# ---- design 1 ----
Design 1, congestion heat map:
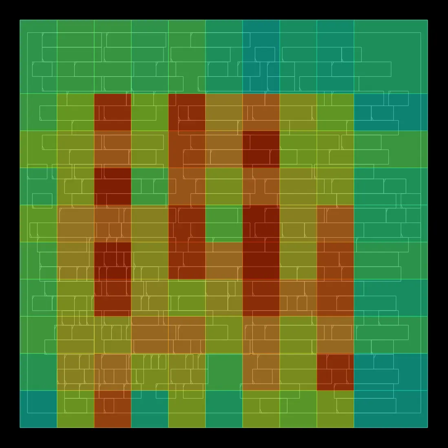

File: config.mk
export PLATFORM = sky130hd
export DESIGN_NAME = uart_rx_fifo_flat
export DESIGN_NICKNAME = d
export VERILOG_FILES = /design/src/rtl/uart_pkg.sv /design/src/rtl/uart_rx_fifo_if.sv /design/src/rtl/uart_fifo_mem.sv /design/src/rtl/uart_rx_fifo.sv /design/src/flat_wrapper.sv
export SDC_FILE = /design/constraint.sdc
export NUM_CORES = 1
export LEC_CHECK = 0
export CAP_MARGIN = 20
export CORE_UTILIZATION = 58
export DETAILED_ROUTE_END_ITERATION = 7
export GPL_TIMING_DRIVEN = 0
export PLACE_DENSITY_LB_ADDON = 0.12
export SYNTH_ARGS = -nofsm -noshare
export SYNTH_HDL_FRONTEND = slang
export SYNTH_SLANG_ARGS = --single-unit
File: constraint.sdc
create_clock -name clk -period 3.66 [get_ports clk]
set_input_delay 0.366 -clock clk [delete_from_list [all_inputs] [get_ports clk]]
set_output_delay 0.366 -clock clk [all_outputs]
set_load 0.05 [all_outputs]
File: src/rtl/uart_pkg.sv
// Constants shared by the UART receiver, its RX FIFO and the MMIO decoder.
package uart_pkg;

    localparam int UART_DATA_W                = 8;
    localparam int UART_RX_FIFO_DEPTH_DEFAULT = 8;

endpackage

File: src/rtl/uart_rx_fifo_if.sv
// Receive-side data path between the UART receiver, the RX FIFO and the CPU load path.
interface uart_rx_fifo_if
    import uart_pkg::*;
#(
    parameter int WIDTH = UART_DATA_W
);

    // Handshake: a transfer happens on a rising clk edge where valid && ready are both 1.
    // valid never waits on ready, and data is held stable while valid && !ready.
    logic [WIDTH-1:0] in_data;
    logic             in_valid;
    logic             in_ready;
    logic [WIDTH-1:0] out_data;
    logic             out_valid;
    logic             out_ready;

    modport master (
        output in_data,
        output in_valid,
        input  in_ready,
        input  out_data,
        input  out_valid,
        output out_ready
    );

    modport slave (
        input  in_data,
        input  in_valid,
        output in_ready,
        output out_data,
        output out_valid,
        input  out_ready
    );

endinterface

File: src/rtl/uart_fifo_mem.sv
// DEPTH x WIDTH register array: one synchronous write port, one asynchronous read port.
module uart_fifo_mem #(
    parameter int DEPTH = 8,
    parameter int WIDTH = 8,
    parameter int AW    = $clog2(DEPTH)
) (
    input  logic             clk,
    input  logic             we,
    input  logic [AW-1:0]    waddr,
    input  logic [WIDTH-1:0] wdata,
    input  logic [AW-1:0]    raddr,
    output logic [WIDTH-1:0] rdata
);

    // Contents are deliberately left unreset; occupancy decides what is valid.
    logic [WIDTH-1:0] mem [DEPTH];

    always_ff @(posedge clk) begin
        if (we) begin
            mem[waddr] <= wdata;
        end
    end

    assign rdata = mem[raddr];

endmodule

File: src/rtl/uart_rx_fifo.sv
// UART receive FIFO, first-word fall-through, pointer + occupancy counter.
// Define UART_RX_FIFO_STATUS_EN to add the count / full_seen / clr_status status ports.
module uart_rx_fifo
    import uart_pkg::*;
#(
    parameter int DEPTH = UART_RX_FIFO_DEPTH_DEFAULT,
    parameter int WIDTH = UART_DATA_W
) (
    input  logic                   clk,
    input  logic                   rst_n,
    uart_rx_fifo_if.slave          bus
`ifdef UART_RX_FIFO_STATUS_EN
    ,
    output logic [$clog2(DEPTH):0] count,
    output logic                   full_seen,
    input  logic                   clr_status
`endif
);

    localparam int AW = $clog2(DEPTH);
    localparam int CW = AW + 1;

    logic [AW-1:0] wr_ptr;
    logic [AW-1:0] rd_ptr;
    logic [CW-1:0] occ;
    logic          armed;
    logic          full;
    logic          empty;
    logic          push;
    logic          pop;

    // in_ready depends only on flops, so a stalled CPU never reaches back to the receiver.
    // armed keeps in_ready low in reset and raises it on the first edge after release.
    assign full          = (occ == CW'(DEPTH));
    assign empty         = (occ == '0);
    assign bus.in_ready  = armed && !full;
    assign bus.out_valid = !empty;

    assign push = bus.in_valid && bus.in_ready;
    assign pop  = bus.out_valid && bus.out_ready;

    always_ff @(posedge clk or negedge rst_n) begin
        if (!rst_n) begin
            wr_ptr <= '0;
            rd_ptr <= '0;
            occ    <= '0;
            armed  <= 1'b0;
        end else begin
            armed <= 1'b1;
            if (push) begin
                wr_ptr <= wr_ptr + AW'(1);
            end
            if (pop) begin
                rd_ptr <= rd_ptr + AW'(1);
            end
            unique case ({push, pop})
                2'b10:   occ <= occ + CW'(1);
                2'b01:   occ <= occ - CW'(1);
                default: occ <= occ;
            endcase
        end
    end

    // Head entry is read straight from the array: no in_data to out_data bypass.
    uart_fifo_mem #(
        .DEPTH (DEPTH),
        .WIDTH (WIDTH),
        .AW    (AW)
    ) u_mem (
        .clk   (clk),
        .we    (push),
        .waddr (wr_ptr),
        .wdata (bus.in_data),
        .raddr (rd_ptr),
        .rdata (bus.out_data)
    );

`ifdef UART_RX_FIFO_STATUS_EN
    logic fill_edge;

    // Only a push without a pop can take occupancy from DEPTH-1 to DEPTH.
    assign fill_edge = push && !pop && (occ == CW'(DEPTH - 1));
    assign count     = occ;

    always_ff @(posedge clk or negedge rst_n) begin
        if (!rst_n) begin
            full_seen <= 1'b0;
        end else if (fill_edge) begin
            full_seen <= 1'b1;
        end else if (clr_status) begin
            full_seen <= 1'b0;
        end
    end
`endif

endmodule

File: src/flat_wrapper.sv
// flat-port wrapper written by rule: the top's interface ports become plain ports
module uart_rx_fifo_flat import uart_pkg::*;
#(
    parameter int DEPTH = UART_RX_FIFO_DEPTH_DEFAULT,
    parameter int WIDTH = UART_DATA_W
)
  (clk, rst_n, bus_in_data, bus_in_valid, bus_in_ready, bus_out_data, bus_out_valid, bus_out_ready);
  uart_rx_fifo_if #(.WIDTH(WIDTH)) bus_i ();
  input  logic clk;
  input  logic rst_n;
  input wire logic [$bits(bus_i.in_data)-1:0] bus_in_data;
  input wire logic [$bits(bus_i.in_valid)-1:0] bus_in_valid;
  output wire logic [$bits(bus_i.in_ready)-1:0] bus_in_ready;
  output wire logic [$bits(bus_i.out_data)-1:0] bus_out_data;
  output wire logic [$bits(bus_i.out_valid)-1:0] bus_out_valid;
  input wire logic [$bits(bus_i.out_ready)-1:0] bus_out_ready;
  assign bus_i.in_data = bus_in_data;
  assign bus_i.in_valid = bus_in_valid;
  assign bus_in_ready = bus_i.in_ready;
  assign bus_out_data = bus_i.out_data;
  assign bus_out_valid = bus_i.out_valid;
  assign bus_i.out_ready = bus_out_ready;
  uart_rx_fifo #(.DEPTH(DEPTH), .WIDTH(WIDTH)) u_core (.clk(clk), .rst_n(rst_n), .bus(bus_i));
endmodule
# ---- design 2 ----
[src/rtl/user_dma_cpl_router.sv]
// Completion router for user DMA reads. Snoops requests into a tag table and routes completion beats to the owning slave.
// Optional statistics counters are enabled by defining USER_DMA_CPL_STATS_EN.
module user_dma_cpl_router #(
  parameter int NUM_SLAVES = 4,
  parameter int TAG_WIDTH  = 8,
  parameter int TAG_IDX_W  = 4,
  parameter int LEN_WIDTH  = 12,
  parameter int DATA_WIDTH = 64,
  parameter int BCNT_W     = 4
) (
  input  logic                          i_clk,
  input  logic                          i_rst_n,
  input  logic                          i_req_fire,
  input  logic [$clog2(NUM_SLAVES)-1:0] i_req_slave,
  input  logic [TAG_WIDTH-1:0]          i_req_tag,
  input  logic [LEN_WIDTH-1:0]          i_req_len,
  input  logic                          i_cpl_valid,
  output logic                          o_cpl_ready,
  input  logic [TAG_WIDTH-1:0]          i_cpl_tag,
  input  logic [BCNT_W-1:0]             i_cpl_bytes,
  input  logic [DATA_WIDTH-1:0]         i_cpl_data,
  output logic [NUM_SLAVES-1:0]         o_slave_data_vld,
  input  logic [NUM_SLAVES-1:0]         i_slave_data_rdy,
  output logic [DATA_WIDTH-1:0]         o_slave_data,
  output logic [TAG_WIDTH-1:0]          o_slave_tag,
  output logic [NUM_SLAVES-1:0]         o_slave_cpl_done,
  output logic                          o_err_unexp_cpl,
  output logic                          o_err_tag_reuse,
`ifdef USER_DMA_CPL_STATS_EN
  output logic [15:0]                   o_stat_done_cnt,
  output logic [15:0]                   o_stat_err_cnt,
`endif
  output logic                          o_busy
);

  localparam int SLV_W = $clog2(NUM_SLAVES);
  localparam int DEPTH = 2 ** TAG_IDX_W;
  localparam int REM_W = LEN_WIDTH + 1;

  logic [DEPTH-1:0]      tblVld_q, tblVld_d;
  logic [SLV_W-1:0]      tblSlave_q [DEPTH];
  logic [SLV_W-1:0]      tblSlave_d [DEPTH];
  logic [REM_W-1:0]      tblRem_q [DEPTH];
  logic [REM_W-1:0]      tblRem_d [DEPTH];

  logic                  outVld_q, outVld_d;
  logic [SLV_W-1:0]      outSlave_q, outSlave_d;
  logic [DATA_WIDTH-1:0] outData_q, outData_d;
  logic [TAG_WIDTH-1:0]  outTag_q, outTag_d;
  logic [NUM_SLAVES-1:0] done_q, done_d;
  logic                  errUnexp_q, errUnexp_d;
  logic                  errReuse_q, errReuse_d;
  logic                  readyEn_q;

  logic [TAG_IDX_W-1:0]  cplIdx, reqIdx;
  logic                  cplAccept, cplHit, cplFree;
  logic [REM_W-1:0]      cplBytes, cplRem, reqRem;
  logic                  unusedReqTag;

  assign cplIdx       = i_cpl_tag[TAG_IDX_W-1:0];
  assign reqIdx       = i_req_tag[TAG_IDX_W-1:0];
  assign unusedReqTag = ^i_req_tag;

  // readyEn_q keeps the completion port closed while reset is asserted
  assign o_cpl_ready = readyEn_q & (~outVld_q | i_slave_data_rdy[outSlave_q]);
  assign cplAccept   = i_cpl_valid & o_cpl_ready;
  assign cplHit      = cplAccept & tblVld_q[cplIdx];
  assign cplRem      = tblRem_q[cplIdx];
  assign cplBytes    = REM_W'(i_cpl_bytes);
  assign cplFree     = cplHit & (cplBytes >= cplRem);
  assign reqRem      = (i_req_len == '0) ? {1'b1, {LEN_WIDTH{1'b0}}} : {1'b0, i_req_len};

  // Completion retires the old entry first so a same-cycle snoop always wins
  always_comb begin
    tblVld_d   = tblVld_q;
    tblSlave_d = tblSlave_q;
    tblRem_d   = tblRem_q;
    if (cplHit) begin
      tblRem_d[cplIdx] = cplFree ? '0 : (cplRem - cplBytes);
      if (cplFree) tblVld_d[cplIdx] = 1'b0;
    end
    if (i_req_fire) begin
      tblVld_d[reqIdx]   = 1'b1;
      tblSlave_d[reqIdx] = i_req_slave;
      tblRem_d[reqIdx]   = reqRem;
    end
  end

  always_comb begin
    outVld_d   = outVld_q;
    outSlave_d = outSlave_q;
    outData_d  = outData_q;
    outTag_d   = outTag_q;
    done_d     = '0;
    if (outVld_q && i_slave_data_rdy[outSlave_q]) outVld_d = 1'b0;
    if (cplHit) begin
      outVld_d   = 1'b1;
      outSlave_d = tblSlave_q[cplIdx];
      outData_d  = i_cpl_data;
      outTag_d   = i_cpl_tag;
    end
    if (cplFree) done_d[tblSlave_q[cplIdx]] = 1'b1;
    errUnexp_d = cplAccept & ~tblVld_q[cplIdx];
    errReuse_d = i_req_fire & tblVld_q[reqIdx] & ~(cplFree && (cplIdx == reqIdx));
  end

  always_ff @(posedge i_clk or negedge i_rst_n) begin
    if (!i_rst_n) begin
      tblVld_q   <= '0;
      for (int i = 0; i < DEPTH; i++) begin
        tblSlave_q[i] <= '0;
        tblRem_q[i]   <= '0;
      end
      outVld_q   <= 1'b0;
      outSlave_q <= '0;
      outData_q  <= '0;
      outTag_q   <= '0;
      done_q     <= '0;
      errUnexp_q <= 1'b0;
      errReuse_q <= 1'b0;
      readyEn_q  <= 1'b0;
    end else begin
      tblVld_q   <= tblVld_d;
      tblSlave_q <= tblSlave_d;
      tblRem_q   <= tblRem_d;
      outVld_q   <= outVld_d;
      outSlave_q <= outSlave_d;
      outData_q  <= outData_d;
      outTag_q   <= outTag_d;
      done_q     <= done_d;
      errUnexp_q <= errUnexp_d;
      errReuse_q <= errReuse_d;
      readyEn_q  <= 1'b1;
    end
  end

  always_comb begin
    o_slave_data_vld = '0;
    for (int k = 0; k < NUM_SLAVES; k++)
      o_slave_data_vld[k] = outVld_q && (outSlave_q == SLV_W'(k));
  end

  assign o_slave_data     = outData_q;
  assign o_slave_tag      = outTag_q;
  assign o_slave_cpl_done = done_q;
  assign o_err_unexp_cpl  = errUnexp_q;
  assign o_err_tag_reuse  = errReuse_q;
  assign o_busy           = |tblVld_q;

`ifdef USER_DMA_CPL_STATS_EN
  logic [15:0] statDone_q, statErr_q;

  // Counters follow the registered pulses and wrap naturally
  always_ff @(posedge i_clk or negedge i_rst_n) begin
    if (!i_rst_n) begin
      statDone_q <= '0;
      statErr_q  <= '0;
    end else begin
      statDone_q <= statDone_q + 16'(|done_q);
      statErr_q  <= statErr_q + 16'(errUnexp_q) + 16'(errReuse_q);
    end
  end

  assign o_stat_done_cnt = statDone_q;
  assign o_stat_err_cnt  = statErr_q;
`endif

endmodule

[config.mk]
export PLATFORM = sky130hd
export DESIGN_NAME = user_dma_cpl_router
export DESIGN_NICKNAME = d
export VERILOG_FILES = /design/src/rtl/user_dma_cpl_router.sv
export SDC_FILE = /design/constraint.sdc
export NUM_CORES = 1
export LEC_CHECK = 0
export ABC_AREA = 1
export CAP_MARGIN = 20
export CORE_AREA = 2 2 229 231
export CTS_BUF_LIST = sky130_fd_sc_hd__clkbuf_4 sky130_fd_sc_hd__clkbuf_8
export DETAILED_ROUTE_END_ITERATION = 7
export DIE_AREA = 0 0 231 233
export HOLD_SLACK_MARGIN = 0.12
export PLACE_DENSITY = 0.64
export SYNTH_ARGS = -nofsm -noshare
export SYNTH_HDL_FRONTEND = slang
export SYNTH_SLANG_ARGS = --single-unit
[constraint.sdc]
create_clock -name i_clk -period 3.27 [get_ports i_clk]
set_clock_uncertainty 0.05 [all_clocks]
set_input_delay 0.4905 -clock i_clk [delete_from_list [all_inputs] [get_ports i_clk]]
set_output_delay 0.4905 -clock i_clk [all_outputs]
set_load 0.005 [all_outputs]
# ---- design 3 ----
===== src/rtl/command_processor.sv =====
// Front-end command decoder: parses header/payload words from a valid/ready
// stream, latches engine operands and issues one start pulse per command.
module command_processor #(
  parameter int COORD_W = 16
) (
  input  logic               clk,
  input  logic               rst_n,
  input  logic               cmd_valid,
  input  logic [31:0]        cmd_data,
  output logic               cmd_ready,
  output logic               clear_start,
  input  logic               clear_done,
  output logic               raster_start,
  input  logic               raster_done,
  output logic               simd_start,
  input  logic               simd_done,
  output logic [31:0]        clear_color,
  output logic [COORD_W-1:0] v0_x,
  output logic [COORD_W-1:0] v0_y,
  output logic [COORD_W-1:0] v1_x,
  output logic [COORD_W-1:0] v1_y,
  output logic [COORD_W-1:0] v2_x,
  output logic [COORD_W-1:0] v2_y,
  output logic [7:0]         simd_op,
  output logic [31:0]        simd_arg0,
  output logic [31:0]        simd_arg1,
  output logic               busy,
  output logic               err_opcode
);

  typedef enum logic [1:0] {S_IDLE, S_RECV, S_DRAIN, S_WAIT} state_t;
  typedef enum logic [1:0] {OP_NONE, OP_CLEAR, OP_DRAW, OP_SIMD} op_t;

  state_t      state_q, state_d;
  op_t         op_q, op_d, hdr_op;
  logic [15:0] cnt_q, cnt_d;
  logic [15:0] idx_q, idx_d;
  logic        fire, err_d, xfer, start_any, done_hit;

  assign cmd_ready = (state_q != S_WAIT);
  assign busy      = (state_q != S_IDLE);
  assign xfer      = cmd_valid && cmd_ready;
  assign start_any = clear_start || raster_start || simd_start;

  always_comb begin
    case (cmd_data[31:24])
      8'h01:   hdr_op = OP_CLEAR;
      8'h02:   hdr_op = OP_DRAW;
      8'h03:   hdr_op = OP_SIMD;
      default: hdr_op = OP_NONE;
    endcase
  end

  always_comb begin
    case (op_q)
      OP_CLEAR: done_hit = clear_done;
      OP_DRAW:  done_hit = raster_done;
      OP_SIMD:  done_hit = simd_done;
      default:  done_hit = 1'b0;
    endcase
  end

  // NOTE: every signal driven here gets a default first so no latch is inferred.
  always_comb begin
    state_d = state_q;
    op_d    = op_q;
    cnt_d   = cnt_q;
    idx_d   = idx_q;
    fire    = 1'b0;
    err_d   = 1'b0;
    case (state_q)
      S_IDLE: if (xfer) begin
        if (hdr_op == OP_NONE) begin
          err_d = 1'b1;
          if (cmd_data[15:0] != 16'd0) begin
            cnt_d   = cmd_data[15:0];
            state_d = S_DRAIN;
          end
        end else begin
          op_d  = hdr_op;
          idx_d = 16'd0;
          if (cmd_data[15:0] == 16'd0) begin
            fire    = 1'b1;
            state_d = S_WAIT;
          end else begin
            cnt_d   = cmd_data[15:0];
            state_d = S_RECV;
          end
        end
      end
      S_RECV: if (xfer) begin
        cnt_d = cnt_q - 16'd1;
        idx_d = idx_q + 16'd1;
        if (cnt_q == 16'd1) begin
          fire    = 1'b1;
          state_d = S_WAIT;
        end
      end
      S_DRAIN: if (xfer) begin
        cnt_d = cnt_q - 16'd1;
        if (cnt_q == 16'd1) state_d = S_IDLE;
      end
      S_WAIT: begin
        // Done is ignored while our own start pulse is still on the wire.
        if (!start_any && done_hit) state_d = S_IDLE;
      end
      default: state_d = S_IDLE;
    endcase
  end

  // NOTE: sequential state uses non-blocking assignments so all registers
  // update together from the values present before the edge.
  always_ff @(posedge clk or negedge rst_n) begin
    if (!rst_n) begin
      state_q      <= S_IDLE;
      op_q         <= OP_NONE;
      cnt_q        <= '0;
      idx_q        <= '0;
      clear_start  <= 1'b0;
      raster_start <= 1'b0;
      simd_start   <= 1'b0;
      err_opcode   <= 1'b0;
    end else begin
      state_q      <= state_d;
      op_q         <= op_d;
      cnt_q        <= cnt_d;
      idx_q        <= idx_d;
      clear_start  <= fire && (op_d == OP_CLEAR);
      raster_start <= fire && (op_d == OP_DRAW);
      simd_start   <= fire && (op_d == OP_SIMD);
      err_opcode   <= err_d;
    end
  end

  // NOTE: operand registers are reset because an aborted command must leave
  // them zeroed, not holding a partial payload.
  always_ff @(posedge clk or negedge rst_n) begin
    if (!rst_n) begin
      clear_color <= '0;
      v0_x        <= '0;
      v0_y        <= '0;
      v1_x        <= '0;
      v1_y        <= '0;
      v2_x        <= '0;
      v2_y        <= '0;
      simd_op     <= '0;
      simd_arg0   <= '0;
      simd_arg1   <= '0;
    end else if (xfer) begin
      if (state_q == S_IDLE && hdr_op == OP_SIMD) simd_op <= cmd_data[23:16];
      if (state_q == S_RECV) begin
        case (op_q)
          OP_CLEAR: if (idx_q == 16'd0) clear_color <= cmd_data;
          OP_DRAW: begin
            case (idx_q)
              16'd0:   v0_x <= cmd_data[COORD_W-1:0];
              16'd1:   v0_y <= cmd_data[COORD_W-1:0];
              16'd2:   v1_x <= cmd_data[COORD_W-1:0];
              16'd3:   v1_y <= cmd_data[COORD_W-1:0];
              16'd4:   v2_x <= cmd_data[COORD_W-1:0];
              16'd5:   v2_y <= cmd_data[COORD_W-1:0];
              default: ;
            endcase
          end
          OP_SIMD: begin
            if (idx_q == 16'd0) simd_arg0 <= cmd_data;
            if (idx_q == 16'd1) simd_arg1 <= cmd_data;
          end
          default: ;
        endcase
      end
    end
  end

endmodule


===== config.mk =====
export PLATFORM = sky130hd
export DESIGN_NAME = command_processor
export DESIGN_NICKNAME = d
export VERILOG_FILES = /design/src/rtl/command_processor.sv
export SDC_FILE = /design/constraint.sdc
export NUM_CORES = 1
export LEC_CHECK = 0
export ABC_AREA = 1
export ABC_CLOCK_PERIOD_IN_PS = 5920
export CAP_MARGIN = 20
export CORE_MARGIN = 10
export CORE_UTILIZATION = 53
export DETAILED_ROUTE_END_ITERATION = 8
export PLACE_DENSITY = 0.84
export SYNTH_ARGS = -nofsm -noshare
export SYNTH_HDL_FRONTEND = slang
export SYNTH_SLANG_ARGS = --single-unit

===== constraint.sdc =====
create_clock -name clk -period 5.92 [get_ports clk]
set_input_delay 1.184 -clock clk [delete_from_list [all_inputs] [get_ports clk]]
set_output_delay 1.184 -clock clk [all_outputs]
set_load 0.01 [all_outputs]

# ---- design 4 ----
==> src/rtl/board_cell_writer.sv <==
// board_cell_writer: write-side partner of the Cat Trap grid renderer.
// Debounces the centre/down buttons, walks a cursor over the 8x8 board and
// sets "blocked" bits, committing each write only while vblank is high.
// Optional feature: define BOARD_WRITER_PRESET_EN to start with the four
// corner cells (0, 7, 56, 63) blocked after reset and clear.

// Two-flop synchronizer, stable-sample debouncer and rising-edge detector.
module board_cell_debounce #(
    parameter int DB_CYCLES = 16
) (
    input  logic clk,
    input  logic reset_n,
    input  logic btn_raw,
    output logic press
);
    localparam int CNT_W = (DB_CYCLES > 1) ? $clog2(DB_CYCLES) : 1;
    localparam logic [CNT_W-1:0] CNT_MAX = CNT_W'(DB_CYCLES - 1);

    logic             sync1_q, sync1_d;
    logic             sync2_q, sync2_d;
    logic             level_q, level_d;
    logic             level_prev_q, level_prev_d;
    logic             press_q, press_d;
    logic [CNT_W-1:0] cnt_q, cnt_d;

    // Next-state: flip the level only after DB_CYCLES differing samples.
    always_comb begin
        // NOTE: every comb output gets a default first so no latch is inferred.
        sync1_d      = btn_raw;
        sync2_d      = sync1_q;
        level_d      = level_q;
        cnt_d        = cnt_q;
        level_prev_d = level_q;
        press_d      = level_q & ~level_prev_q;
        if (sync2_q == level_q) begin
            cnt_d = '0;
        end else if (cnt_q == CNT_MAX) begin
            level_d = sync2_q;
            cnt_d   = '0;
        end else begin
            cnt_d = cnt_q + 1'b1;
        end
    end

    // Debounce state registers.
    always_ff @(posedge clk or negedge reset_n) begin
        if (!reset_n) begin
            sync1_q      <= 1'b0;
            sync2_q      <= 1'b0;
            level_q      <= 1'b0;
            level_prev_q <= 1'b0;
            press_q      <= 1'b0;
            cnt_q        <= '0;
        end else begin
            // NOTE: sequential state uses non-blocking assignments so every
            // flop samples pre-edge values, independent of statement order.
            sync1_q      <= sync1_d;
            sync2_q      <= sync2_d;
            level_q      <= level_d;
            level_prev_q <= level_prev_d;
            press_q      <= press_d;
            cnt_q        <= cnt_d;
        end
    end

    assign press = press_q;
endmodule

module board_cell_writer #(
    parameter int DB_CYCLES     = 16,
    parameter int CAT_START_IDX = 27
) (
    input  logic        clk,
    input  logic        reset_n,
    input  logic        BtnC,
    input  logic        BtnD,
    input  logic        vblank,
    input  logic        clear,
    input  logic [5:0]  cat_idx,
    output logic [63:0] blocked,
    output logic [5:0]  cursor_idx,
    output logic        busy,
    output logic        place_ok,
    output logic        place_rej
);
`ifdef BOARD_WRITER_PRESET_EN
    localparam logic [63:0] BASE_PATTERN = 64'h8100_0000_0000_0081;
`else
    localparam logic [63:0] BASE_PATTERN = 64'h0;
`endif
    // The cat's starting cell is never blocked, whatever the preset says.
    localparam logic [63:0] RESET_PATTERN = BASE_PATTERN & ~(64'd1 << CAT_START_IDX);

    typedef enum logic {IDLE = 1'b0, PEND = 1'b1} state_t;

    logic        press_c, press_d;
    state_t      state_q, state_d;
    logic [63:0] blocked_q, blocked_d;
    logic [5:0]  cursor_q, cursor_d;
    logic [5:0]  tgt_q, tgt_d;
    logic        place_ok_q, place_ok_d;
    logic        place_rej_q, place_rej_d;
    logic        cell_refused;

    board_cell_debounce #(.DB_CYCLES(DB_CYCLES)) u_deb_c (
        .clk(clk), .reset_n(reset_n), .btn_raw(BtnC), .press(press_c)
    );
    board_cell_debounce #(.DB_CYCLES(DB_CYCLES)) u_deb_d (
        .clk(clk), .reset_n(reset_n), .btn_raw(BtnD), .press(press_d)
    );

    // A placement at the cursor is refused on the cat or on a blocked cell.
    assign cell_refused = (cursor_q == cat_idx) || blocked_q[cursor_q];

    // State register plus board, cursor, target and pulse registers.
    always_ff @(posedge clk or negedge reset_n) begin
        if (!reset_n) begin
            state_q     <= IDLE;
            blocked_q   <= RESET_PATTERN;
            cursor_q    <= '0;
            tgt_q       <= '0;
            place_ok_q  <= 1'b0;
            place_rej_q <= 1'b0;
        end else begin
            state_q     <= state_d;
            blocked_q   <= blocked_d;
            cursor_q    <= cursor_d;
            tgt_q       <= tgt_d;
            place_ok_q  <= place_ok_d;
            place_rej_q <= place_rej_d;
        end
    end

    // Next state: clear wins; IDLE enters PEND on an acceptable C press,
    // PEND leaves on the first vblank cycle.
    always_comb begin
        state_d = state_q;
        if (clear) begin
            state_d = IDLE;
        end else begin
            unique case (state_q)
                IDLE: if (press_c && !cell_refused) state_d = PEND;
                PEND: if (vblank) state_d = IDLE;
                default: state_d = IDLE;
            endcase
        end
    end

    // Outputs and datapath: cursor stepping, target latch, commit and pulses.
    always_comb begin
        blocked_d   = blocked_q;
        cursor_d    = cursor_q;
        tgt_d       = tgt_q;
        place_ok_d  = 1'b0;
        place_rej_d = 1'b0;
        if (clear) begin
            blocked_d = RESET_PATTERN;
            cursor_d  = '0;
        end else begin
            unique case (state_q)
                IDLE: begin
                    // C uses the pre-increment cursor even when D fires too.
                    if (press_d) cursor_d = cursor_q + 6'd1;
                    if (press_c) begin
                        if (cell_refused) place_rej_d = 1'b1;
                        else              tgt_d       = cursor_q;
                    end
                end
                PEND: begin
                    // Presses are dropped here; the cat may have moved onto
                    // the target since it was latched.
                    if (vblank) begin
                        if (cat_idx == tgt_q) begin
                            place_rej_d = 1'b1;
                        end else begin
                            blocked_d[tgt_q] = 1'b1;
                            place_ok_d       = 1'b1;
                        end
                    end
                end
                default: ;
            endcase
        end
    end

    assign blocked    = blocked_q;
    assign cursor_idx = cursor_q;
    assign busy       = (state_q == PEND);
    assign place_ok   = place_ok_q;
    assign place_rej  = place_rej_q;
endmodule

==> config.mk <==
export PLATFORM = sky130hd
export DESIGN_NAME = board_cell_writer
export DESIGN_NICKNAME = d
export VERILOG_FILES = /design/src/rtl/board_cell_writer.sv
export SDC_FILE = /design/constraint.sdc
export NUM_CORES = 1
export LEC_CHECK = 0
export CORE_MARGIN = 4
export CORE_UTILIZATION = 33
export CTS_CLUSTER_SIZE = 16
export DETAILED_ROUTE_END_ITERATION = 12
export SYNTH_ARGS = -nofsm -noshare
export SYNTH_HDL_FRONTEND = slang
export SYNTH_SLANG_ARGS = --single-unit
==> constraint.sdc <==
create_clock -name clk -period 3.1 [get_ports clk]
set_input_delay 0.465 -clock clk [delete_from_list [all_inputs] [get_ports clk]]
set_output_delay 0.465 -clock clk [all_outputs]
set_load 0.01 [all_outputs]
# ---- design 5 ----
[src/rtl/exhaustive_vector_checker_pkg.sv]
// rtl/exhaustive_vector_checker_pkg.sv - shared types and constants for the exhaustive vector checker
package exhaustive_chk_pkg;

  typedef enum logic [1:0] {
    IDLE = 2'd0,
    RUN  = 2'd1,
    DONE = 2'd2
  } state_t;

  localparam logic [15:0] MISR_POLY_DEFAULT = 16'h1021;
  localparam int          HOLD_W            = 8;

endpackage

[src/rtl/exhaustive_vector_checker_sig_misr.sv]
// rtl/exhaustive_vector_checker_sig_misr.sv - single-input signature register over sampled core outputs
module sig_misr
  import exhaustive_chk_pkg::*;
#(
  parameter int                MISR_W    = 16,
  parameter logic [MISR_W-1:0] MISR_POLY = MISR_POLY_DEFAULT
) (
  input  logic              CK,
  input  logic              reset,
  input  logic              clr,
  input  logic              en,
  input  logic              din,
  output logic [MISR_W-1:0] sig
);

  logic [MISR_W-1:0] sig_q, sig_d;

  always_comb begin
    sig_d = sig_q;
    if (clr) begin
      sig_d = '0;
    end else if (en) begin
      sig_d = {sig_q[MISR_W-2:0], 1'b0}
            ^ (sig_q[MISR_W-1] ? MISR_POLY : '0)
            ^ {{(MISR_W-1){1'b0}}, din};
    end
  end

  always_ff @(posedge CK or posedge reset) begin
    if (reset) sig_q <= '0;
    else       sig_q <= sig_d;
  end

  assign sig = sig_q;

endmodule

[config.mk]
export PLATFORM = sky130hd
export DESIGN_NAME = sig_misr
export DESIGN_NICKNAME = d
export VERILOG_FILES = /design/src/rtl/exhaustive_vector_checker_pkg.sv /design/src/rtl/exhaustive_vector_checker_sig_misr.sv
export SDC_FILE = /design/constraint.sdc
export NUM_CORES = 1
export LEC_CHECK = 0
export ABC_CLOCK_PERIOD_IN_PS = 2400
export CAP_MARGIN = 20
export CORE_MARGIN = 2
export CORE_UTILIZATION = 41
export DETAILED_ROUTE_END_ITERATION = 16
export PLACE_DENSITY = 0.71
export SYNTH_ARGS = -nofsm -noshare
export SYNTH_HDL_FRONTEND = slang
export SYNTH_SLANG_ARGS = --single-unit
export TNS_END_PERCENT = 5
[constraint.sdc]
create_clock -name CK -period 2.4 [get_ports CK]
set_input_delay 0.72 -clock CK [delete_from_list [all_inputs] [get_ports CK]]
set_output_delay 0.72 -clock CK [all_outputs]
set_load 0.05 [all_outputs]

## Gallery

Metal 3.
(a)
The bar under the picture is 50 um long.
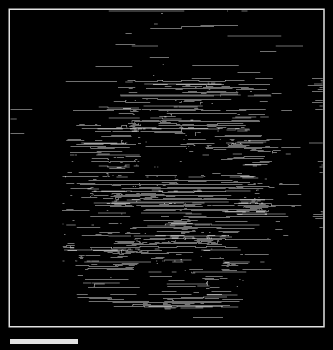
(b)
The bar under the picture is 20 um long.
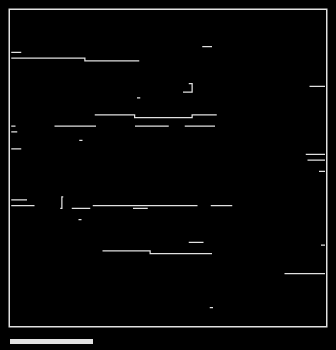
(c)
The bar under the picture is 50 um long.
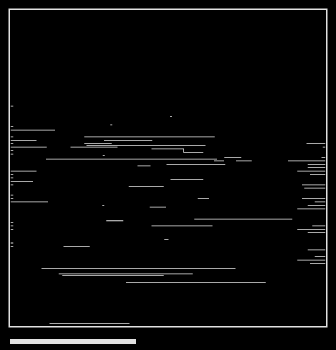
(d)
The bar under the picture is 50 um long.
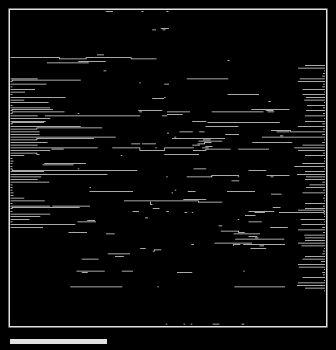
Of these, smallest die: (b)
Of these, largest die: (a)
(b) is design 1.
(a) is design 2.
(c) is design 4.
(d) is design 3.

Key to (d):
main direction: horizontal
nets with wire on the layer: 217
wire length on this layer: 2720 um
longest straight run: 63.9 um
share of all routed wire: 8.7%

Design 2, M4 wires:
Cells faint in the background.
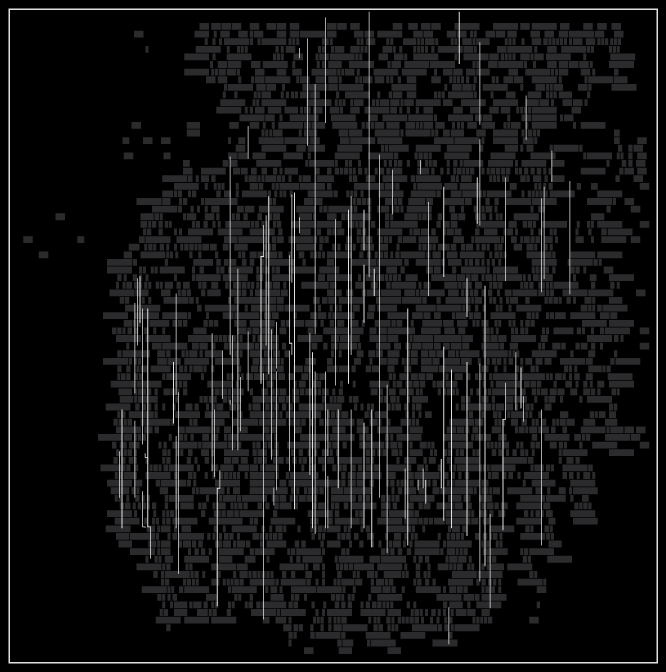
main direction: vertical
nets with wire on the layer: 70

==> flow_metrics.env, design 2 <==
# physical design summary
export IMPL_largest_register="tblRem_q"
export IMPL_critical_path_top_delay_family="simple AND/OR/NAND/NOR gates"
export IMPL_violations="setup timing"
export IMPL_nets=2881
export IMPL_switchingPower_mw=6.366
export IMPL_crit_type="register to register"
export IMPL_bufAreaShareNonClock_pct=18.32
export IMPL_die_h_um=233
export IMPL_drt_wl_total_um=77350
export IMPL_netlist_top_cells_count="801 x nand2_1, 451 x a21oi_1, 338 x dfrtp_1, 269 x nor2_1, 127 x nand3_1"
export IMPL_placed_area_sq_um=21810
export IMPL_worst_r2r_cell_count=17
export IMPL_ff_type="dfrtp_1"
export IMPL_syn2layout_area_growth_pct=38.86
export IMPL_timing_critical_path_to="tblRem_q[156]"
export IMPL_grt_use_total_pct=27.51
export IMPL_yosysWarnings=0
export IMPL_antenna_left=0
export IMPL_fin_area_sq_um=24660
export IMPL_post_route_period_util_pct=102.2
export IMPL_grtUsageMet2_pct=42.44
export IMPL_clockBufferDepth=3
export IMPL_most_common_cell="nand2_1"
export IMPL_layout_top_cell="nand2_1"
export IMPL_wl_met3_um=8672
export IMPL_top_layer_used="met5"
export IMPL_ys_cells=2444
export IMPL_setup_viol=65
export IMPL_grt_pass1_wl_um=113100
export IMPL_xor_share_pct=0.5426
export IMPL_status="finished, violations left"
export IMPL_syn_cell_area_sq_um=17760
export IMPL_cts_sinks=338
export IMPL_buffers_excl_clock=440
export IMPL_fin_ws_ns=-0.07325
export IMPL_h_tree_depth=2
export IMPL_io_buffers=185
export IMPL_power_mw=17.34
export IMPL_synth_cell_types=40
export IMPL_slowest_delay_ns=0.55
export IMPL_core_sq_um=51090
export IMPL_synthTopCellsByArea="dfrtp_1 48%, nand2_1 17%, a21oi_1 13%, nor2_1 5.7%, nand3_1 3.6%"
export IMPL_taps=680
export IMPL_yosys_stat_area_sq_um=17760
export IMPL_leakage_nw=11.54
export IMPL_min_path_type="input port to register"
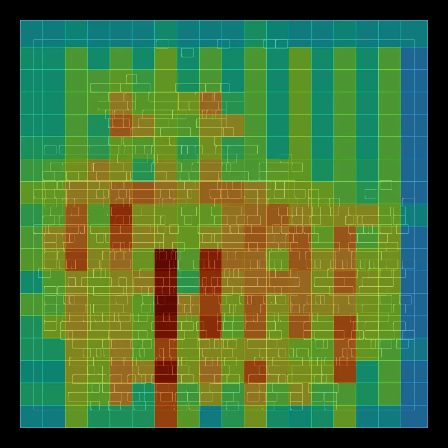
Design 4: congestion heat map
WL per Instance: 18.55 um
GRT met3 Usage: 2.814%
grt met1 use: 22.25%
Layout Utilization: 43.44%
GRT busiest layer: met2

==> flow_metrics.env, design 4 <==
# physical design summary
export IMPL_status="finished, final reports clean"
export IMPL_inv_count=67
export IMPL_ff_type="dfrtp_1"
export IMPL_layout_top_cell="dfrtp_1"
export IMPL_finalSetupTns_ns=0
export IMPL_post_route_period_util_pct=85.04
export IMPL_via_per_inst=5.122
export IMPL_cts_sinks=97
export IMPL_drt_iter0_markers=244
export IMPL_ios=85
export IMPL_worst_clock_skew_ns=0.01283
export IMPL_cts_resized_gates=0
export IMPL_crit_chain="buf_12, mux4_1, mux2i_1, a221oi_2, a211oi_4, mux2_2"
export IMPL_cp_arrival_ns=2.85
export IMPL_hold_ws_ns=0.1322
export IMPL_fin_ws_ns=0.4638
export IMPL_yosys_stat_area_sq_um=4561
export IMPL_synthTopCellsByArea="dfrtp_1 53%, o22ai_1 8.8%, inv_1 5.5%, mux4_1 4.0%, mux2i_1 3.7%"
export IMPL_die_h_um=125.6
export IMPL_vias=3406
export IMPL_synth_net_count=433
export IMPL_reg2reg_to="tgt_q[0]"
export IMPL_reg2reg_setup_slack_ns=0.46
export IMPL_bufAreaShareNonClock_pct=15.52
export IMPL_fin_area_sq_um=5821
export IMPL_period_needed_ns=2.636
export IMPL_synth_seq_share_pct=53.22
export IMPL_leakage_nw=2.325
export IMPL_grtUsageMet2_pct=24.76
export IMPL_antenna_found_initial=0
export IMPL_power_share_clock_pct=45.4
export IMPL_drv_cap=0
export IMPL_critPathBufInv=1
export IMPL_pre_cts_ws_ns=0.4983
export IMPL_grt_pass1_wl_um=19550
export IMPL_cts_setup_buffers=0
export IMPL_core_sq_um=13400
export IMPL_powerClk_mw=1.14
export IMPL_aoi_share_pct=13.99
export IMPL_min_path_type="input port to async pin"
export IMPL_syn_cell_area_sq_um=4561
export IMPL_seq_cell_share_pct=41.70
export IMPL_crit_type="register to register"
export IMPL_power_mw=2.501
export IMPL_postCtsHoldBufs=0
export IMPL_clockNetworkAreaShare_pct=5.224
export IMPL_clkbuf_count=11
export IMPL_final_comb_area_sq_um=1714
export IMPL_yosysTopAreaCell="dfrtp_1"
Design 3, signal wires on met2:
The bar under the picture is 50 um long. Cells faint in the background.
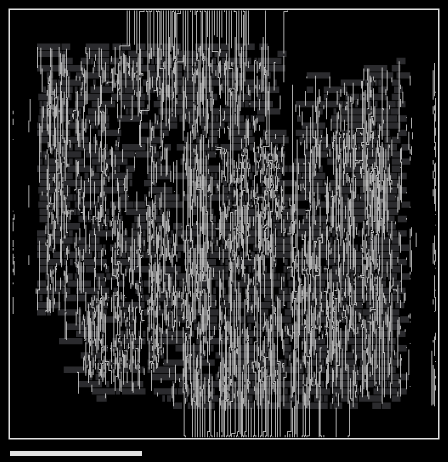
main direction: vertical
longest straight run: 53.4 um
share of all routed wire: 49%
wire length on this layer: 15200 um
nets with wire on the layer: 1304
M2 GR Usage: 39.39%
routed wire length: 31380 um
Vias: 9389

==> flow_metrics.env, design 3 <==
# physical design summary
export IMPL_hp_start="simd_op[3]"
export IMPL_slowest_delay_ns=0.61
export IMPL_swShare_pct=28.67
export IMPL_syn2layout_area_growth_pct=33.31
export IMPL_setup_viol=0
export IMPL_clock_latency_late_pin_ns=0.53
export IMPL_r2r_start="state_q[0]"
export IMPL_whs_endpoint="simd_op[3]"
export IMPL_h_tree_depth=1
export IMPL_clkTransAtPathRegs_ns=0.07
export IMPL_final_comb_area_sq_um=3532
export IMPL_timing_critical_path_to="busy"
export IMPL_synth_seq_share_pct=56.08
export IMPL_fin_ws_ns=2.681
export IMPL_synth_cell_types=28
export IMPL_yosysTopAreaCell="dfrtp_1"
export IMPL_log_warning_count=36
export IMPL_ff_type="dfrtp_1"
export IMPL_reg2reg_to="cnt_q[3]"
export IMPL_fmax_mhz=308.7
export IMPL_netlist_top_cells_count="339 x nand2_1, 251 x inv_1, 240 x dfrtp_1, 147 x o21ai_0, 80 x o21ai_1"
export IMPL_synth_flops=240
export IMPL_drt_iter0_markers=682
export IMPL_wl_met3_um=2720
export IMPL_die_w_um=162.1
export IMPL_critPathRequiredTime_ns=4.74
export IMPL_power_mw=4.613
export IMPL_taps=265
export IMPL_synthTopCellsByArea="dfrtp_1 56%, nand2_1 12%, inv_1 8.8%, o21ai_0 6.9%, o21ai_1 3.7%"
export IMPL_ys_sh_adder_pct=1.285
export IMPL_regArea_sq_um=6006
export IMPL_worst_clock_skew_ns=0.008789
export IMPL_nets=1586
export IMPL_yosys_stat_area_sq_um=10710
export IMPL_most_common_cell="nand2_1"
export IMPL_lay_top_cells="339 x nand2_1, 251 x inv_1, 242 x clkdlybuf4s50_1"
export IMPL_worstSetupStartpoint="state_q[0]"
export IMPL_yosysTopAreaCellShare_pct=56.08
export IMPL_path_common_cell="inv_1"
export IMPL_clkbuf_count=35
export IMPL_grt_overflow=0
export IMPL_antenna_found_initial=0
export IMPL_core_sq_um=19650
export IMPL_antenna_cells=0
export IMPL_p_int_mw=3.291
export IMPL_power_share_clock_pct=39.7
export IMPL_num_fill_cells=1477
export IMPL_dp_cells=1774
export IMPL_fp_util_pct=54.49
export IMPL_power_density_nw_per_um2=323.1
export IMPL_busiest_layer="met2"
export IMPL_drc_errors=0
export IMPL_vdd_ir_drop_max_v=0.0002514
export IMPL_drive_above_1_share_pct=4.239
export IMPL_worstSetupPathDepth=4
export IMPL_layout_top_cell="nand2_1"
export IMPL_flops=240
export IMPL_slew_violations=0
export IMPL_status="finished, final reports clean"
export IMPL_synth_net_count=1356
export IMPL_dominant_cell_class="flip-flops and latches"
export IMPL_cts_tree="done"
export IMPL_pre_cts_ws_ns=2.334
export IMPL_critPathBufInv=3
export IMPL_cp_arrival_ns=2.06
export IMPL_wl_per_cell_um=17.22
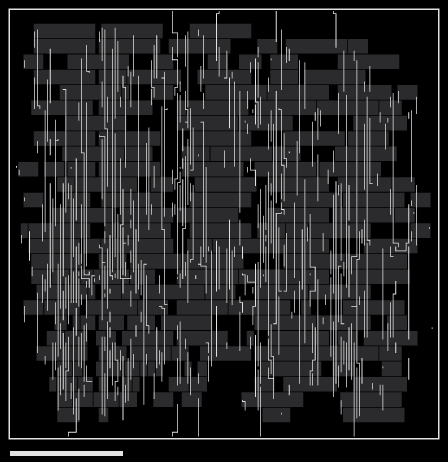
Design 1: signal wires on met2
The bar under the picture is 20 um long. Cells faint in the background.
longest straight run: 39.4 um
wire length on this layer: 2870 um
share of all routed wire: 51%
nets with wire on the layer: 199

## Picture notes: 'congestion heat map' of design 1
Layout Utilization: 70.95%
aggregate global-route resource usage: 22.87%
M2 GR Usage: 37.56%

==> flow_metrics.env, design 1 <==
# physical design summary
export IMPL_detail_route_first_pass_iterations=4
export IMPL_crit_slowest_cell="clkdlybuf4s50_1"
export IMPL_cts_sinks=75
export IMPL_inv_count=5
export IMPL_ff_type="edfxtp_1"
export IMPL_worst_r2r_cell_count=8
export IMPL_drc_errors=0
export IMPL_p_comb_mw=1.19
export IMPL_regArea_sq_um=2197
export IMPL_synth_cell_types=33
export IMPL_power_density_nw_per_um2=807.1
export IMPL_fin_ws_ns=0.4701
export IMPL_syn2layout_area_growth_pct=16.20
export IMPL_timing_critical_path_to="bus_out_data[1]"
export IMPL_antenna_cells=0
export IMPL_worst_clock_skew_ns=0.008880
export IMPL_log_warning_count=26
export IMPL_slew_violations=0
export IMPL_largest_register="u_core.u_mem.mem"
export IMPL_reg2reg_to="u_core.occ[3]"
export IMPL_crit_type="register to output port"
export IMPL_reg_top3="u_core.u_mem.mem (64), u_core.occ (4)"
export IMPL_top_power_group="combinational cells"
export IMPL_switchingPower_mw=1.041
export IMPL_drt_wl_total_um=5606
export IMPL_grt_max_degree=13
export IMPL_busiest_layer="met2"
export IMPL_core_sq_um=5172
export IMPL_io_buffers=21
export IMPL_use_met3_pct=6.614
export IMPL_most_common_cell="edfxtp_1"
export IMPL_seq_power_mw=1.13
export IMPL_critPathBufInv=3
export IMPL_nets=210
export IMPL_drt_iter0_markers=100
export IMPL_hold_ws_ns=0.3590
export IMPL_die_h_um=75.79
export IMPL_ys_sh_mux_pct=17.55
export IMPL_topCombFamilyByArea="multiplexers"
export IMPL_cts_resized_gates=0
export IMPL_end_kind="output port"
export IMPL_clockBufferDepth=2
export IMPL_path_max_fanout=10
export IMPL_via_per_inst=6.034
export IMPL_leakage_nw=1.281
export IMPL_first_global_vias=1664
export IMPL_crit_chain="clkbuf_1, buf_2, mux4_1, mux2_2, clkdlybuf4s50_1"
export IMPL_comb_share_pct=24.62
export IMPL_setup_viol=0
export IMPL_flops=75
export IMPL_period_needed_ns=3.190
export IMPL_grtUsageMet1_pct=28.79
export IMPL_syn_inst=160
export IMPL_status="finished, final reports clean"
export IMPL_clkTransAtPathRegs_ns=0.07
export IMPL_maxSlewHeadroom_pct=36.27
export IMPL_synth_net_count=178
Design 5, metal 3:
The bar under the picture is 10 um long.
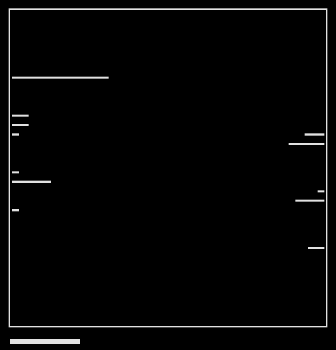
nets with wire on the layer: 12
share of all routed wire: 3.4%
wire length on this layer: 39.0 um
longest straight run: 13.6 um
main direction: horizontal
GRT met3 Usage: 2.381%
Vias: 467
routed wire length: 1138 um

==> flow_metrics.env, design 5 <==
# physical design summary
export IMPL_seq_cell_share_pct=43.18
export IMPL_timing_critical_path_to="sig[15]"
export IMPL_hold_ws_ns=0.5527
export IMPL_clock_latency_late_pin_ns=0.27
export IMPL_status="finished, final reports clean"
export IMPL_largest_reg_flops=16
export IMPL_first_global_vias=430
export IMPL_grtUsageMet2_pct=18.31
export IMPL_drt_iter0_markers=12
export IMPL_yosysTopAreaCellShare_pct=56.84
export IMPL_cts_buffers=3
export IMPL_die_area_sq_um=2066
export IMPL_power_mw=0.5189
export IMPL_slowest_delay_ns=0.84
export IMPL_clockBufferDepth=2
export IMPL_placed_area_sq_um=890.9
export IMPL_bufAreaShareNonClock_pct=22.40
export IMPL_log_warning_count=26
export IMPL_ys_cells=56
export IMPL_ys_async_sr_fraction_pct=100.0
export IMPL_synthTopCellsByArea="dfrtp_1 57%, mux2i_1 18%, nor2_1 7.5%, a211oi_2 5.3%, xnor2_1 3.7%"
export IMPL_drt_met1_wl_um=600
export IMPL_antenna_left=0
export IMPL_drc_errors=0
export IMPL_dp_cells=89
export IMPL_min_path_type="register to register"
export IMPL_p_comb_share_pct=13.5
export IMPL_ys_sh_simple_pct=9.236
export IMPL_nMultiInputCombCells=35
export IMPL_power_density_nw_per_um2=559.7

# ---- design 6 ----
File: src/rtl/reg_file8.sv
// reg_file8: 8 x WIDTH register file for the WISC decode stage.
// It has two combinational read ports and one synchronous write port.
// The write port is decoded by an internal dec8 into one-hot load strobes.
// The optional macro REG_FILE8_BYPASS_EN forwards a same-cycle write to any
// read port that selects the register being written.

// dec8: 3-to-8 one-hot decoder gated by an enable.
module dec8 (
  input  logic [2:0] sel_i,
  input  logic       en_i,
  output logic [7:0] dec_o
);

  // One strobe high for the selected index, all low when disabled
  always_comb begin
    dec_o = '0;
    if (en_i) begin
      dec_o[sel_i] = 1'b1;
    end
  end

endmodule

module reg_file8 #(
  parameter int unsigned WIDTH = 16
) (
  input  logic             clk,
  input  logic             rst,
  input  logic [2:0]       read1RegSel,
  input  logic [2:0]       read2RegSel,
  input  logic [2:0]       writeRegSel,
  input  logic [WIDTH-1:0] writeData,
  input  logic             writeEn,
  output logic [WIDTH-1:0] read1Data,
  output logic [WIDTH-1:0] read2Data,
  output logic             err
);

  logic [7:0]       load;
  logic [WIDTH-1:0] regs_q [8];
  logic [WIDTH-1:0] regs_d [8];

  dec8 u_dec8 (
    .sel_i (writeRegSel),
    .en_i  (writeEn),
    .dec_o (load)
  );

  // Next-state per register: reset clears all and beats any load strobe
  always_comb begin
    for (int unsigned i = 0; i < 8; i++) begin
      regs_d[i] = regs_q[i];
      if (rst) begin
        regs_d[i] = '0;
      end else if (load[i]) begin
        regs_d[i] = writeData;
      end
    end
  end

  // Register storage
  always_ff @(posedge clk) begin
    for (int unsigned i = 0; i < 8; i++) begin
      regs_q[i] <= regs_d[i];
    end
  end

  // Combinational read ports, with optional write-to-read forwarding
  always_comb begin
    read1Data = regs_q[read1RegSel];
    read2Data = regs_q[read2RegSel];
`ifdef REG_FILE8_BYPASS_EN
    if (writeEn && !rst && (read1RegSel == writeRegSel)) begin
      read1Data = writeData;
    end
    if (writeEn && !rst && (read2RegSel == writeRegSel)) begin
      read2Data = writeData;
    end
`else
`endif
  end

  // A write presented during reset is dropped; flag it
  assign err = rst & writeEn;

endmodule

File: config.mk
export PLATFORM = sky130hd
export DESIGN_NAME = reg_file8
export DESIGN_NICKNAME = d
export VERILOG_FILES = /design/src/rtl/reg_file8.sv
export SDC_FILE = /design/constraint.sdc
export NUM_CORES = 1
export LEC_CHECK = 0
export CORE_MARGIN = 2
export CORE_UTILIZATION = 51
export CTS_BUF_LIST = sky130_fd_sc_hd__clkbuf_8
export DETAILED_ROUTE_END_ITERATION = 8
export GPL_ROUTABILITY_DRIVEN = 0
export HOLD_SLACK_MARGIN = 0.05
export PLACE_DENSITY = 0.75
export SLEW_MARGIN = 20
export SYNTH_ARGS = -nofsm -noshare
export SYNTH_HDL_FRONTEND = slang
export SYNTH_HIERARCHICAL = 1
export SYNTH_SLANG_ARGS = --single-unit
File: constraint.sdc
create_clock -name clk -period 3.4 [get_ports clk]
set_input_delay 0.34 -clock clk [delete_from_list [all_inputs] [get_ports clk]]
set_output_delay 0.34 -clock clk [all_outputs]
set_load 0.01 [all_outputs]
# ---- design 7 ----
**config.mk**
```make
export PLATFORM = sky130hd
export DESIGN_NAME = priority_encoder_dual_pipe_flat
export DESIGN_NICKNAME = d
export VERILOG_FILES = /design/src/rtl/priority_encoder_dual_pipe_if.sv /design/src/rtl/priority_encoder_dual_pipe.sv /design/src/flat_wrapper.sv
export SDC_FILE = /design/constraint.sdc
export NUM_CORES = 1
export LEC_CHECK = 0
export ABC_AREA = 1
export CORE_AREA = 2 2 39 41
export DETAILED_ROUTE_END_ITERATION = 10
export DIE_AREA = 0 0 41 43
export GPL_ROUTABILITY_DRIVEN = 0
export GPL_TIMING_DRIVEN = 0
export PLACE_DENSITY = 0.72
export SLEW_MARGIN = 20
export SYNTH_ARGS = -nofsm -noshare
export SYNTH_HDL_FRONTEND = slang
export SYNTH_SLANG_ARGS = --single-unit
```
**constraint.sdc**
```tcl
create_clock -name clk -period 1.1 [get_ports clk]
set_input_delay 0.11 -clock clk [delete_from_list [all_inputs] [get_ports clk]]
set_output_delay 0.11 -clock clk [all_outputs]
set_load 0.03 [all_outputs]
```
**src/rtl/priority_encoder_dual_pipe_if.sv**
```systemverilog
// rtl/priority_encoder_dual_pipe_if.sv - request/result handshake bundle for the dual priority encoder
//
// Ports (signals):
//   in_valid, in_ready, r               request side (r is the N-bit request vector)
//   out_valid, out_ready, first, second result side (W-bit encoded indices, 0 = none)
//   ptr                                 current highest-priority bit index (visibility)
// Modports: master drives requests and consumes results, slave is the encoder.
interface priority_encoder_dual_pipe_if #(
  parameter int N = 12,
  parameter int W = $clog2(N + 1)
) ();
  logic         in_valid;
  logic         in_ready;
  logic [N-1:0] r;
  logic         out_valid;
  logic         out_ready;
  logic [W-1:0] first;
  logic [W-1:0] second;
  logic [W-1:0] ptr;

  modport master (
    output in_valid, r, out_ready,
    input  in_ready, out_valid, first, second, ptr
  );

  modport slave (
    input  in_valid, r, out_ready,
    output in_ready, out_valid, first, second, ptr
  );
endinterface

```
**src/rtl/priority_encoder_dual_pipe.sv**
```systemverilog
// rtl/priority_encoder_dual_pipe.sv - registered top-two priority encoder, fixed or round-robin order
//
// Ports:
//   clk      rising-edge clock
//   reset_n  asynchronous active-low reset
//   bus      priority_encoder_dual_pipe_if.slave:
//              in_valid/in_ready/r           request accepted when in_valid && in_ready
//              out_valid/out_ready           one-deep registered result, 1-cycle latency
//              first/second                  winner / runner-up index + 1 (0 = none)
//              ptr                           bit index searched first (N-1 in fixed mode)
module priority_encoder_dual_pipe #(
  parameter int N       = 12,
  parameter int RR_MODE = 0
) (
  input logic                        clk,
  input logic                        reset_n,
  priority_encoder_dual_pipe_if.slave bus
);
  localparam int W  = $clog2(N + 1);
  localparam int IW = (N > 1) ? $clog2(N) : 1;
  localparam logic [W-1:0] TOP = W'(N - 1);

  logic         out_valid_q;
  logic [W-1:0] first_q;
  logic [W-1:0] second_q;
  logic [W-1:0] ptr_q;
  logic [W-1:0] first_c;
  logic [W-1:0] second_c;
  logic         accept;

  // Walk downward from ptr with wrap; the first two set bits found win.
  // A zero code doubles as "not yet found" since found codes are 1..N.
  always_comb begin
    int idx;
    idx      = 0;
    first_c  = '0;
    second_c = '0;
    for (int i = 0; i < N; i++) begin
      idx = (int'(ptr_q) >= i) ? int'(ptr_q) - i : int'(ptr_q) + N - i;
      if (bus.r[IW'(idx)]) begin
        if (first_c == '0) begin
          first_c = W'(idx + 1);
        end else if (second_c == '0) begin
          second_c = W'(idx + 1);
        end
      end
    end
  end

  // Single output register: a new request can enter whenever the slot is
  // empty or being drained this cycle.
  assign bus.in_ready = !out_valid_q || bus.out_ready;
  assign accept       = bus.in_valid && bus.in_ready;

  always_ff @(posedge clk or negedge reset_n) begin
    if (!reset_n) begin
      out_valid_q <= 1'b0;
      first_q     <= '0;
      second_q    <= '0;
      ptr_q       <= TOP;
    end else begin
      if (accept) begin
        out_valid_q <= 1'b1;
        first_q     <= first_c;
        second_q    <= second_c;
        // Winner drops to lowest priority: the next search starts just below it.
        if (RR_MODE != 0 && first_c != '0) begin
          ptr_q <= (first_c == W'(1)) ? TOP : first_c - W'(2);
        end
      end else if (bus.out_ready) begin
        out_valid_q <= 1'b0;
      end
    end
  end

  assign bus.out_valid = out_valid_q;
  assign bus.first     = first_q;
  assign bus.second    = second_q;
  assign bus.ptr       = ptr_q;
endmodule

```
**src/flat_wrapper.sv**
```systemverilog
// flat-port wrapper written by rule: the top's interface ports become plain ports
module priority_encoder_dual_pipe_flat 
#(
  parameter int N       = 12,
  parameter int RR_MODE = 0
)
  (clk, reset_n, bus_in_valid, bus_r, bus_out_ready, bus_in_ready, bus_out_valid, bus_first, bus_second, bus_ptr);
  priority_encoder_dual_pipe_if #(.N(N)) bus_i ();
  input logic clk;
  input logic reset_n;
  input wire logic [$bits(bus_i.in_valid)-1:0] bus_in_valid;
  input wire logic [$bits(bus_i.r)-1:0] bus_r;
  input wire logic [$bits(bus_i.out_ready)-1:0] bus_out_ready;
  output wire logic [$bits(bus_i.in_ready)-1:0] bus_in_ready;
  output wire logic [$bits(bus_i.out_valid)-1:0] bus_out_valid;
  output wire logic [$bits(bus_i.first)-1:0] bus_first;
  output wire logic [$bits(bus_i.second)-1:0] bus_second;
  output wire logic [$bits(bus_i.ptr)-1:0] bus_ptr;
  assign bus_i.in_valid = bus_in_valid;
  assign bus_i.r = bus_r;
  assign bus_i.out_ready = bus_out_ready;
  assign bus_in_ready = bus_i.in_ready;
  assign bus_out_valid = bus_i.out_valid;
  assign bus_first = bus_i.first;
  assign bus_second = bus_i.second;
  assign bus_ptr = bus_i.ptr;
  priority_encoder_dual_pipe #(.N(N), .RR_MODE(RR_MODE)) u_core (.clk(clk), .reset_n(reset_n), .bus(bus_i));
endmodule
```
# ---- design 8 ----
File: config.mk
export PLATFORM = sky130hd
export DESIGN_NAME = clk_div_gen
export DESIGN_NICKNAME = d
export VERILOG_FILES = /design/src/rtl/clk_div_gen.sv
export SDC_FILE = /design/constraint.sdc
export NUM_CORES = 1
export LEC_CHECK = 0
export ABC_AREA = 1
export CORE_MARGIN = 5
export CORE_UTILIZATION = 45
export DETAILED_ROUTE_END_ITERATION = 10
export GPL_ROUTABILITY_DRIVEN = 1
export GPL_TIMING_DRIVEN = 0
export SLEW_MARGIN = 20
export SYNTH_ARGS = -nofsm -noshare
export SYNTH_HDL_FRONTEND = slang
export SYNTH_SLANG_ARGS = --single-unit
File: constraint.sdc
create_clock -name clk -period 1.9 [get_ports clk]
set_input_delay 0.285 -clock clk [delete_from_list [all_inputs] [get_ports clk]]
set_output_delay 0.285 -clock clk [all_outputs]
set_load 0.01 [all_outputs]
File: src/rtl/clk_div_gen.sv
// clk_div_gen -- multi-channel programmable clock divider / tick generator.
//
// Each channel counts a phase p through an effective period D = max(div,1).
// It emits a registered level clk_out (high while p < high) and a one-cycle
// tick at phase 0. New div/high values are written into a shadow register
// and only become active on the channel's wrap edge (p == D-1). This keeps
// every period and high pulse whole.
//
// Optional feature macro: CLKGEN_SYNC_EN. When it is defined, a `sync` input
// exists. It realigns all channels to phase 0 and applies any pending config
// immediately.
//
// Ports:
//   clk          system clock, rising edge
//   reset        synchronous active-high reset
//   en           global count enable
//   cfg_we       config write strobe
//   cfg_ch       target channel (indices >= CHANNELS are ignored)
//   cfg_div      period in clk cycles (0 behaves as 1)
//   cfg_high     high cycles per period
//   sync         realign all channels (CLKGEN_SYNC_EN only)
//   clk_out      divided level per channel
//   tick         phase-0 pulse per channel
//   cfg_pending  shadow config waiting for its channel's wrap edge

// One divider channel.
module clk_div_gen_chan #(
  parameter int DIV_WIDTH  = 8,
  parameter int RESET_DIV  = 2,
  parameter int RESET_HIGH = 1
) (
  input  logic                 clk,
  input  logic                 reset,
  input  logic                 en,
  input  logic                 sync,
  input  logic                 we,
  input  logic [DIV_WIDTH-1:0] wdiv,
  input  logic [DIV_WIDTH-1:0] whigh,
  output logic                 clk_out,
  output logic                 tick,
  output logic                 pend
);
  logic [DIV_WIDTH-1:0] p, div, high, pdiv, phigh, plast;
  logic                 wrap;

  // Last phase of the period. div==0 behaves like div==1, so the last phase is 0.
  assign plast = (div == '0) ? '0 : div - DIV_WIDTH'(1);
  assign wrap  = (p == plast);

  always_ff @(posedge clk) begin
    if (reset) begin
      p       <= '0;
      div     <= DIV_WIDTH'(RESET_DIV);
      high    <= DIV_WIDTH'(RESET_HIGH);
      pdiv    <= '0;
      phigh   <= '0;
      pend    <= 1'b0;
      clk_out <= 1'b0;
      tick    <= 1'b0;
    end else begin
      if (sync) begin
        p       <= '0;
        tick    <= 1'b0;
        clk_out <= 1'b0;
        if (pend) begin
          div  <= pdiv;
          high <= phigh;
        end
      end else if (en) begin
        tick    <= (p == '0);
        clk_out <= (p < high);
        if (wrap) begin
          p <= '0;
          if (pend) begin
            div  <= pdiv;
            high <= phigh;
          end
        end else begin
          p <= p + DIV_WIDTH'(1);
        end
      end else begin
        tick <= 1'b0;
      end

      // A write on the same edge as a load still lands in the shadow.
      // The value loaded into active is the one that was pending before this edge.
      if (we) begin
        pdiv  <= wdiv;
        phigh <= whigh;
        pend  <= 1'b1;
      end else if (sync || (en && wrap)) begin
        pend <= 1'b0;
      end
    end
  end
endmodule

module clk_div_gen #(
  parameter int CHANNELS   = 4,
  parameter int DIV_WIDTH  = 8,
  parameter int RESET_DIV  = 2,
  parameter int RESET_HIGH = 1,
  localparam int CH_W      = (CHANNELS > 1) ? $clog2(CHANNELS) : 1
) (
  input  logic                 clk,
  input  logic                 reset,
  input  logic                 en,
  input  logic                 cfg_we,
  input  logic [CH_W-1:0]      cfg_ch,
  input  logic [DIV_WIDTH-1:0] cfg_div,
  input  logic [DIV_WIDTH-1:0] cfg_high,
`ifdef CLKGEN_SYNC_EN
  input  logic                 sync,
`endif
  output logic [CHANNELS-1:0]  clk_out,
  output logic [CHANNELS-1:0]  tick,
  output logic [CHANNELS-1:0]  cfg_pending
);
  logic sync_i;
`ifdef CLKGEN_SYNC_EN
  assign sync_i = sync;
`else
  assign sync_i = 1'b0;
`endif

  for (genvar i = 0; i < CHANNELS; i++) begin : g_ch
    logic we_i;
    // An out-of-range cfg_ch matches no channel, so that write is dropped.
    assign we_i = cfg_we && (cfg_ch == CH_W'(i));

    clk_div_gen_chan #(
      .DIV_WIDTH (DIV_WIDTH),
      .RESET_DIV (RESET_DIV),
      .RESET_HIGH(RESET_HIGH)
    ) u_chan (
      .clk    (clk),
      .reset  (reset),
      .en     (en),
      .sync   (sync_i),
      .we     (we_i),
      .wdiv   (cfg_div),
      .whigh  (cfg_high),
      .clk_out(clk_out[i]),
      .tick   (tick[i]),
      .pend   (cfg_pending[i])
    );
  end
endmodule

# ---- design 9 ----
===== src/rtl/alu_seq_pkg.sv =====
// Shared types and constants for the ALU command sequencer: FSM states,
// ALU flag bit positions and opcode encodings.
package alu_seq_pkg;

   typedef enum logic [1:0] {
      IDLE  = 2'd0,
      ISSUE = 2'd1,
      OUT   = 2'd2
   } seq_state_e;

   localparam int CMD_W = 12;

   localparam int FLG_Z = 7;
   localparam int FLG_C = 6;
   localparam int FLG_S = 5;
   localparam int FLG_E = 4;

   localparam logic [3:0] OP_ADD = 4'h0;
   localparam logic [3:0] OP_SUB = 4'h1;
   localparam logic [3:0] OP_MUL = 4'h2;
   localparam logic [3:0] OP_DIV = 4'h3;
   localparam logic [3:0] OP_MOD = 4'h4;
   localparam logic [3:0] OP_AND = 4'h5;
   localparam logic [3:0] OP_OR  = 4'h6;
   localparam logic [3:0] OP_XOR = 4'h7;
   localparam logic [3:0] OP_NOT = 4'h8;
   localparam logic [3:0] OP_SHL = 4'h9;
   localparam logic [3:0] OP_SHR = 4'hA;
   localparam logic [3:0] OP_ROL = 4'hB;
   localparam logic [3:0] OP_ROR = 4'hC;
   localparam logic [3:0] OP_LT  = 4'hD;
   localparam logic [3:0] OP_GT  = 4'hE;
   localparam logic [3:0] OP_EQ  = 4'hF;

endpackage


===== src/rtl/alu_seq_fifo.sv =====
// DEPTH x W synchronous FIFO with wrap-bit pointers; push is ignored when
// full and pop when empty, so there is no pass-through on a full FIFO.
module alu_seq_fifo #(
   parameter int DEPTH = 4,
   parameter int W     = 12
) (
   input  logic         clk,
   input  logic         rst,
   input  logic         push,
   input  logic         pop,
   input  logic [W-1:0] wdata,
   output logic [W-1:0] rdata,
   output logic         full,
   output logic         empty
);

   localparam int AW = $clog2(DEPTH);

   logic [W-1:0] mem [DEPTH];
   logic [AW:0]  wr_ptr, rd_ptr;
   logic         do_push, do_pop;

   assign do_push = push && !full;
   assign do_pop  = pop && !empty;

   // Same index with opposite wrap bits means the writer lapped the reader.
   assign empty = (wr_ptr == rd_ptr);
   assign full  = (wr_ptr[AW] != rd_ptr[AW]) && (wr_ptr[AW-1:0] == rd_ptr[AW-1:0]);
   assign rdata = mem[rd_ptr[AW-1:0]];

   always_ff @(posedge clk or posedge rst) begin
      if (rst) begin
         wr_ptr <= '0;
         rd_ptr <= '0;
      end else begin
         if (do_push) wr_ptr <= wr_ptr + (AW+1)'(1);
         if (do_pop)  rd_ptr <= rd_ptr + (AW+1)'(1);
      end
   end

   always_ff @(posedge clk) begin
      if (do_push) mem[wr_ptr[AW-1:0]] <= wdata;
   end

endmodule


===== src/rtl/alu_cmd_sequencer.sv =====
// Issues buffered {A,B,op} commands to an external combinational ALU one at a
// time and returns each tagged result over valid/ready. ALU_SEQ_ERRCNT_EN
// enables the saturating error counter; otherwise err_count is tied to zero.
module alu_cmd_sequencer
   import alu_seq_pkg::*;
#(
   parameter int DEPTH = 4,
   parameter int TAG_W = 4
) (
   input  logic             clk,
   input  logic             rst,
   input  logic             cmd_valid,
   output logic             cmd_ready,
   input  logic [3:0]       cmd_a,
   input  logic [3:0]       cmd_b,
   input  logic [3:0]       cmd_op,
   output logic [3:0]       alu_a,
   output logic [3:0]       alu_b,
   output logic [3:0]       alu_op,
   input  logic [7:0]       alu_res,
   output logic             res_valid,
   input  logic             res_ready,
   output logic [7:0]       res_data,
   output logic [TAG_W-1:0] res_tag,
   output logic             busy,
   output logic [7:0]       err_count
);

   seq_state_e       state, state_nxt;
   logic [CMD_W-1:0] head;
   logic             full, empty;
   logic             load, cap, hs;
   logic [TAG_W-1:0] tag_cnt;

   alu_seq_fifo #(.DEPTH(DEPTH), .W(CMD_W)) u_fifo (
      .clk   (clk),
      .rst   (rst),
      .push  (cmd_valid),
      .pop   (cap),
      .wdata ({cmd_a, cmd_b, cmd_op}),
      .rdata (head),
      .full  (full),
      .empty (empty)
   );

   assign cmd_ready = !full;
   assign busy      = !empty || (state != IDLE);

   // The issued command stays at the FIFO head until its result is captured.
   always_comb begin
      state_nxt = state;
      load      = 1'b0;
      cap       = 1'b0;
      hs        = 1'b0;
      unique case (state)
         IDLE: begin
            if (!empty) begin
               load      = 1'b1;
               state_nxt = ISSUE;
            end
         end
         ISSUE: begin
            cap       = 1'b1;
            state_nxt = OUT;
         end
         OUT: begin
            if (res_ready) begin
               hs        = 1'b1;
               load      = !empty;
               state_nxt = empty ? IDLE : ISSUE;
            end
         end
         default: state_nxt = IDLE;
      endcase
   end

   always_ff @(posedge clk or posedge rst) begin
      if (rst) begin
         state     <= IDLE;
         alu_a     <= '0;
         alu_b     <= '0;
         alu_op    <= '0;
         res_valid <= 1'b0;
         res_data  <= '0;
         res_tag   <= '0;
         tag_cnt   <= '0;
      end else begin
         state <= state_nxt;
         if (load) {alu_a, alu_b, alu_op} <= head;
         if (cap) begin
            res_data  <= alu_res;
            res_tag   <= tag_cnt;
            res_valid <= 1'b1;
            tag_cnt   <= tag_cnt + TAG_W'(1);
         end else if (hs) begin
            res_valid <= 1'b0;
         end
      end
   end

`ifdef ALU_SEQ_ERRCNT_EN
   logic [7:0] err_cnt;

   always_ff @(posedge clk or posedge rst) begin
      if (rst)
         err_cnt <= '0;
      else if (cap && alu_res[FLG_E] && (err_cnt != 8'hFF))
         err_cnt <= err_cnt + 8'd1;
   end

   assign err_count = err_cnt;
`else
   assign err_count = 8'h00;
`endif

endmodule

===== config.mk =====
export PLATFORM = sky130hd
export DESIGN_NAME = alu_cmd_sequencer
export DESIGN_NICKNAME = d
export VERILOG_FILES = /design/src/rtl/alu_seq_pkg.sv /design/src/rtl/alu_seq_fifo.sv /design/src/rtl/alu_cmd_sequencer.sv
export SDC_FILE = /design/constraint.sdc
export NUM_CORES = 1
export LEC_CHECK = 0
export CAP_MARGIN = 15
export CORE_MARGIN = 3
export CORE_UTILIZATION = 53
export CTS_CLUSTER_SIZE = 25
export DETAILED_ROUTE_END_ITERATION = 7
export PLACE_DENSITY_LB_ADDON = 0.08
export SETUP_SLACK_MARGIN = 0.15
export SLEW_MARGIN = 20
export SYNTH_ARGS = -nofsm -noshare
export SYNTH_HDL_FRONTEND = slang
export SYNTH_HIERARCHICAL = 1
export SYNTH_SLANG_ARGS = --single-unit

===== constraint.sdc =====
create_clock -name clk -period 2.47 [get_ports clk]
set_input_delay 0.3705 -clock clk [delete_from_list [all_inputs] [get_ports clk]]
set_output_delay 0.3705 -clock clk [all_outputs]
set_load 0.005 [all_outputs]

# ---- design 10 ----
### config.mk
export PLATFORM = sky130hd
export DESIGN_NAME = video_timing_gen
export DESIGN_NICKNAME = d
export VERILOG_FILES = /design/src/rtl/video_timing_gen.sv
export SDC_FILE = /design/constraint.sdc
export NUM_CORES = 1
export LEC_CHECK = 0
export CORE_MARGIN = 2
export CORE_UTILIZATION = 39
export CTS_BUF_LIST = sky130_fd_sc_hd__clkbuf_16
export CTS_CLUSTER_SIZE = 28
export DETAILED_ROUTE_END_ITERATION = 12
export GPL_TIMING_DRIVEN = 0
export PLACE_DENSITY = 0.76
export SYNTH_ARGS = -nofsm -noshare
export SYNTH_HDL_FRONTEND = slang
export SYNTH_SLANG_ARGS = --single-unit
export TNS_END_PERCENT = 100
### constraint.sdc
create_clock -name pixel_clk -period 1.7 [get_ports pixel_clk]
set_input_delay 0.34 -clock pixel_clk [delete_from_list [all_inputs] [get_ports pixel_clk]]
set_output_delay 0.34 -clock pixel_clk [all_outputs]
set_load 0.05 [all_outputs]
### src/rtl/video_timing_gen.sv
`default_nettype none
// ============================================================================
//  Module   : video_timing_gen
//  Brief    : Raster timing generator. Produces pixel coordinates for a pixel
//             source, then re-aligns sync/data-enable with the returned pixel
//             through a delay line matching the source latency.
//  Revision : 1.0 - initial release
// ============================================================================
module video_timing_gen #(
  parameter int   FRAME_WIDTH   = 2200,
  parameter int   FRAME_HEIGHT  = 1125,
  parameter int   SCREEN_WIDTH  = 1920,
  parameter int   SCREEN_HEIGHT = 1080,
  parameter int   H_FRONT       = 88,
  parameter int   H_SYNC        = 44,
  parameter int   V_FRONT       = 4,
  parameter int   V_SYNC        = 5,
  parameter logic SYNC_POL      = 1'b1,
  parameter int   RGB_LATENCY   = 2,
  parameter int   BIT_WIDTH     = 12,
  parameter int   BIT_HEIGHT    = 11
) (
  input  logic                  pixel_clk,
  input  logic                  reset,
  input  logic                  enable,
  output logic [BIT_WIDTH-1:0]  cx,
  output logic [BIT_HEIGHT-1:0] cy,
  input  logic [23:0]           rgb_in,
  output logic [23:0]           rgb_out,
  output logic                  hsync_out,
  output logic                  vsync_out,
  output logic                  de_out,
  output logic                  frame_start,
  output logic                  line_start
);

  // Raster boundaries at full counter width so every compare is unsigned.
  localparam logic [BIT_WIDTH-1:0]  c_h_last   = BIT_WIDTH'(FRAME_WIDTH - 1);
  localparam logic [BIT_WIDTH-1:0]  c_h_active = BIT_WIDTH'(SCREEN_WIDTH);
  localparam logic [BIT_WIDTH-1:0]  c_hs_start = BIT_WIDTH'(SCREEN_WIDTH + H_FRONT);
  localparam logic [BIT_WIDTH-1:0]  c_hs_end   = BIT_WIDTH'(SCREEN_WIDTH + H_FRONT + H_SYNC);
  localparam logic [BIT_HEIGHT-1:0] c_v_last   = BIT_HEIGHT'(FRAME_HEIGHT - 1);
  localparam logic [BIT_HEIGHT-1:0] c_v_active = BIT_HEIGHT'(SCREEN_HEIGHT);
  localparam logic [BIT_HEIGHT-1:0] c_vs_start = BIT_HEIGHT'(SCREEN_HEIGHT + V_FRONT);
  localparam logic [BIT_HEIGHT-1:0] c_vs_end   = BIT_HEIGHT'(SCREEN_HEIGHT + V_FRONT + V_SYNC);

  logic [BIT_WIDTH-1:0]   cx_q, cx_d;
  logic [BIT_HEIGHT-1:0]  cy_q, cy_d;
  logic                   de_raw, hs_raw, vs_raw;
  logic [RGB_LATENCY-1:0] de_dly_q, hs_dly_q, vs_dly_q;
  logic                   de_out_q, hs_out_q, vs_out_q;
  logic [23:0]            rgb_out_q;

  // Counter next state: hold at origin while disabled; >= keeps a wrap even
  // if a counter were ever out of range.
  always_comb begin
    cx_d = cx_q;
    cy_d = cy_q;
    if (!enable) begin
      cx_d = '0;
      cy_d = '0;
    end else if (cx_q >= c_h_last) begin
      cx_d = '0;
      cy_d = (cy_q >= c_v_last) ? '0 : cy_q + BIT_HEIGHT'(1);
    end else begin
      cx_d = cx_q + BIT_WIDTH'(1);
    end
  end

  // Position counter registers.
  always_ff @(posedge pixel_clk) begin
    if (reset) begin
      cx_q <= '0;
      cy_q <= '0;
    end else begin
      cx_q <= cx_d;
      cy_q <= cy_d;
    end
  end

  // Undelayed timing decoded from the current position; vsync depends only on
  // cy, so it can only change when cx wraps to 0.
  always_comb begin
    de_raw = enable && (cx_q < c_h_active) && (cy_q < c_v_active);
    hs_raw = ((cx_q >= c_hs_start) && (cx_q < c_hs_end)) ? SYNC_POL : ~SYNC_POL;
    vs_raw = ((cy_q >= c_vs_start) && (cy_q < c_vs_end)) ? SYNC_POL : ~SYNC_POL;
  end

  // Delay line matching the pixel source latency; keeps shifting while
  // disabled so in-flight pixels drain out.
  always_ff @(posedge pixel_clk) begin
    if (reset) begin
      de_dly_q <= '0;
      hs_dly_q <= {RGB_LATENCY{~SYNC_POL}};
      vs_dly_q <= {RGB_LATENCY{~SYNC_POL}};
    end else begin
      de_dly_q[0] <= de_raw;
      hs_dly_q[0] <= hs_raw;
      vs_dly_q[0] <= vs_raw;
      for (int i = 1; i < RGB_LATENCY; i++) begin
        de_dly_q[i] <= de_dly_q[i-1];
        hs_dly_q[i] <= hs_dly_q[i-1];
        vs_dly_q[i] <= vs_dly_q[i-1];
      end
    end
  end

  // Output register: pixel captured in the same cycle its delayed de arrives.
  always_ff @(posedge pixel_clk) begin
    if (reset) begin
      de_out_q  <= 1'b0;
      hs_out_q  <= ~SYNC_POL;
      vs_out_q  <= ~SYNC_POL;
      rgb_out_q <= 24'h000000;
    end else begin
      de_out_q  <= de_dly_q[RGB_LATENCY-1];
      hs_out_q  <= hs_dly_q[RGB_LATENCY-1];
      vs_out_q  <= vs_dly_q[RGB_LATENCY-1];
      rgb_out_q <= de_dly_q[RGB_LATENCY-1] ? rgb_in : 24'h000000;
    end
  end

  // Start pulses follow the live enable so a restart flags the origin cycle.
  always_comb begin
    frame_start = enable && !reset && (cx_q == '0) && (cy_q == '0);
    line_start  = enable && !reset && (cx_q == '0);
  end

  assign cx        = cx_q;
  assign cy        = cy_q;
  assign de_out    = de_out_q;
  assign hsync_out = hs_out_q;
  assign vsync_out = vs_out_q;
  assign rgb_out   = rgb_out_q;

endmodule
`default_nettype wire

Design 6, metal 1:
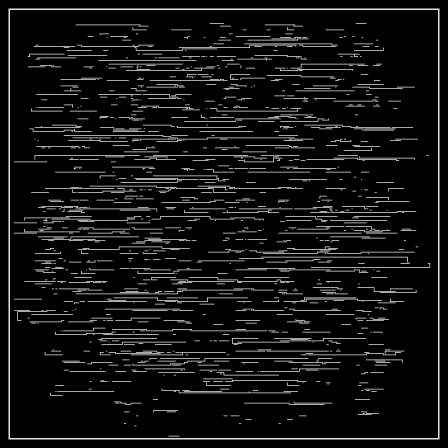
longest straight run: 39.1 um
wire length on this layer: 4730 um
nets with wire on the layer: 323
main direction: horizontal

==> flow_metrics.env, design 6 <==
# physical design summary
export IMPL_status="finished, final reports clean"
export IMPL_wl_met2_um=6341
export IMPL_drt_wl_total_um=11990
export IMPL_use_met3_pct=5.664
export IMPL_synth_flops=128
export IMPL_leakage_nw=2.605
export IMPL_grtUsageMet1_pct=25.68
export IMPL_hold_depth=2
export IMPL_hold_ws_ns=0.6837
export IMPL_log_warning_count=26
export IMPL_syn_cell_area_sq_um=6245
export IMPL_ys_async_sr_fraction_pct=0
export IMPL_drv_cap=0
export IMPL_p_comb_share_pct=15.0
export IMPL_seq_power_mw=1.96
export IMPL_finalSetupTns_ns=0
export IMPL_largest_register="regs_q"
export IMPL_syn2layout_area_growth_pct=17.99
export IMPL_xor_share_pct=0
export IMPL_yosysTopAreaCellShare_pct=61.55
export IMPL_synth_cell_types=17
export IMPL_num_fill_cells=835
export IMPL_critical_path_top_delay_family="buffers and inverters"
export IMPL_cts_setup_buffers=0
export IMPL_busiest_layer="met2"
export IMPL_critPathRequiredTime_ns=3.06
export IMPL_drc_errors=0
export IMPL_path_common_cell="clkdlybuf4s50_1"
export IMPL_path_max_fanout=32
export IMPL_power_density_nw_per_um2=523.6
export IMPL_most_common_cell="edfxtp_1"
export IMPL_h_tree_depth=4
export IMPL_antenna_cells=0
export IMPL_power_share_clock_pct=34.2
export IMPL_ys_sh_adder_pct=0
export IMPL_clockNetworkAreaShare_pct=5.553
export IMPL_yosysWarnings=6
export IMPL_antenna_found_initial=0
export IMPL_cts_tree="done"
export IMPL_drt_met1_wl_um=4727
export IMPL_dp_cells=471
export IMPL_grt_pass1_wl_um=18240
export IMPL_ios=61
export IMPL_pre_cts_ws_ns=0.6758
export IMPL_switchingPower_mw=0.8302
export IMPL_yosysTopAreaCell="edfxtp_1"
export IMPL_grtUsageMet2_pct=32.43
export IMPL_seq_cell_share_pct=52.17
export IMPL_bufAreaShareNonClock_pct=9.068
export IMPL_cts_buffers=17
export IMPL_die_area_sq_um=13150
export IMPL_fmax_mhz=367.8
export IMPL_reg_top3="regs_q (128)"
export IMPL_lay_top_cells="128 x edfxtp_1, 58 x clkdlybuf4s50_1, 56 x mux4_1"
export IMPL_ff_type="edfxtp_1"
export IMPL_postCtsHoldBufs=0
export IMPL_clkTransAtPathRegs_ns=0.07
export IMPL_comb_share_pct=30.72
export IMPL_fin_area_sq_um=7368
export IMPL_powerClk_mw=1.32
export IMPL_nets=371
export IMPL_ys_sh_simple_pct=4.027
export IMPL_synth_net_count=305
export IMPL_top_layer_used="met4"
Design 8, M4 wires:
Cells faint in the background.
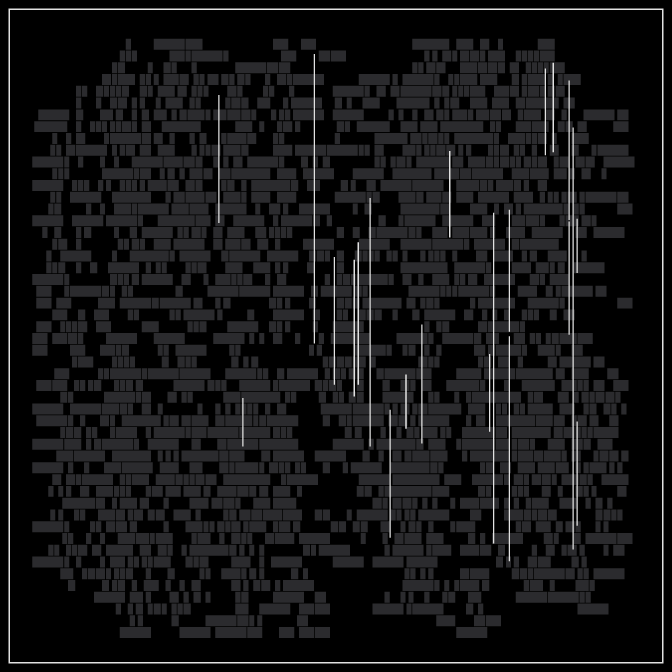
main direction: vertical
wire length on this layer: 750 um
share of all routed wire: 2.8%
Vias: 8927
routed wire length: 27190 um

Design 8, metal 3:
The bar under the picture is 50 um long.
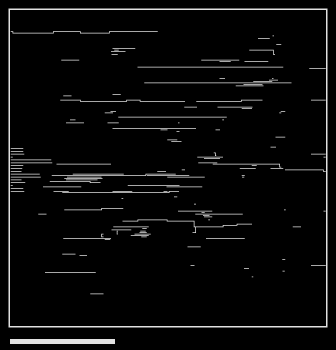
share of all routed wire: 5.6%
wire length on this layer: 1520 um
nets with wire on the layer: 92
main direction: horizontal
longest straight run: 69.9 um

==> flow_metrics.env, design 8 <==
# physical design summary
export IMPL_status="finished, violations left"
export IMPL_violations="setup timing"
export IMPL_grt_use_total_pct=24.13
export IMPL_ys_cells=1340
export IMPL_die_w_um=150.7
export IMPL_slowest_delay_ns=0.36
export IMPL_vdd_ir_drop_max_v=0.0005890
export IMPL_hp_start="en"
export IMPL_rows=51
export IMPL_drv_cap=0
export IMPL_nets=1514
export IMPL_buffers_excl_clock=156
export IMPL_detail_route_first_pass_iterations=6
export IMPL_leakage_nw=5.475
export IMPL_timing_critical_path_to="g_ch[1].u_chan.div[0]"
export IMPL_regArea_sq_um=3472
export IMPL_finalSetupTns_ns=-8.157
export IMPL_post_route_period_util_pct=108.5
export IMPL_wl_per_cell_um=15.73
export IMPL_cts_sinks=172
export IMPL_powerClk_mw=3.70
export IMPL_reg2reg_to="g_ch[1].u_chan.div[0]"
export IMPL_clkTransAtPathRegs_ns=0.07
export IMPL_top_layer_used="met4"
export IMPL_io_buffers=32
export IMPL_worst_clock_skew_ns=0.007987
export IMPL_seq_cell_share_pct=29.65
export IMPL_r2r_start="g_ch[1].u_chan.div[1]"
export IMPL_busiest_layer="met2"
export IMPL_synth_net_count=1402
export IMPL_seq_power_mw=3.82
export IMPL_bufAreaShareNonClock_pct=11.36
export IMPL_clkbuf_count=21
export IMPL_aoi_share_pct=7.793
export IMPL_final_util_pct=60.16
export IMPL_fin_ws_ns=-0.1622
export IMPL_dominant_cell_class="logic gates"
export IMPL_cp_arrival_ns=2.43
export IMPL_ys_sh_simple_pct=36.39
export IMPL_via_per_inst=5.163
export IMPL_antenna_left=0
export IMPL_log_warning_count=32
export IMPL_ff_type="dfxtp_1"
export IMPL_synthTopCellsByArea="dfxtp_1 39%, nand2_1 14%, nor2_1 10%, inv_1 6.2%, nand3_1 6.1%"
export IMPL_path_common_cell="nand2_1"
export IMPL_grt_max_degree=17
export IMPL_period_needed_ns=2.062
export IMPL_setup_viol=81
export IMPL_critPathRequiredTime_ns=2.27
export IMPL_clock_latency_late_pin_ns=0.43
export IMPL_grtUsageMet1_pct=31.89
export IMPL_ios=34
export IMPL_power_density_nw_per_um2=739.5
export IMPL_core_sq_um=19460
export IMPL_dp_cells=1637
export IMPL_final_comb_area_sq_um=5348
export IMPL_ys_async_sr_fraction_pct=0
export IMPL_slew_violations=0
export IMPL_flops=172
export IMPL_cts_tree="done"
export IMPL_root_buffer="clkbuf_16"
export IMPL_hpwl_um=18200
export IMPL_clockBufferDepth=2
export IMPL_maxSlewHeadroom_pct=34.28
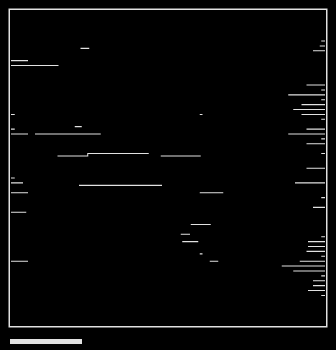
Design 9: metal 3
The bar under the picture is 20 um long.
nets with wire on the layer: 48
share of all routed wire: 4.7%
Vias: 1817
GRT met3 Usage: 3.763%

Design 9, signal wires on met2:
The bar under the picture is 20 um long. Cells faint in the background.
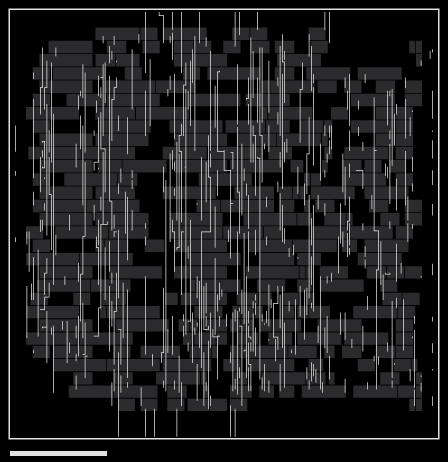
share of all routed wire: 49%
main direction: vertical
wire length on this layer: 2830 um
routed wire length: 5818 um
M2 GR Usage: 26.58%

==> flow_metrics.env, design 9 <==
# physical design summary
export IMPL_inv_count=9
export IMPL_cts_buffers=9
export IMPL_antenna_left=0
export IMPL_clock_latency_late_pin_ns=0.34
export IMPL_clockBufferDepth=2
export IMPL_synthTopCellsByArea="edfxtp_1 41%, dfrtp_1 26%, mux2_2 7.9%, mux4_2 7.6%, ha_1 2.1%"
export IMPL_core_sq_um=6422
export IMPL_antenna_cells=0
export IMPL_status="finished, final reports clean"
export IMPL_synth_flops=85
export IMPL_taps=77
export IMPL_final_cell_count_no_fill=342
export IMPL_log_warning_count=30
export IMPL_yosysTopAreaCellShare_pct=40.59
export IMPL_wl_met2_um=2829
Design 7, signal wires on met2:
The bar under the picture is 10 um long. Cells faint in the background.
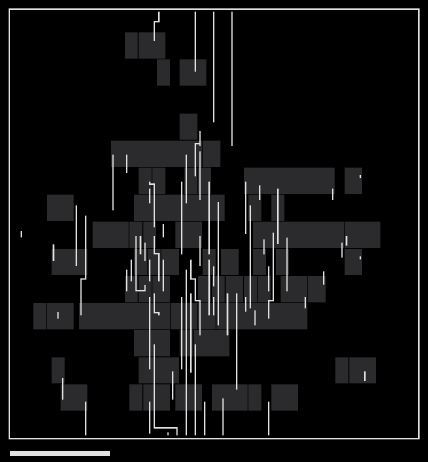
longest straight run: 16.5 um
wire length on this layer: 298 um
routed wire length: 624 um
M2 GR Usage: 10.94%
Vias: 293

==> flow_metrics.env, design 7 <==
# physical design summary
export IMPL_status="finished, final reports clean"
export IMPL_regArea_sq_um=150.1
export IMPL_largest_reg_flops=3
export IMPL_drt_met1_wl_um=236
export IMPL_crit_chain="nand2_4, buf_4"
export IMPL_yosysTopAreaCell="dfrtp_1"
export IMPL_power_frac_seq_pct=39.2
export IMPL_critPathRequiredTime_ns=0.99
export IMPL_p_comb_share_pct=29.8
export IMPL_crit_type="register to output port"
export IMPL_end_kind="output port"
export IMPL_bufAreaShareNonClock_pct=31.09
export IMPL_antenna_cells=0
export IMPL_r2r_start="u_core.bus.out_valid"
export IMPL_first_global_vias=236
export IMPL_num_fill_cells=155
export IMPL_min_path_type="input port to async pin"
export IMPL_cts_sinks=6
export IMPL_io_buffers=13
export IMPL_synthTopCellsByArea="dfrtp_1 48%, nand2_1 18%, buf_4 17%, nand3_1 4.8%, inv_1 4.8%"
export IMPL_grt_max_degree=7
export IMPL_ys_sh_adder_pct=0
export IMPL_use_met3_pct=9.424
export IMPL_placed_area_sq_um=493.0
export IMPL_cts_setup_buffers=0
export IMPL_crit_slowest_cell="dfrtp_1"
Design 10, congestion heat map:
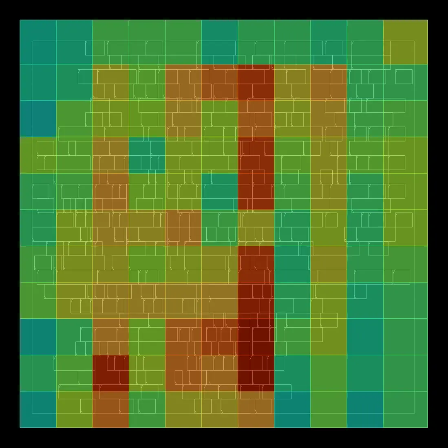
Layout Utilization: 62.95%
M2 GR Usage: 28.52%
aggregate global-route resource usage: 17.15%

==> flow_metrics.env, design 10 <==
# physical design summary
export IMPL_power_mw=2.516
export IMPL_most_common_cell="dfxtp_1"
export IMPL_rsz0062_at_grt="yes"
export IMPL_core_sq_um=5140
export IMPL_log_warning_count=31
export IMPL_io_buffers=77
export IMPL_slew_violations=0
export IMPL_crit_chain="clkdlybuf4s50_1, nand2b_1, nor2_2, and3_4, and4_4, buf_8"
export IMPL_synthTopCellsByArea="dfxtp_1 53%, and2_1 7.1%, a21oi_1 3.6%, nor2_1 3.4%, xnor2_1 2.9%"
export IMPL_power_share_clock_pct=40.0
export IMPL_cts_buffers=5
export IMPL_start_kind="input port"
export IMPL_fin_ws_ns=-0.3184
export IMPL_ys_sh_simple_pct=26.67
export IMPL_inv_count=7
export IMPL_aoi_share_pct=10.00
export IMPL_fin_area_sq_um=3236
export IMPL_place_gp_congestion=0.8085
export IMPL_nMultiInputCombCells=144
export IMPL_dominant_cell_class="flip-flops and latches"
export IMPL_power_density_nw_per_um2=777.7
export IMPL_cts_sinks=56
export IMPL_violations="setup timing"
export IMPL_yosys_stat_area_sq_um=2102
export IMPL_final_comb_area_sq_um=983.4
export IMPL_setup_viol=2
export IMPL_ys_sh_adder_pct=2.381
export IMPL_worst_pin_slew_ns=0.5190
export IMPL_busiest_layer="met2"
export IMPL_drt_wl_total_um=5145
export IMPL_whs_endpoint="de_dly_q[1]"
export IMPL_swShare_pct=22.12
export IMPL_ys_async_sr_fraction_pct=0
export IMPL_postCtsHoldBufs=0
export IMPL_buffers_excl_clock=91
export IMPL_status="finished, violations left"
export IMPL_cts_tree="done"
export IMPL_yosysTopAreaCell="dfxtp_1"
export IMPL_placed_area_sq_um=3039
export IMPL_worstSetupPathDepth=6
export IMPL_nets=336
export IMPL_clockBufferDepth=2

# ---- design 11 ----
Design 11, a small window of the routed layout:
The bar under the picture is 5 um long. Region (0, 20) to (20, 40) um. Cells in gray, sequential cells in the stronger gray; small squares are vias.
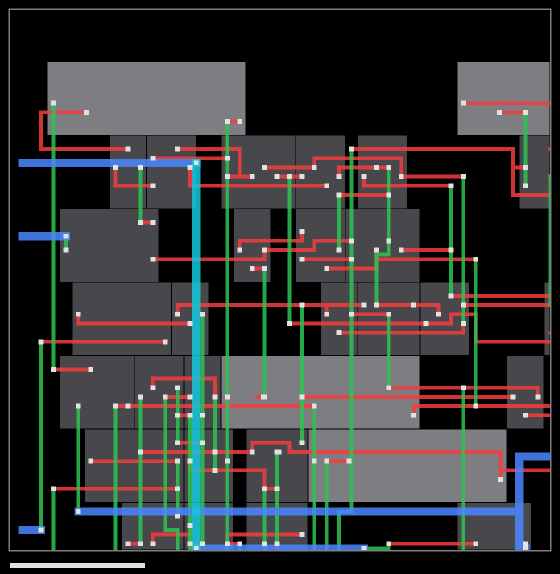

===== src/rtl/traffic_ctrl_param.sv =====
// Two-way intersection controller with a pedestrian walk phase and a flashing-yellow night mode.
// Phase lengths are counted in timebase ticks, so the controller is independent of the clock rate.
module traffic_ctrl_param #(
    parameter int GREEN_TICKS  = 5,
    parameter int YELLOW_TICKS = 2,
    parameter int ALLRED_TICKS = 1,
    parameter int WALK_TICKS   = 3,
    parameter int CW           = 4
) (
    input  logic clk,
    input  logic rst,
    input  logic tick,
    input  logic ped_req,
    input  logic flash_en,
    output logic ns_g,
    output logic ns_y,
    output logic ns_r,
    output logic ew_g,
    output logic ew_y,
    output logic ew_r,
    output logic walk,
    output logic ped_pending
);

    localparam logic [2:0] S_NS_G  = 3'd0;
    localparam logic [2:0] S_NS_Y  = 3'd1;
    localparam logic [2:0] S_AR1   = 3'd2;
    localparam logic [2:0] S_EW_G  = 3'd3;
    localparam logic [2:0] S_EW_Y  = 3'd4;
    localparam logic [2:0] S_AR2   = 3'd5;
    localparam logic [2:0] S_WALK  = 3'd6;
    localparam logic [2:0] S_FLASH = 3'd7;

    localparam logic [CW-1:0] G_LAST = CW'(GREEN_TICKS - 1);
    localparam logic [CW-1:0] Y_LAST = CW'(YELLOW_TICKS - 1);
    localparam logic [CW-1:0] A_LAST = CW'(ALLRED_TICKS - 1);
    localparam logic [CW-1:0] W_LAST = CW'(WALK_TICKS - 1);

    logic [2:0]    state_q, state_d;
    logic [CW-1:0] cnt_q, cnt_d;
    logic          blink_q, blink_d;
    logic          pend_q, pend_d;
    logic [CW-1:0] lastCnt;
    logic [2:0]    nextPhase;

    // Final count value and successor of each timed phase.
    always_comb begin
        lastCnt   = '0;
        nextPhase = S_NS_G;
        case (state_q)
            S_NS_G: begin lastCnt = G_LAST; nextPhase = S_NS_Y; end
            S_NS_Y: begin lastCnt = Y_LAST; nextPhase = S_AR1;  end
            S_AR1:  begin lastCnt = A_LAST; nextPhase = S_EW_G; end
            S_EW_G: begin lastCnt = G_LAST; nextPhase = S_EW_Y; end
            S_EW_Y: begin lastCnt = Y_LAST; nextPhase = S_AR2;  end
            S_AR2:  begin lastCnt = A_LAST; nextPhase = pend_q ? S_WALK : S_NS_G; end
            S_WALK: begin lastCnt = W_LAST; nextPhase = S_NS_G; end
            default: begin lastCnt = '0; nextPhase = S_NS_G; end
        endcase
    end

    // Flash mode overrides phase timing; leaving it restarts from the second all-red.
    always_comb begin
        state_d = state_q;
        cnt_d   = cnt_q;
        blink_d = blink_q;
        if (state_q == S_FLASH) begin
            if (!flash_en) begin
                state_d = S_AR2;
                cnt_d   = '0;
                blink_d = 1'b0;
            end else if (tick) begin
                blink_d = ~blink_q;
            end
        end else if (flash_en) begin
            state_d = S_FLASH;
            cnt_d   = '0;
            blink_d = 1'b0;
        end else if (tick) begin
            if (cnt_q == lastCnt) begin
                state_d = nextPhase;
                cnt_d   = '0;
            end else begin
                cnt_d = cnt_q + 1'b1;
            end
        end
    end

    // A request arriving on the cycle the walk phase starts is considered served by it.
    always_comb begin
        pend_d = pend_q;
        if (ped_req && state_q != S_WALK) begin
            pend_d = 1'b1;
        end
        if (state_d == S_WALK && state_q != S_WALK) begin
            pend_d = 1'b0;
        end
    end

    always_ff @(posedge clk) begin
        if (rst) begin
            state_q <= S_NS_G;
            cnt_q   <= '0;
            blink_q <= 1'b0;
            pend_q  <= 1'b0;
        end else begin
            state_q <= state_d;
            cnt_q   <= cnt_d;
            blink_q <= blink_d;
            pend_q  <= pend_d;
        end
    end

    always_comb begin
        ns_g = 1'b0;
        ns_y = 1'b0;
        ns_r = 1'b0;
        ew_g = 1'b0;
        ew_y = 1'b0;
        ew_r = 1'b0;
        walk = 1'b0;
        case (state_q)
            S_NS_G:  begin ns_g = 1'b1; ew_r = 1'b1; end
            S_NS_Y:  begin ns_y = 1'b1; ew_r = 1'b1; end
            S_EW_G:  begin ns_r = 1'b1; ew_g = 1'b1; end
            S_EW_Y:  begin ns_r = 1'b1; ew_y = 1'b1; end
            S_WALK:  begin ns_r = 1'b1; ew_r = 1'b1; walk = 1'b1; end
            S_FLASH: begin ns_y = blink_q; ew_y = blink_q; end
            default: begin ns_r = 1'b1; ew_r = 1'b1; end
        endcase
    end

    assign ped_pending = pend_q;

endmodule


===== config.mk =====
export PLATFORM = sky130hd
export DESIGN_NAME = traffic_ctrl_param
export DESIGN_NICKNAME = d
export VERILOG_FILES = /design/src/rtl/traffic_ctrl_param.sv
export SDC_FILE = /design/constraint.sdc
export NUM_CORES = 1
export LEC_CHECK = 0
export CAP_MARGIN = 20
export CORE_MARGIN = 1
export CORE_UTILIZATION = 50
export DETAILED_ROUTE_END_ITERATION = 7
export HOLD_SLACK_MARGIN = 0.02
export PLACE_DENSITY = 0.76
export SLEW_MARGIN = 20
export SYNTH_ARGS = -nofsm -noshare
export SYNTH_HDL_FRONTEND = slang
export SYNTH_SLANG_ARGS = --single-unit

===== constraint.sdc =====
create_clock -name clk -period 4.5 [get_ports clk]
set_input_delay 0.9 -clock clk [delete_from_list [all_inputs] [get_ports clk]]
set_output_delay 0.9 -clock clk [all_outputs]
set_load 0.02 [all_outputs]

# ---- design 12 ----
## src/rtl/fir_pkg.sv

```systemverilog
// Shared definitions for the FIR decimator block and its result FIFO.
// Holds the FIR output sample width, the default decimation/FIFO sizes
// and the decimator control FSM state encoding.
package fir_pkg;

  // Width of a filtered sample coming out of the FIR stage
  localparam int FIR_OUT_W          = 10;
  // Samples averaged per output block
  localparam int DEFAULT_DECIM      = 4;
  // Entries in the result FIFO
  localparam int DEFAULT_FIFO_DEPTH = 4;

  // ST_ACCUM: still collecting, ST_LAST: the next accepted sample closes the block
  typedef enum logic {
    ST_ACCUM = 1'b0,
    ST_LAST  = 1'b1
  } dec_state_t;

endpackage

```

## src/rtl/fir_sync_fifo.sv

```systemverilog
// Single-clock result FIFO for the decimator: push/pop on rising edge.
// Latency: a push into an empty FIFO is visible at pop_data one cycle later.
// Backpressure: a push while full is accepted only if a pop happens on the same edge.
// Ports: clk/rst (async active-high); push/push_data write side;
//        pop/pop_data read side (pop_data is the head, 0 when empty);
//        full/empty/count occupancy status.
module fir_sync_fifo #(
  parameter int W     = 10,
  parameter int DEPTH = 4
) (
  input  logic                     clk,
  input  logic                     rst,
  input  logic                     push,
  input  logic [W-1:0]             push_data,
  input  logic                     pop,
  output logic [W-1:0]             pop_data,
  output logic                     full,
  output logic                     empty,
  output logic [$clog2(DEPTH):0]   count
);

  localparam int PTR_W = $clog2(DEPTH);
  localparam int CNT_W = PTR_W + 1;

  logic [W-1:0]     mem [DEPTH];
  logic [PTR_W-1:0] wr_ptr;
  logic [PTR_W-1:0] rd_ptr;
  logic             do_push;
  logic             do_pop;

  assign full  = (count == CNT_W'(DEPTH));
  assign empty = (count == '0);

  // A full FIFO still takes a push when the head leaves on the same edge
  assign do_pop  = pop && !empty;
  assign do_push = push && (!full || do_pop);

  // Head is forced to 0 when nothing is stored
  assign pop_data = empty ? '0 : mem[rd_ptr];

  always_ff @(posedge clk) begin
    if (do_push) begin
      mem[wr_ptr] <= push_data;
    end
  end

  // DEPTH is a power of two, so pointers wrap naturally
  always_ff @(posedge clk or posedge rst) begin
    if (rst) begin
      wr_ptr <= '0;
      rd_ptr <= '0;
      count  <= '0;
    end else begin
      if (do_push) begin
        wr_ptr <= wr_ptr + PTR_W'(1);
      end
      if (do_pop) begin
        rd_ptr <= rd_ptr + PTR_W'(1);
      end
      case ({do_push, do_pop})
        2'b10:   count <= count + CNT_W'(1);
        2'b01:   count <= count - CNT_W'(1);
        default: count <= count;
      endcase
    end
  end

endmodule

```

## src/rtl/fir_decimator.sv

```systemverilog
// Block-mean decimator: averages every DECIM accepted samples into one result.
// Latency: result is at dout one cycle after the edge accepting the last sample.
// Backpressure: none upstream; results queue in a FIFO, dropped (sticky overflow) when full.
// Ports: clk/rst (async active-high); din/din_valid sample input;
//        dout/dout_valid/dout_ready result output; overflow sticky drop flag;
//        fill current result FIFO occupancy.
module fir_decimator
  import fir_pkg::*;
#(
  parameter int DECIM      = DEFAULT_DECIM,
  parameter int FIFO_DEPTH = DEFAULT_FIFO_DEPTH
) (
  input  logic                          clk,
  input  logic                          rst,
  input  logic [FIR_OUT_W-1:0]          din,
  input  logic                          din_valid,
  output logic [FIR_OUT_W-1:0]          dout,
  output logic                          dout_valid,
  input  logic                          dout_ready,
  output logic                          overflow,
  output logic [$clog2(FIFO_DEPTH):0]   fill
);

  localparam int SHIFT = $clog2(DECIM);
  localparam int ACC_W = FIR_OUT_W + SHIFT;
  localparam int PH_W  = SHIFT;

  localparam logic [PH_W-1:0] PH_MAX = PH_W'(DECIM - 1);
  // Phase value whose accepted sample moves the FSM into ST_LAST
  localparam logic [PH_W-1:0] PH_PRE = PH_W'(DECIM - 2);

  dec_state_t           state;
  dec_state_t           state_nxt;
  logic [PH_W-1:0]      phase;
  logic [ACC_W-1:0]     acc;
  logic [ACC_W-1:0]     sum;
  logic [FIR_OUT_W-1:0] result;
  logic                 push_req;
  logic                 fifo_full;
  logic                 fifo_empty;

  // Wide enough for DECIM full-scale samples, so the sum never wraps
  assign sum    = acc + ACC_W'(din);
  assign result = sum[ACC_W-1:SHIFT];

  // ---------------- control FSM ----------------
  always_ff @(posedge clk or posedge rst) begin
    if (rst) begin
      state <= ST_ACCUM;
    end else begin
      state <= state_nxt;
    end
  end

  always_comb begin
    state_nxt = state;
    case (state)
      ST_ACCUM: if (din_valid && (phase == PH_PRE)) state_nxt = ST_LAST;
      ST_LAST:  if (din_valid)                      state_nxt = ST_ACCUM;
      default:                                      state_nxt = ST_ACCUM;
    endcase
  end

  always_comb begin
    push_req = 1'b0;
    if ((state == ST_LAST) && din_valid) begin
      push_req = 1'b1;
    end
  end

  // ---------------- datapath ----------------
  always_ff @(posedge clk or posedge rst) begin
    if (rst) begin
      phase <= '0;
      acc   <= '0;
    end else if (din_valid) begin
      phase <= (phase == PH_MAX) ? '0 : phase + PH_W'(1);
      acc   <= push_req ? '0 : sum;
    end
  end

  // Full FIFO implies non-empty, so dout_ready alone decides whether a slot frees up
  always_ff @(posedge clk or posedge rst) begin
    if (rst) begin
      overflow <= 1'b0;
    end else if (push_req && fifo_full && !dout_ready) begin
      overflow <= 1'b1;
    end
  end

  // ---------------- result buffer ----------------
  fir_sync_fifo #(
    .W     (FIR_OUT_W),
    .DEPTH (FIFO_DEPTH)
  ) u_fifo (
    .clk       (clk),
    .rst       (rst),
    .push      (push_req),
    .push_data (result),
    .pop       (dout_ready),
    .pop_data  (dout),
    .full      (fifo_full),
    .empty     (fifo_empty),
    .count     (fill)
  );

  assign dout_valid = !fifo_empty;

endmodule

```

## config.mk

```make
export PLATFORM = sky130hd
export DESIGN_NAME = fir_decimator
export DESIGN_NICKNAME = d
export VERILOG_FILES = /design/src/rtl/fir_pkg.sv /design/src/rtl/fir_sync_fifo.sv /design/src/rtl/fir_decimator.sv
export SDC_FILE = /design/constraint.sdc
export NUM_CORES = 1
export LEC_CHECK = 0
export CORE_MARGIN = 2
export CORE_UTILIZATION = 51
export DETAILED_ROUTE_END_ITERATION = 16
export GPL_TIMING_DRIVEN = 0
export PLACE_DENSITY = 0.75
export SYNTH_ARGS = -nofsm -noshare
export SYNTH_HDL_FRONTEND = slang
export SYNTH_SLANG_ARGS = --single-unit
```

## constraint.sdc

```tcl
create_clock -name clk -period 2 [get_ports clk]
set_clock_uncertainty 0.1 [all_clocks]
set_input_delay 0.3 -clock clk [delete_from_list [all_inputs] [get_ports clk]]
set_output_delay 0.3 -clock clk [all_outputs]
set_load 0.02 [all_outputs]
```

# ---- design 13 ----
**src/rtl/vga_timing_pkg.sv**
```systemverilog
// vga_timing_pkg: default 640x480@60 timing, polarity constants, FSM states, total helpers
package vga_timing_pkg;
  localparam int DEF_H_ACTIVE = 640;
  localparam int DEF_H_FP = 16;
  localparam int DEF_H_SYNC = 96;
  localparam int DEF_H_BP = 48;
  localparam int DEF_V_ACTIVE = 480;
  localparam int DEF_V_FP = 10;
  localparam int DEF_V_SYNC = 2;
  localparam int DEF_V_BP = 33;
  localparam bit ACTIVE_LOW = 1'b0;
  localparam bit ACTIVE_HIGH = 1'b1;
  typedef enum logic {IDLE, RUN} state_t;
  function automatic int axis_total(input int active, input int fp, input int sync, input int bp);
    return active + fp + sync + bp;
  endfunction
  function automatic int h_total(input int active, input int fp, input int sync, input int bp);
    return axis_total(active, fp, sync, bp);
  endfunction
  function automatic int v_total(input int active, input int fp, input int sync, input int bp);
    return axis_total(active, fp, sync, bp);
  endfunction
endpackage

```
**src/rtl/timing_axis.sv**
```systemverilog
// timing_axis: one raster axis (counter, wrap, registered sync, upcoming active decode)
module timing_axis
  import vga_timing_pkg::*;
#(
  parameter int ACTIVE = DEF_H_ACTIVE,
  parameter int FP = DEF_H_FP,
  parameter int SYNC = DEF_H_SYNC,
  parameter int BP = DEF_H_BP,
  parameter bit POL = ACTIVE_LOW,
  parameter int W = 10
) (
  input  logic         clk,
  input  logic         reset,
  input  logic         advance,
  input  logic         load,
  output logic [W-1:0] count,
  output logic         wrap,
  output logic         sync,
  output logic         in_active
);
  localparam int TOTAL = axis_total(ACTIVE, FP, SYNC, BP);
  logic [W-1:0] nxt;
  assign wrap = count == W'(TOTAL - 1);
  assign nxt = advance ? (wrap ? '0 : count + W'(1)) : count;
  assign in_active = nxt < W'(ACTIVE);
  always_ff @(posedge clk) begin
    if (reset) begin
      count <= '0;
      sync <= ~POL;
    end else begin
      count <= nxt;
      if (load) sync <= (nxt >= W'(ACTIVE + FP) && nxt < W'(ACTIVE + FP + SYNC)) ? POL : ~POL;
    end
  end
endmodule

```
**src/rtl/vga_timing_gen.sv**
```systemverilog
// vga_timing_gen: parametrised VGA raster timing with syncs, data enable, strobes and frame counter
module vga_timing_gen
  import vga_timing_pkg::*;
#(
  parameter int H_ACTIVE = DEF_H_ACTIVE,
  parameter int H_FP = DEF_H_FP,
  parameter int H_SYNC = DEF_H_SYNC,
  parameter int H_BP = DEF_H_BP,
  parameter int V_ACTIVE = DEF_V_ACTIVE,
  parameter int V_FP = DEF_V_FP,
  parameter int V_SYNC = DEF_V_SYNC,
  parameter int V_BP = DEF_V_BP,
  parameter bit H_POL = ACTIVE_LOW,
  parameter bit V_POL = ACTIVE_LOW,
  parameter int CNT_W = 10,
  parameter int FRAME_W = 8
) (
  input  logic               i_Clk,
  input  logic               i_Reset,
  input  logic               i_Enable,
  output logic [CNT_W-1:0]   o_col_num,
  output logic [CNT_W-1:0]   o_row_num,
  output logic               o_h_sync,
  output logic               o_v_sync,
  output logic               o_active,
  output logic               o_line_start,
  output logic               o_frame_start,
  output logic [FRAME_W-1:0] o_frame_count
);
  localparam int H_TOTAL = h_total(H_ACTIVE, H_FP, H_SYNC, H_BP);
  localparam int V_TOTAL = v_total(V_ACTIVE, V_FP, V_SYNC, V_BP);
  localparam int MAX_TOTAL = H_TOTAL > V_TOTAL ? H_TOTAL : V_TOTAL;
  if ((longint'(1) << CNT_W) < longint'(MAX_TOTAL) || H_ACTIVE == 0 || H_FP == 0 || H_SYNC == 0 ||
      H_BP == 0 || V_ACTIVE == 0 || V_FP == 0 || V_SYNC == 0 || V_BP == 0) begin : g_bad_params
    $error("vga_timing_gen: CNT_W too narrow or zero-length interval");
  end
  state_t state, state_nxt;
  logic h_adv, h_wrap, v_wrap, h_act, v_act, line_nxt, frame_nxt;
  assign h_adv = i_Enable & (state == RUN);
  timing_axis #(.ACTIVE(H_ACTIVE), .FP(H_FP), .SYNC(H_SYNC), .BP(H_BP), .POL(H_POL), .W(CNT_W)) u_h (
    .clk(i_Clk), .reset(i_Reset), .advance(h_adv), .load(i_Enable),
    .count(o_col_num), .wrap(h_wrap), .sync(o_h_sync), .in_active(h_act)
  );
  timing_axis #(.ACTIVE(V_ACTIVE), .FP(V_FP), .SYNC(V_SYNC), .BP(V_BP), .POL(V_POL), .W(CNT_W)) u_v (
    .clk(i_Clk), .reset(i_Reset), .advance(h_adv & h_wrap), .load(i_Enable),
    .count(o_row_num), .wrap(v_wrap), .sync(o_v_sync), .in_active(v_act)
  );
  always_ff @(posedge i_Clk) begin
    if (i_Reset) state <= IDLE;
    else state <= state_nxt;
  end
  always_comb begin
    state_nxt = (state == IDLE && i_Enable) ? RUN : state;
    line_nxt = i_Enable & (state == IDLE | h_wrap);
    frame_nxt = i_Enable & (state == IDLE | (h_wrap & v_wrap));
  end
  always_ff @(posedge i_Clk) begin
    if (i_Reset) begin
      o_active <= 1'b0;
      o_line_start <= 1'b0;
      o_frame_start <= 1'b0;
      o_frame_count <= '0;
    end else begin
      o_line_start <= line_nxt;
      o_frame_start <= frame_nxt;
      if (i_Enable) o_active <= h_act & v_act;
      if (h_adv & h_wrap & v_wrap) o_frame_count <= o_frame_count + FRAME_W'(1);
    end
  end
endmodule

```
**config.mk**
```make
export PLATFORM = sky130hd
export DESIGN_NAME = vga_timing_gen
export DESIGN_NICKNAME = d
export VERILOG_FILES = /design/src/rtl/vga_timing_pkg.sv /design/src/rtl/timing_axis.sv /design/src/rtl/vga_timing_gen.sv
export SDC_FILE = /design/constraint.sdc
export NUM_CORES = 1
export LEC_CHECK = 0
export ABC_CLOCK_PERIOD_IN_PS = 2400
export CAP_MARGIN = 20
export CORE_MARGIN = 4
export CORE_UTILIZATION = 46
export CTS_CLUSTER_DIAMETER = 30
export DETAILED_ROUTE_END_ITERATION = 7
export PLACE_DENSITY = 0.75
export SETUP_SLACK_MARGIN = 0.4
export SLEW_MARGIN = 20
export SYNTH_ARGS = -nofsm -noshare
export SYNTH_HDL_FRONTEND = slang
export SYNTH_HIERARCHICAL = 1
export SYNTH_SLANG_ARGS = --single-unit
```
**constraint.sdc**
```tcl
create_clock -name i_Clk -period 2.4 [get_ports i_Clk]
set_clock_uncertainty 0.05 [all_clocks]
set_input_delay 0.48 -clock i_Clk [delete_from_list [all_inputs] [get_ports i_Clk]]
set_output_delay 0.48 -clock i_Clk [all_outputs]
set_load 0.01 [all_outputs]
```
Design 12, signal wires on met2:
The bar under the picture is 20 um long. Cells faint in the background.
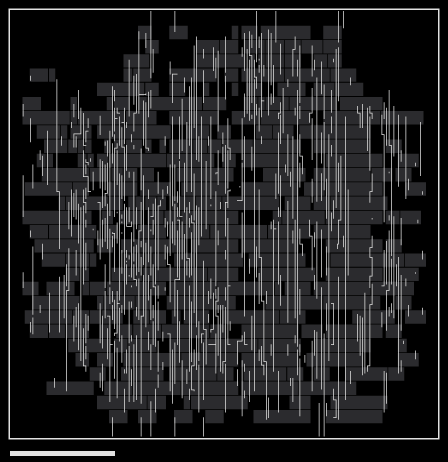
share of all routed wire: 53%
longest straight run: 59.5 um
main direction: vertical
wire length on this layer: 3410 um
M2 GR Usage: 35.61%
routed wire length: 6439 um
Vias: 2069

==> flow_metrics.env, design 12 <==
# physical design summary
export IMPL_status="finished, violations left"
export IMPL_violations="setup timing"
export IMPL_hold_depth=3
export IMPL_path_common_cell="buf_6"
export IMPL_syn2layout_area_growth_pct=34.04
export IMPL_swShare_pct=35.65
export IMPL_lay_top_cells="40 x edfxtp_1, 20 x dfrtp_1, 15 x clkdlybuf4s50_1"
export IMPL_place_gp_congestion=0.8206
export IMPL_finalHoldViolCount=0
export IMPL_r2r_start="acc[0]"
export IMPL_worstSetupPathDepth=5
export IMPL_ios=29
export IMPL_clockNetworkAreaShare_pct=4.958
export IMPL_power_frac_seq_pct=30.6
export IMPL_detail_route_first_pass_iterations=4
export IMPL_final_util_pct=70.32
export IMPL_finalSetupTns_ns=-2.212
export IMPL_grt_use_total_pct=20.72
export IMPL_wl_per_cell_um=17.94
export IMPL_drt_iter0_markers=81
export IMPL_clockBufferDepth=2
export IMPL_final_comb_area_sq_um=1534
export IMPL_top_power_group="combinational cells"
export IMPL_setup_viol=27
export IMPL_dp_cells=331
export IMPL_yosysTopAreaCellShare_pct=38.90
export IMPL_bufAreaShareNonClock_pct=11.34
export IMPL_vdd_ir_drop_max_v=0.0008042
export IMPL_fin_ws_ns=-0.1335
export IMPL_worst_pin_slew_ns=0.9117
export IMPL_cts_setup_buffers=15
export IMPL_ys_sh_mux_pct=7.618
export IMPL_aoi_share_pct=9.765
export IMPL_flops=63
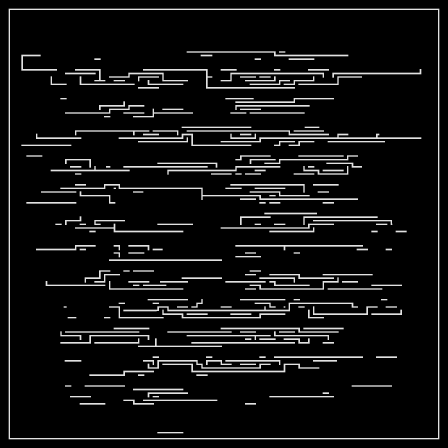
Design 11: metal 1
share of all routed wire: 50%
main direction: horizontal
wire length on this layer: 860 um
nets with wire on the layer: 107
longest straight run: 15.2 um
routed wire length: 1703 um
grt met1 use: 32.03%
Vias: 738

## Picture notes: 'a small window of the routed layout' of design 11
[metal 2] green
[metal 3] blue
[metal 1] red
[metal 4] cyan
cells with their middle in the window: 29
sequential cells in the window: 3
most frequent: nor2_1 (5), a21oi_1 (4), o21ai_0 (4)

==> flow_metrics.env, design 11 <==
# physical design summary
export IMPL_drt_met1_wl_um=860
export IMPL_final_comb_area_sq_um=506.7
export IMPL_syn_cell_area_sq_um=742.0
export IMPL_reg2reg_setup_slack_ns=2.34
export IMPL_grt_overflow=0
export IMPL_nets=117
export IMPL_worstSetupPathDepth=4
export IMPL_wl_met3_um=64
export IMPL_cts_resized_gates=0
export IMPL_taps=15
export IMPL_cts_tree="done"
export IMPL_hpwl_um=1152
export IMPL_slew_violations=0
export IMPL_hold_depth=2
export IMPL_drv_cap=0
export IMPL_status="finished, final reports clean"
export IMPL_netlist_top_cells_count="9 x a21oi_1, 9 x dfxtp_1, 9 x nand2_1, 9 x nor2_1"
export IMPL_fin_ws_ns=1.568
export IMPL_ys_sh_adder_pct=3.035
export IMPL_finalHoldViolCount=0
export IMPL_vdd_ir_drop_max_v=0.0001864
export IMPL_fin_area_sq_um=867.1
export IMPL_grt_max_degree=24
export IMPL_drive_above_1_share_pct=7.273
export IMPL_power_mw=0.2329
export IMPL_largest_register="cnt_q"
export IMPL_yosys_stat_area_sq_um=742.0
export IMPL_finalSetupTns_ns=0
export IMPL_cts_sinks=9
export IMPL_comb_share_pct=58.44
export IMPL_antenna_found_initial=0
export IMPL_p_comb_share_pct=29.9
export IMPL_busiest_layer="met2"
export IMPL_fp_util_pct=55.63
export IMPL_worst_clock_skew_ns=0.004514
export IMPL_dominant_cell_class="logic gates"
export IMPL_grt_use_total_pct=25.62
export IMPL_io_buffers=12
export IMPL_period_needed_ns=2.932
export IMPL_p_int_mw=0.1522
export IMPL_postCtsHoldBufs=0
export IMPL_ys_cells=102
export IMPL_final_cell_count_no_fill=125
export IMPL_synth_flops=9
Design 13, congestion heat map:
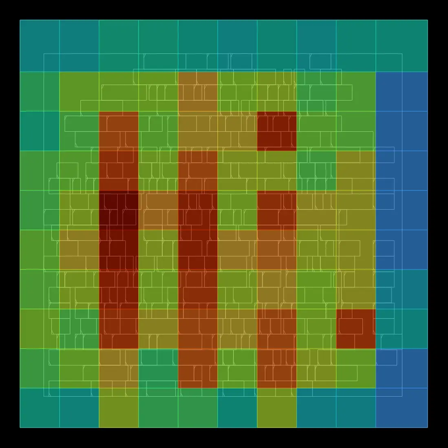
WL per Instance: 14.41 um
GRT busiest layer: met2
GRT met3 Usage: 3.977%
aggregate global-route resource usage: 19.07%
Layout Utilization: 70.79%

Design 13, metal 3:
The bar under the picture is 20 um long.
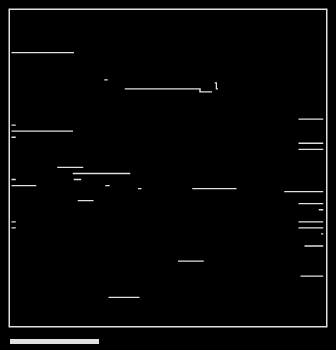
share of all routed wire: 3.3%
main direction: horizontal
Vias: 1729
routed wire length: 4656 um

==> flow_metrics.env, design 13 <==
# physical design summary
export IMPL_antenna_left=0
export IMPL_synth_cell_types=49
export IMPL_taps=48
export IMPL_io_buffers=35
export IMPL_reg2reg_setup_slack_ns=0.04
export IMPL_ios=36
export IMPL_switchingPower_mw=0.2521
export IMPL_hold_depth=2
export IMPL_place_gp_congestion=0.9134
export IMPL_lay_top_cells="34 x clkdlybuf4s50_1, 28 x buf_4, 27 x dfxtp_1"
export IMPL_critPathBufInv=0
export IMPL_p_int_mw=1.007
export IMPL_clockNetworkAreaShare_pct=5.194
export IMPL_finalSetupTns_ns=0
export IMPL_top_layer_used="met4"
export IMPL_pre_cts_ws_ns=0.02647
export IMPL_reg_top3="u_h/count (10), u_v/count (10), o_frame_count (8)"
export IMPL_p_comb_mw=0.0521
export IMPL_yosysTopAreaCellShare_pct=37.11
export IMPL_die_h_um=71.15
export IMPL_die_w_um=71.15
export IMPL_whs_endpoint="o_active"
export IMPL_min_path_type="register to register"
export IMPL_status="finished, final reports clean"
export IMPL_synth_seq_share_pct=37.11
export IMPL_dp_cells=305
export IMPL_vdd_ir_drop_max_v=0.0005140
export IMPL_finalHoldViolCount=0
export IMPL_seq_cell_share_pct=26.30
export IMPL_hp_start="o_active"
export IMPL_cp_arrival_ns=2.54
export IMPL_ys_async_sr_fraction_pct=0
export IMPL_fin_area_sq_um=2650
export IMPL_crit_slowest_cell="dfxtp_4"
export IMPL_final_comb_area_sq_um=1106
export IMPL_synthTopCellsByArea="dfxtp_1 37%, xor2_1 6.2%, nor2_1 5.1%, a21oi_1 3.8%, xnor2_1 3.3%"
export IMPL_yosys_stat_area_sq_um=1834
export IMPL_slew_violations=0
export IMPL_wl_met3_um=153
export IMPL_clkTransAtPathRegs_ns=0.07
export IMPL_grt_pass1_wl_um=7734
export IMPL_ff_type="dfxtp_1"
export IMPL_grt_max_degree=17
export IMPL_worstSetupStartpoint="u_h/count[3]"
export IMPL_setup_viol=0
export IMPL_root_buffer="clkbuf_8"
export IMPL_netlist_top_cells_count="34 x dfxtp_1, 25 x nor2_1, 16 x nand2_1, 14 x a21oi_1, 13 x xor2_1"
export IMPL_clock_latency_late_pin_ns=0.29
export IMPL_bufAreaShareNonClock_pct=23.37
export IMPL_ys_sh_adder_pct=2.729
export IMPL_power_mw=1.259
export IMPL_cts_setup_buffers=5
export IMPL_nMultiInputCombCells=157
export IMPL_path_max_fanout=5
export IMPL_fin_ws_ns=0.03932
export IMPL_via_per_inst=5.353
export IMPL_antenna_cells=0
export IMPL_syn_cell_area_sq_um=1834
export IMPL_ys_sh_simple_pct=29.47
export IMPL_power_share_clock_pct=50.5


==> layout pictures side by side <==
Congestion heat map.
panel A
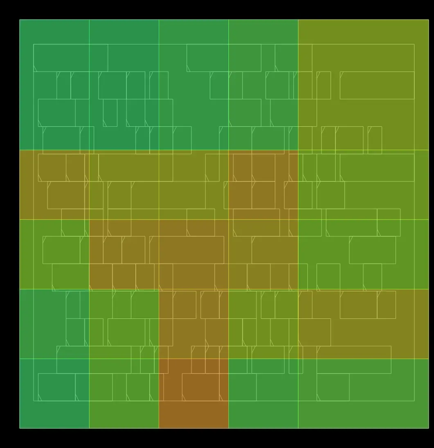
panel B
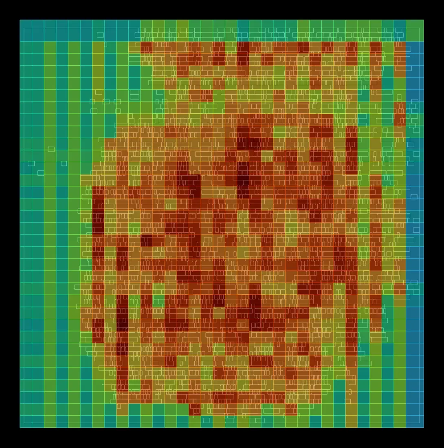
panel C
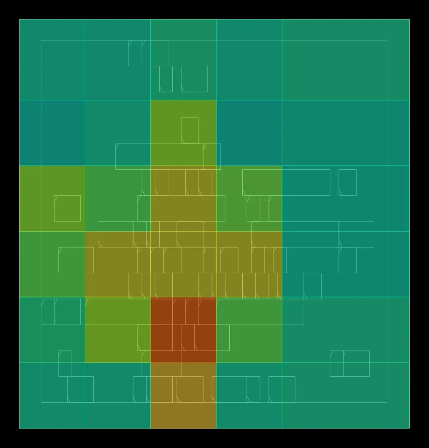
panel D
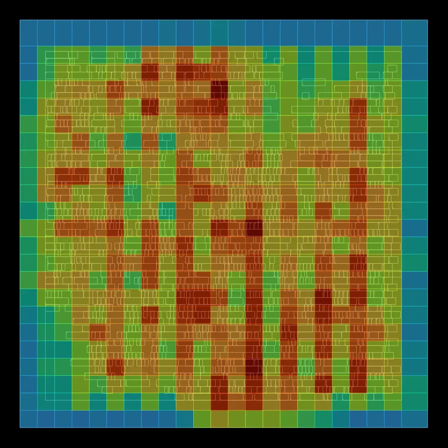
panel E
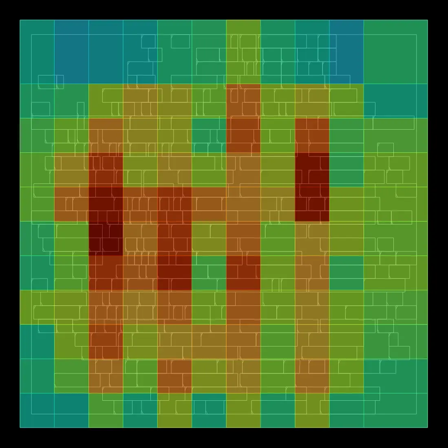
panel F
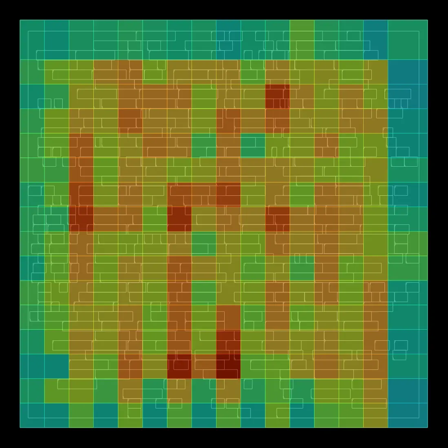
panel D: design 3
panel B: design 2
panel C: design 7
panel E: design 12
panel F: design 6
panel A: design 11
The one with the lowest utilization is panel C.
The one with the least wire per cell is panel C.


==> notes/layouts.md <==
Pictures saved along the way, in no particular order.

Congestion heat map.
shot_01.png
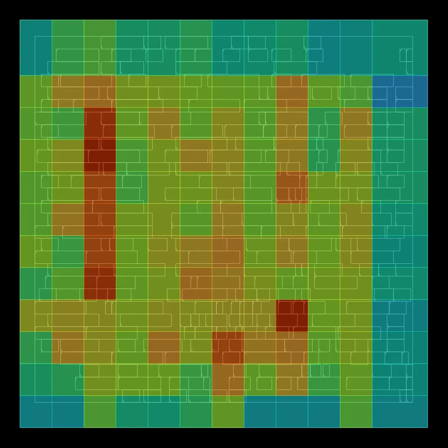
shot_02.png
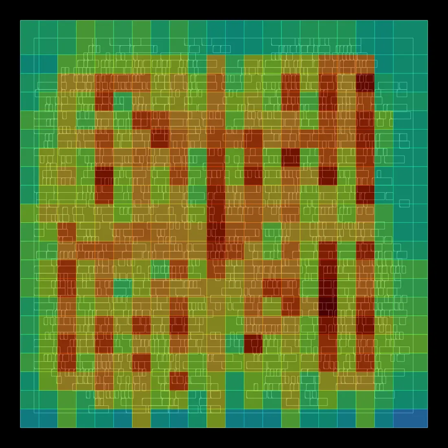
shot_03.png
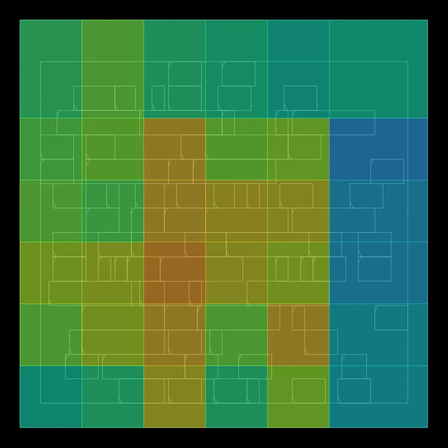
Of these, least wire per cell: shot_03.png
Of these, highest track usage: shot_02.png
shot_02.png -> design 8
shot_03.png -> design 5
shot_01.png -> design 9

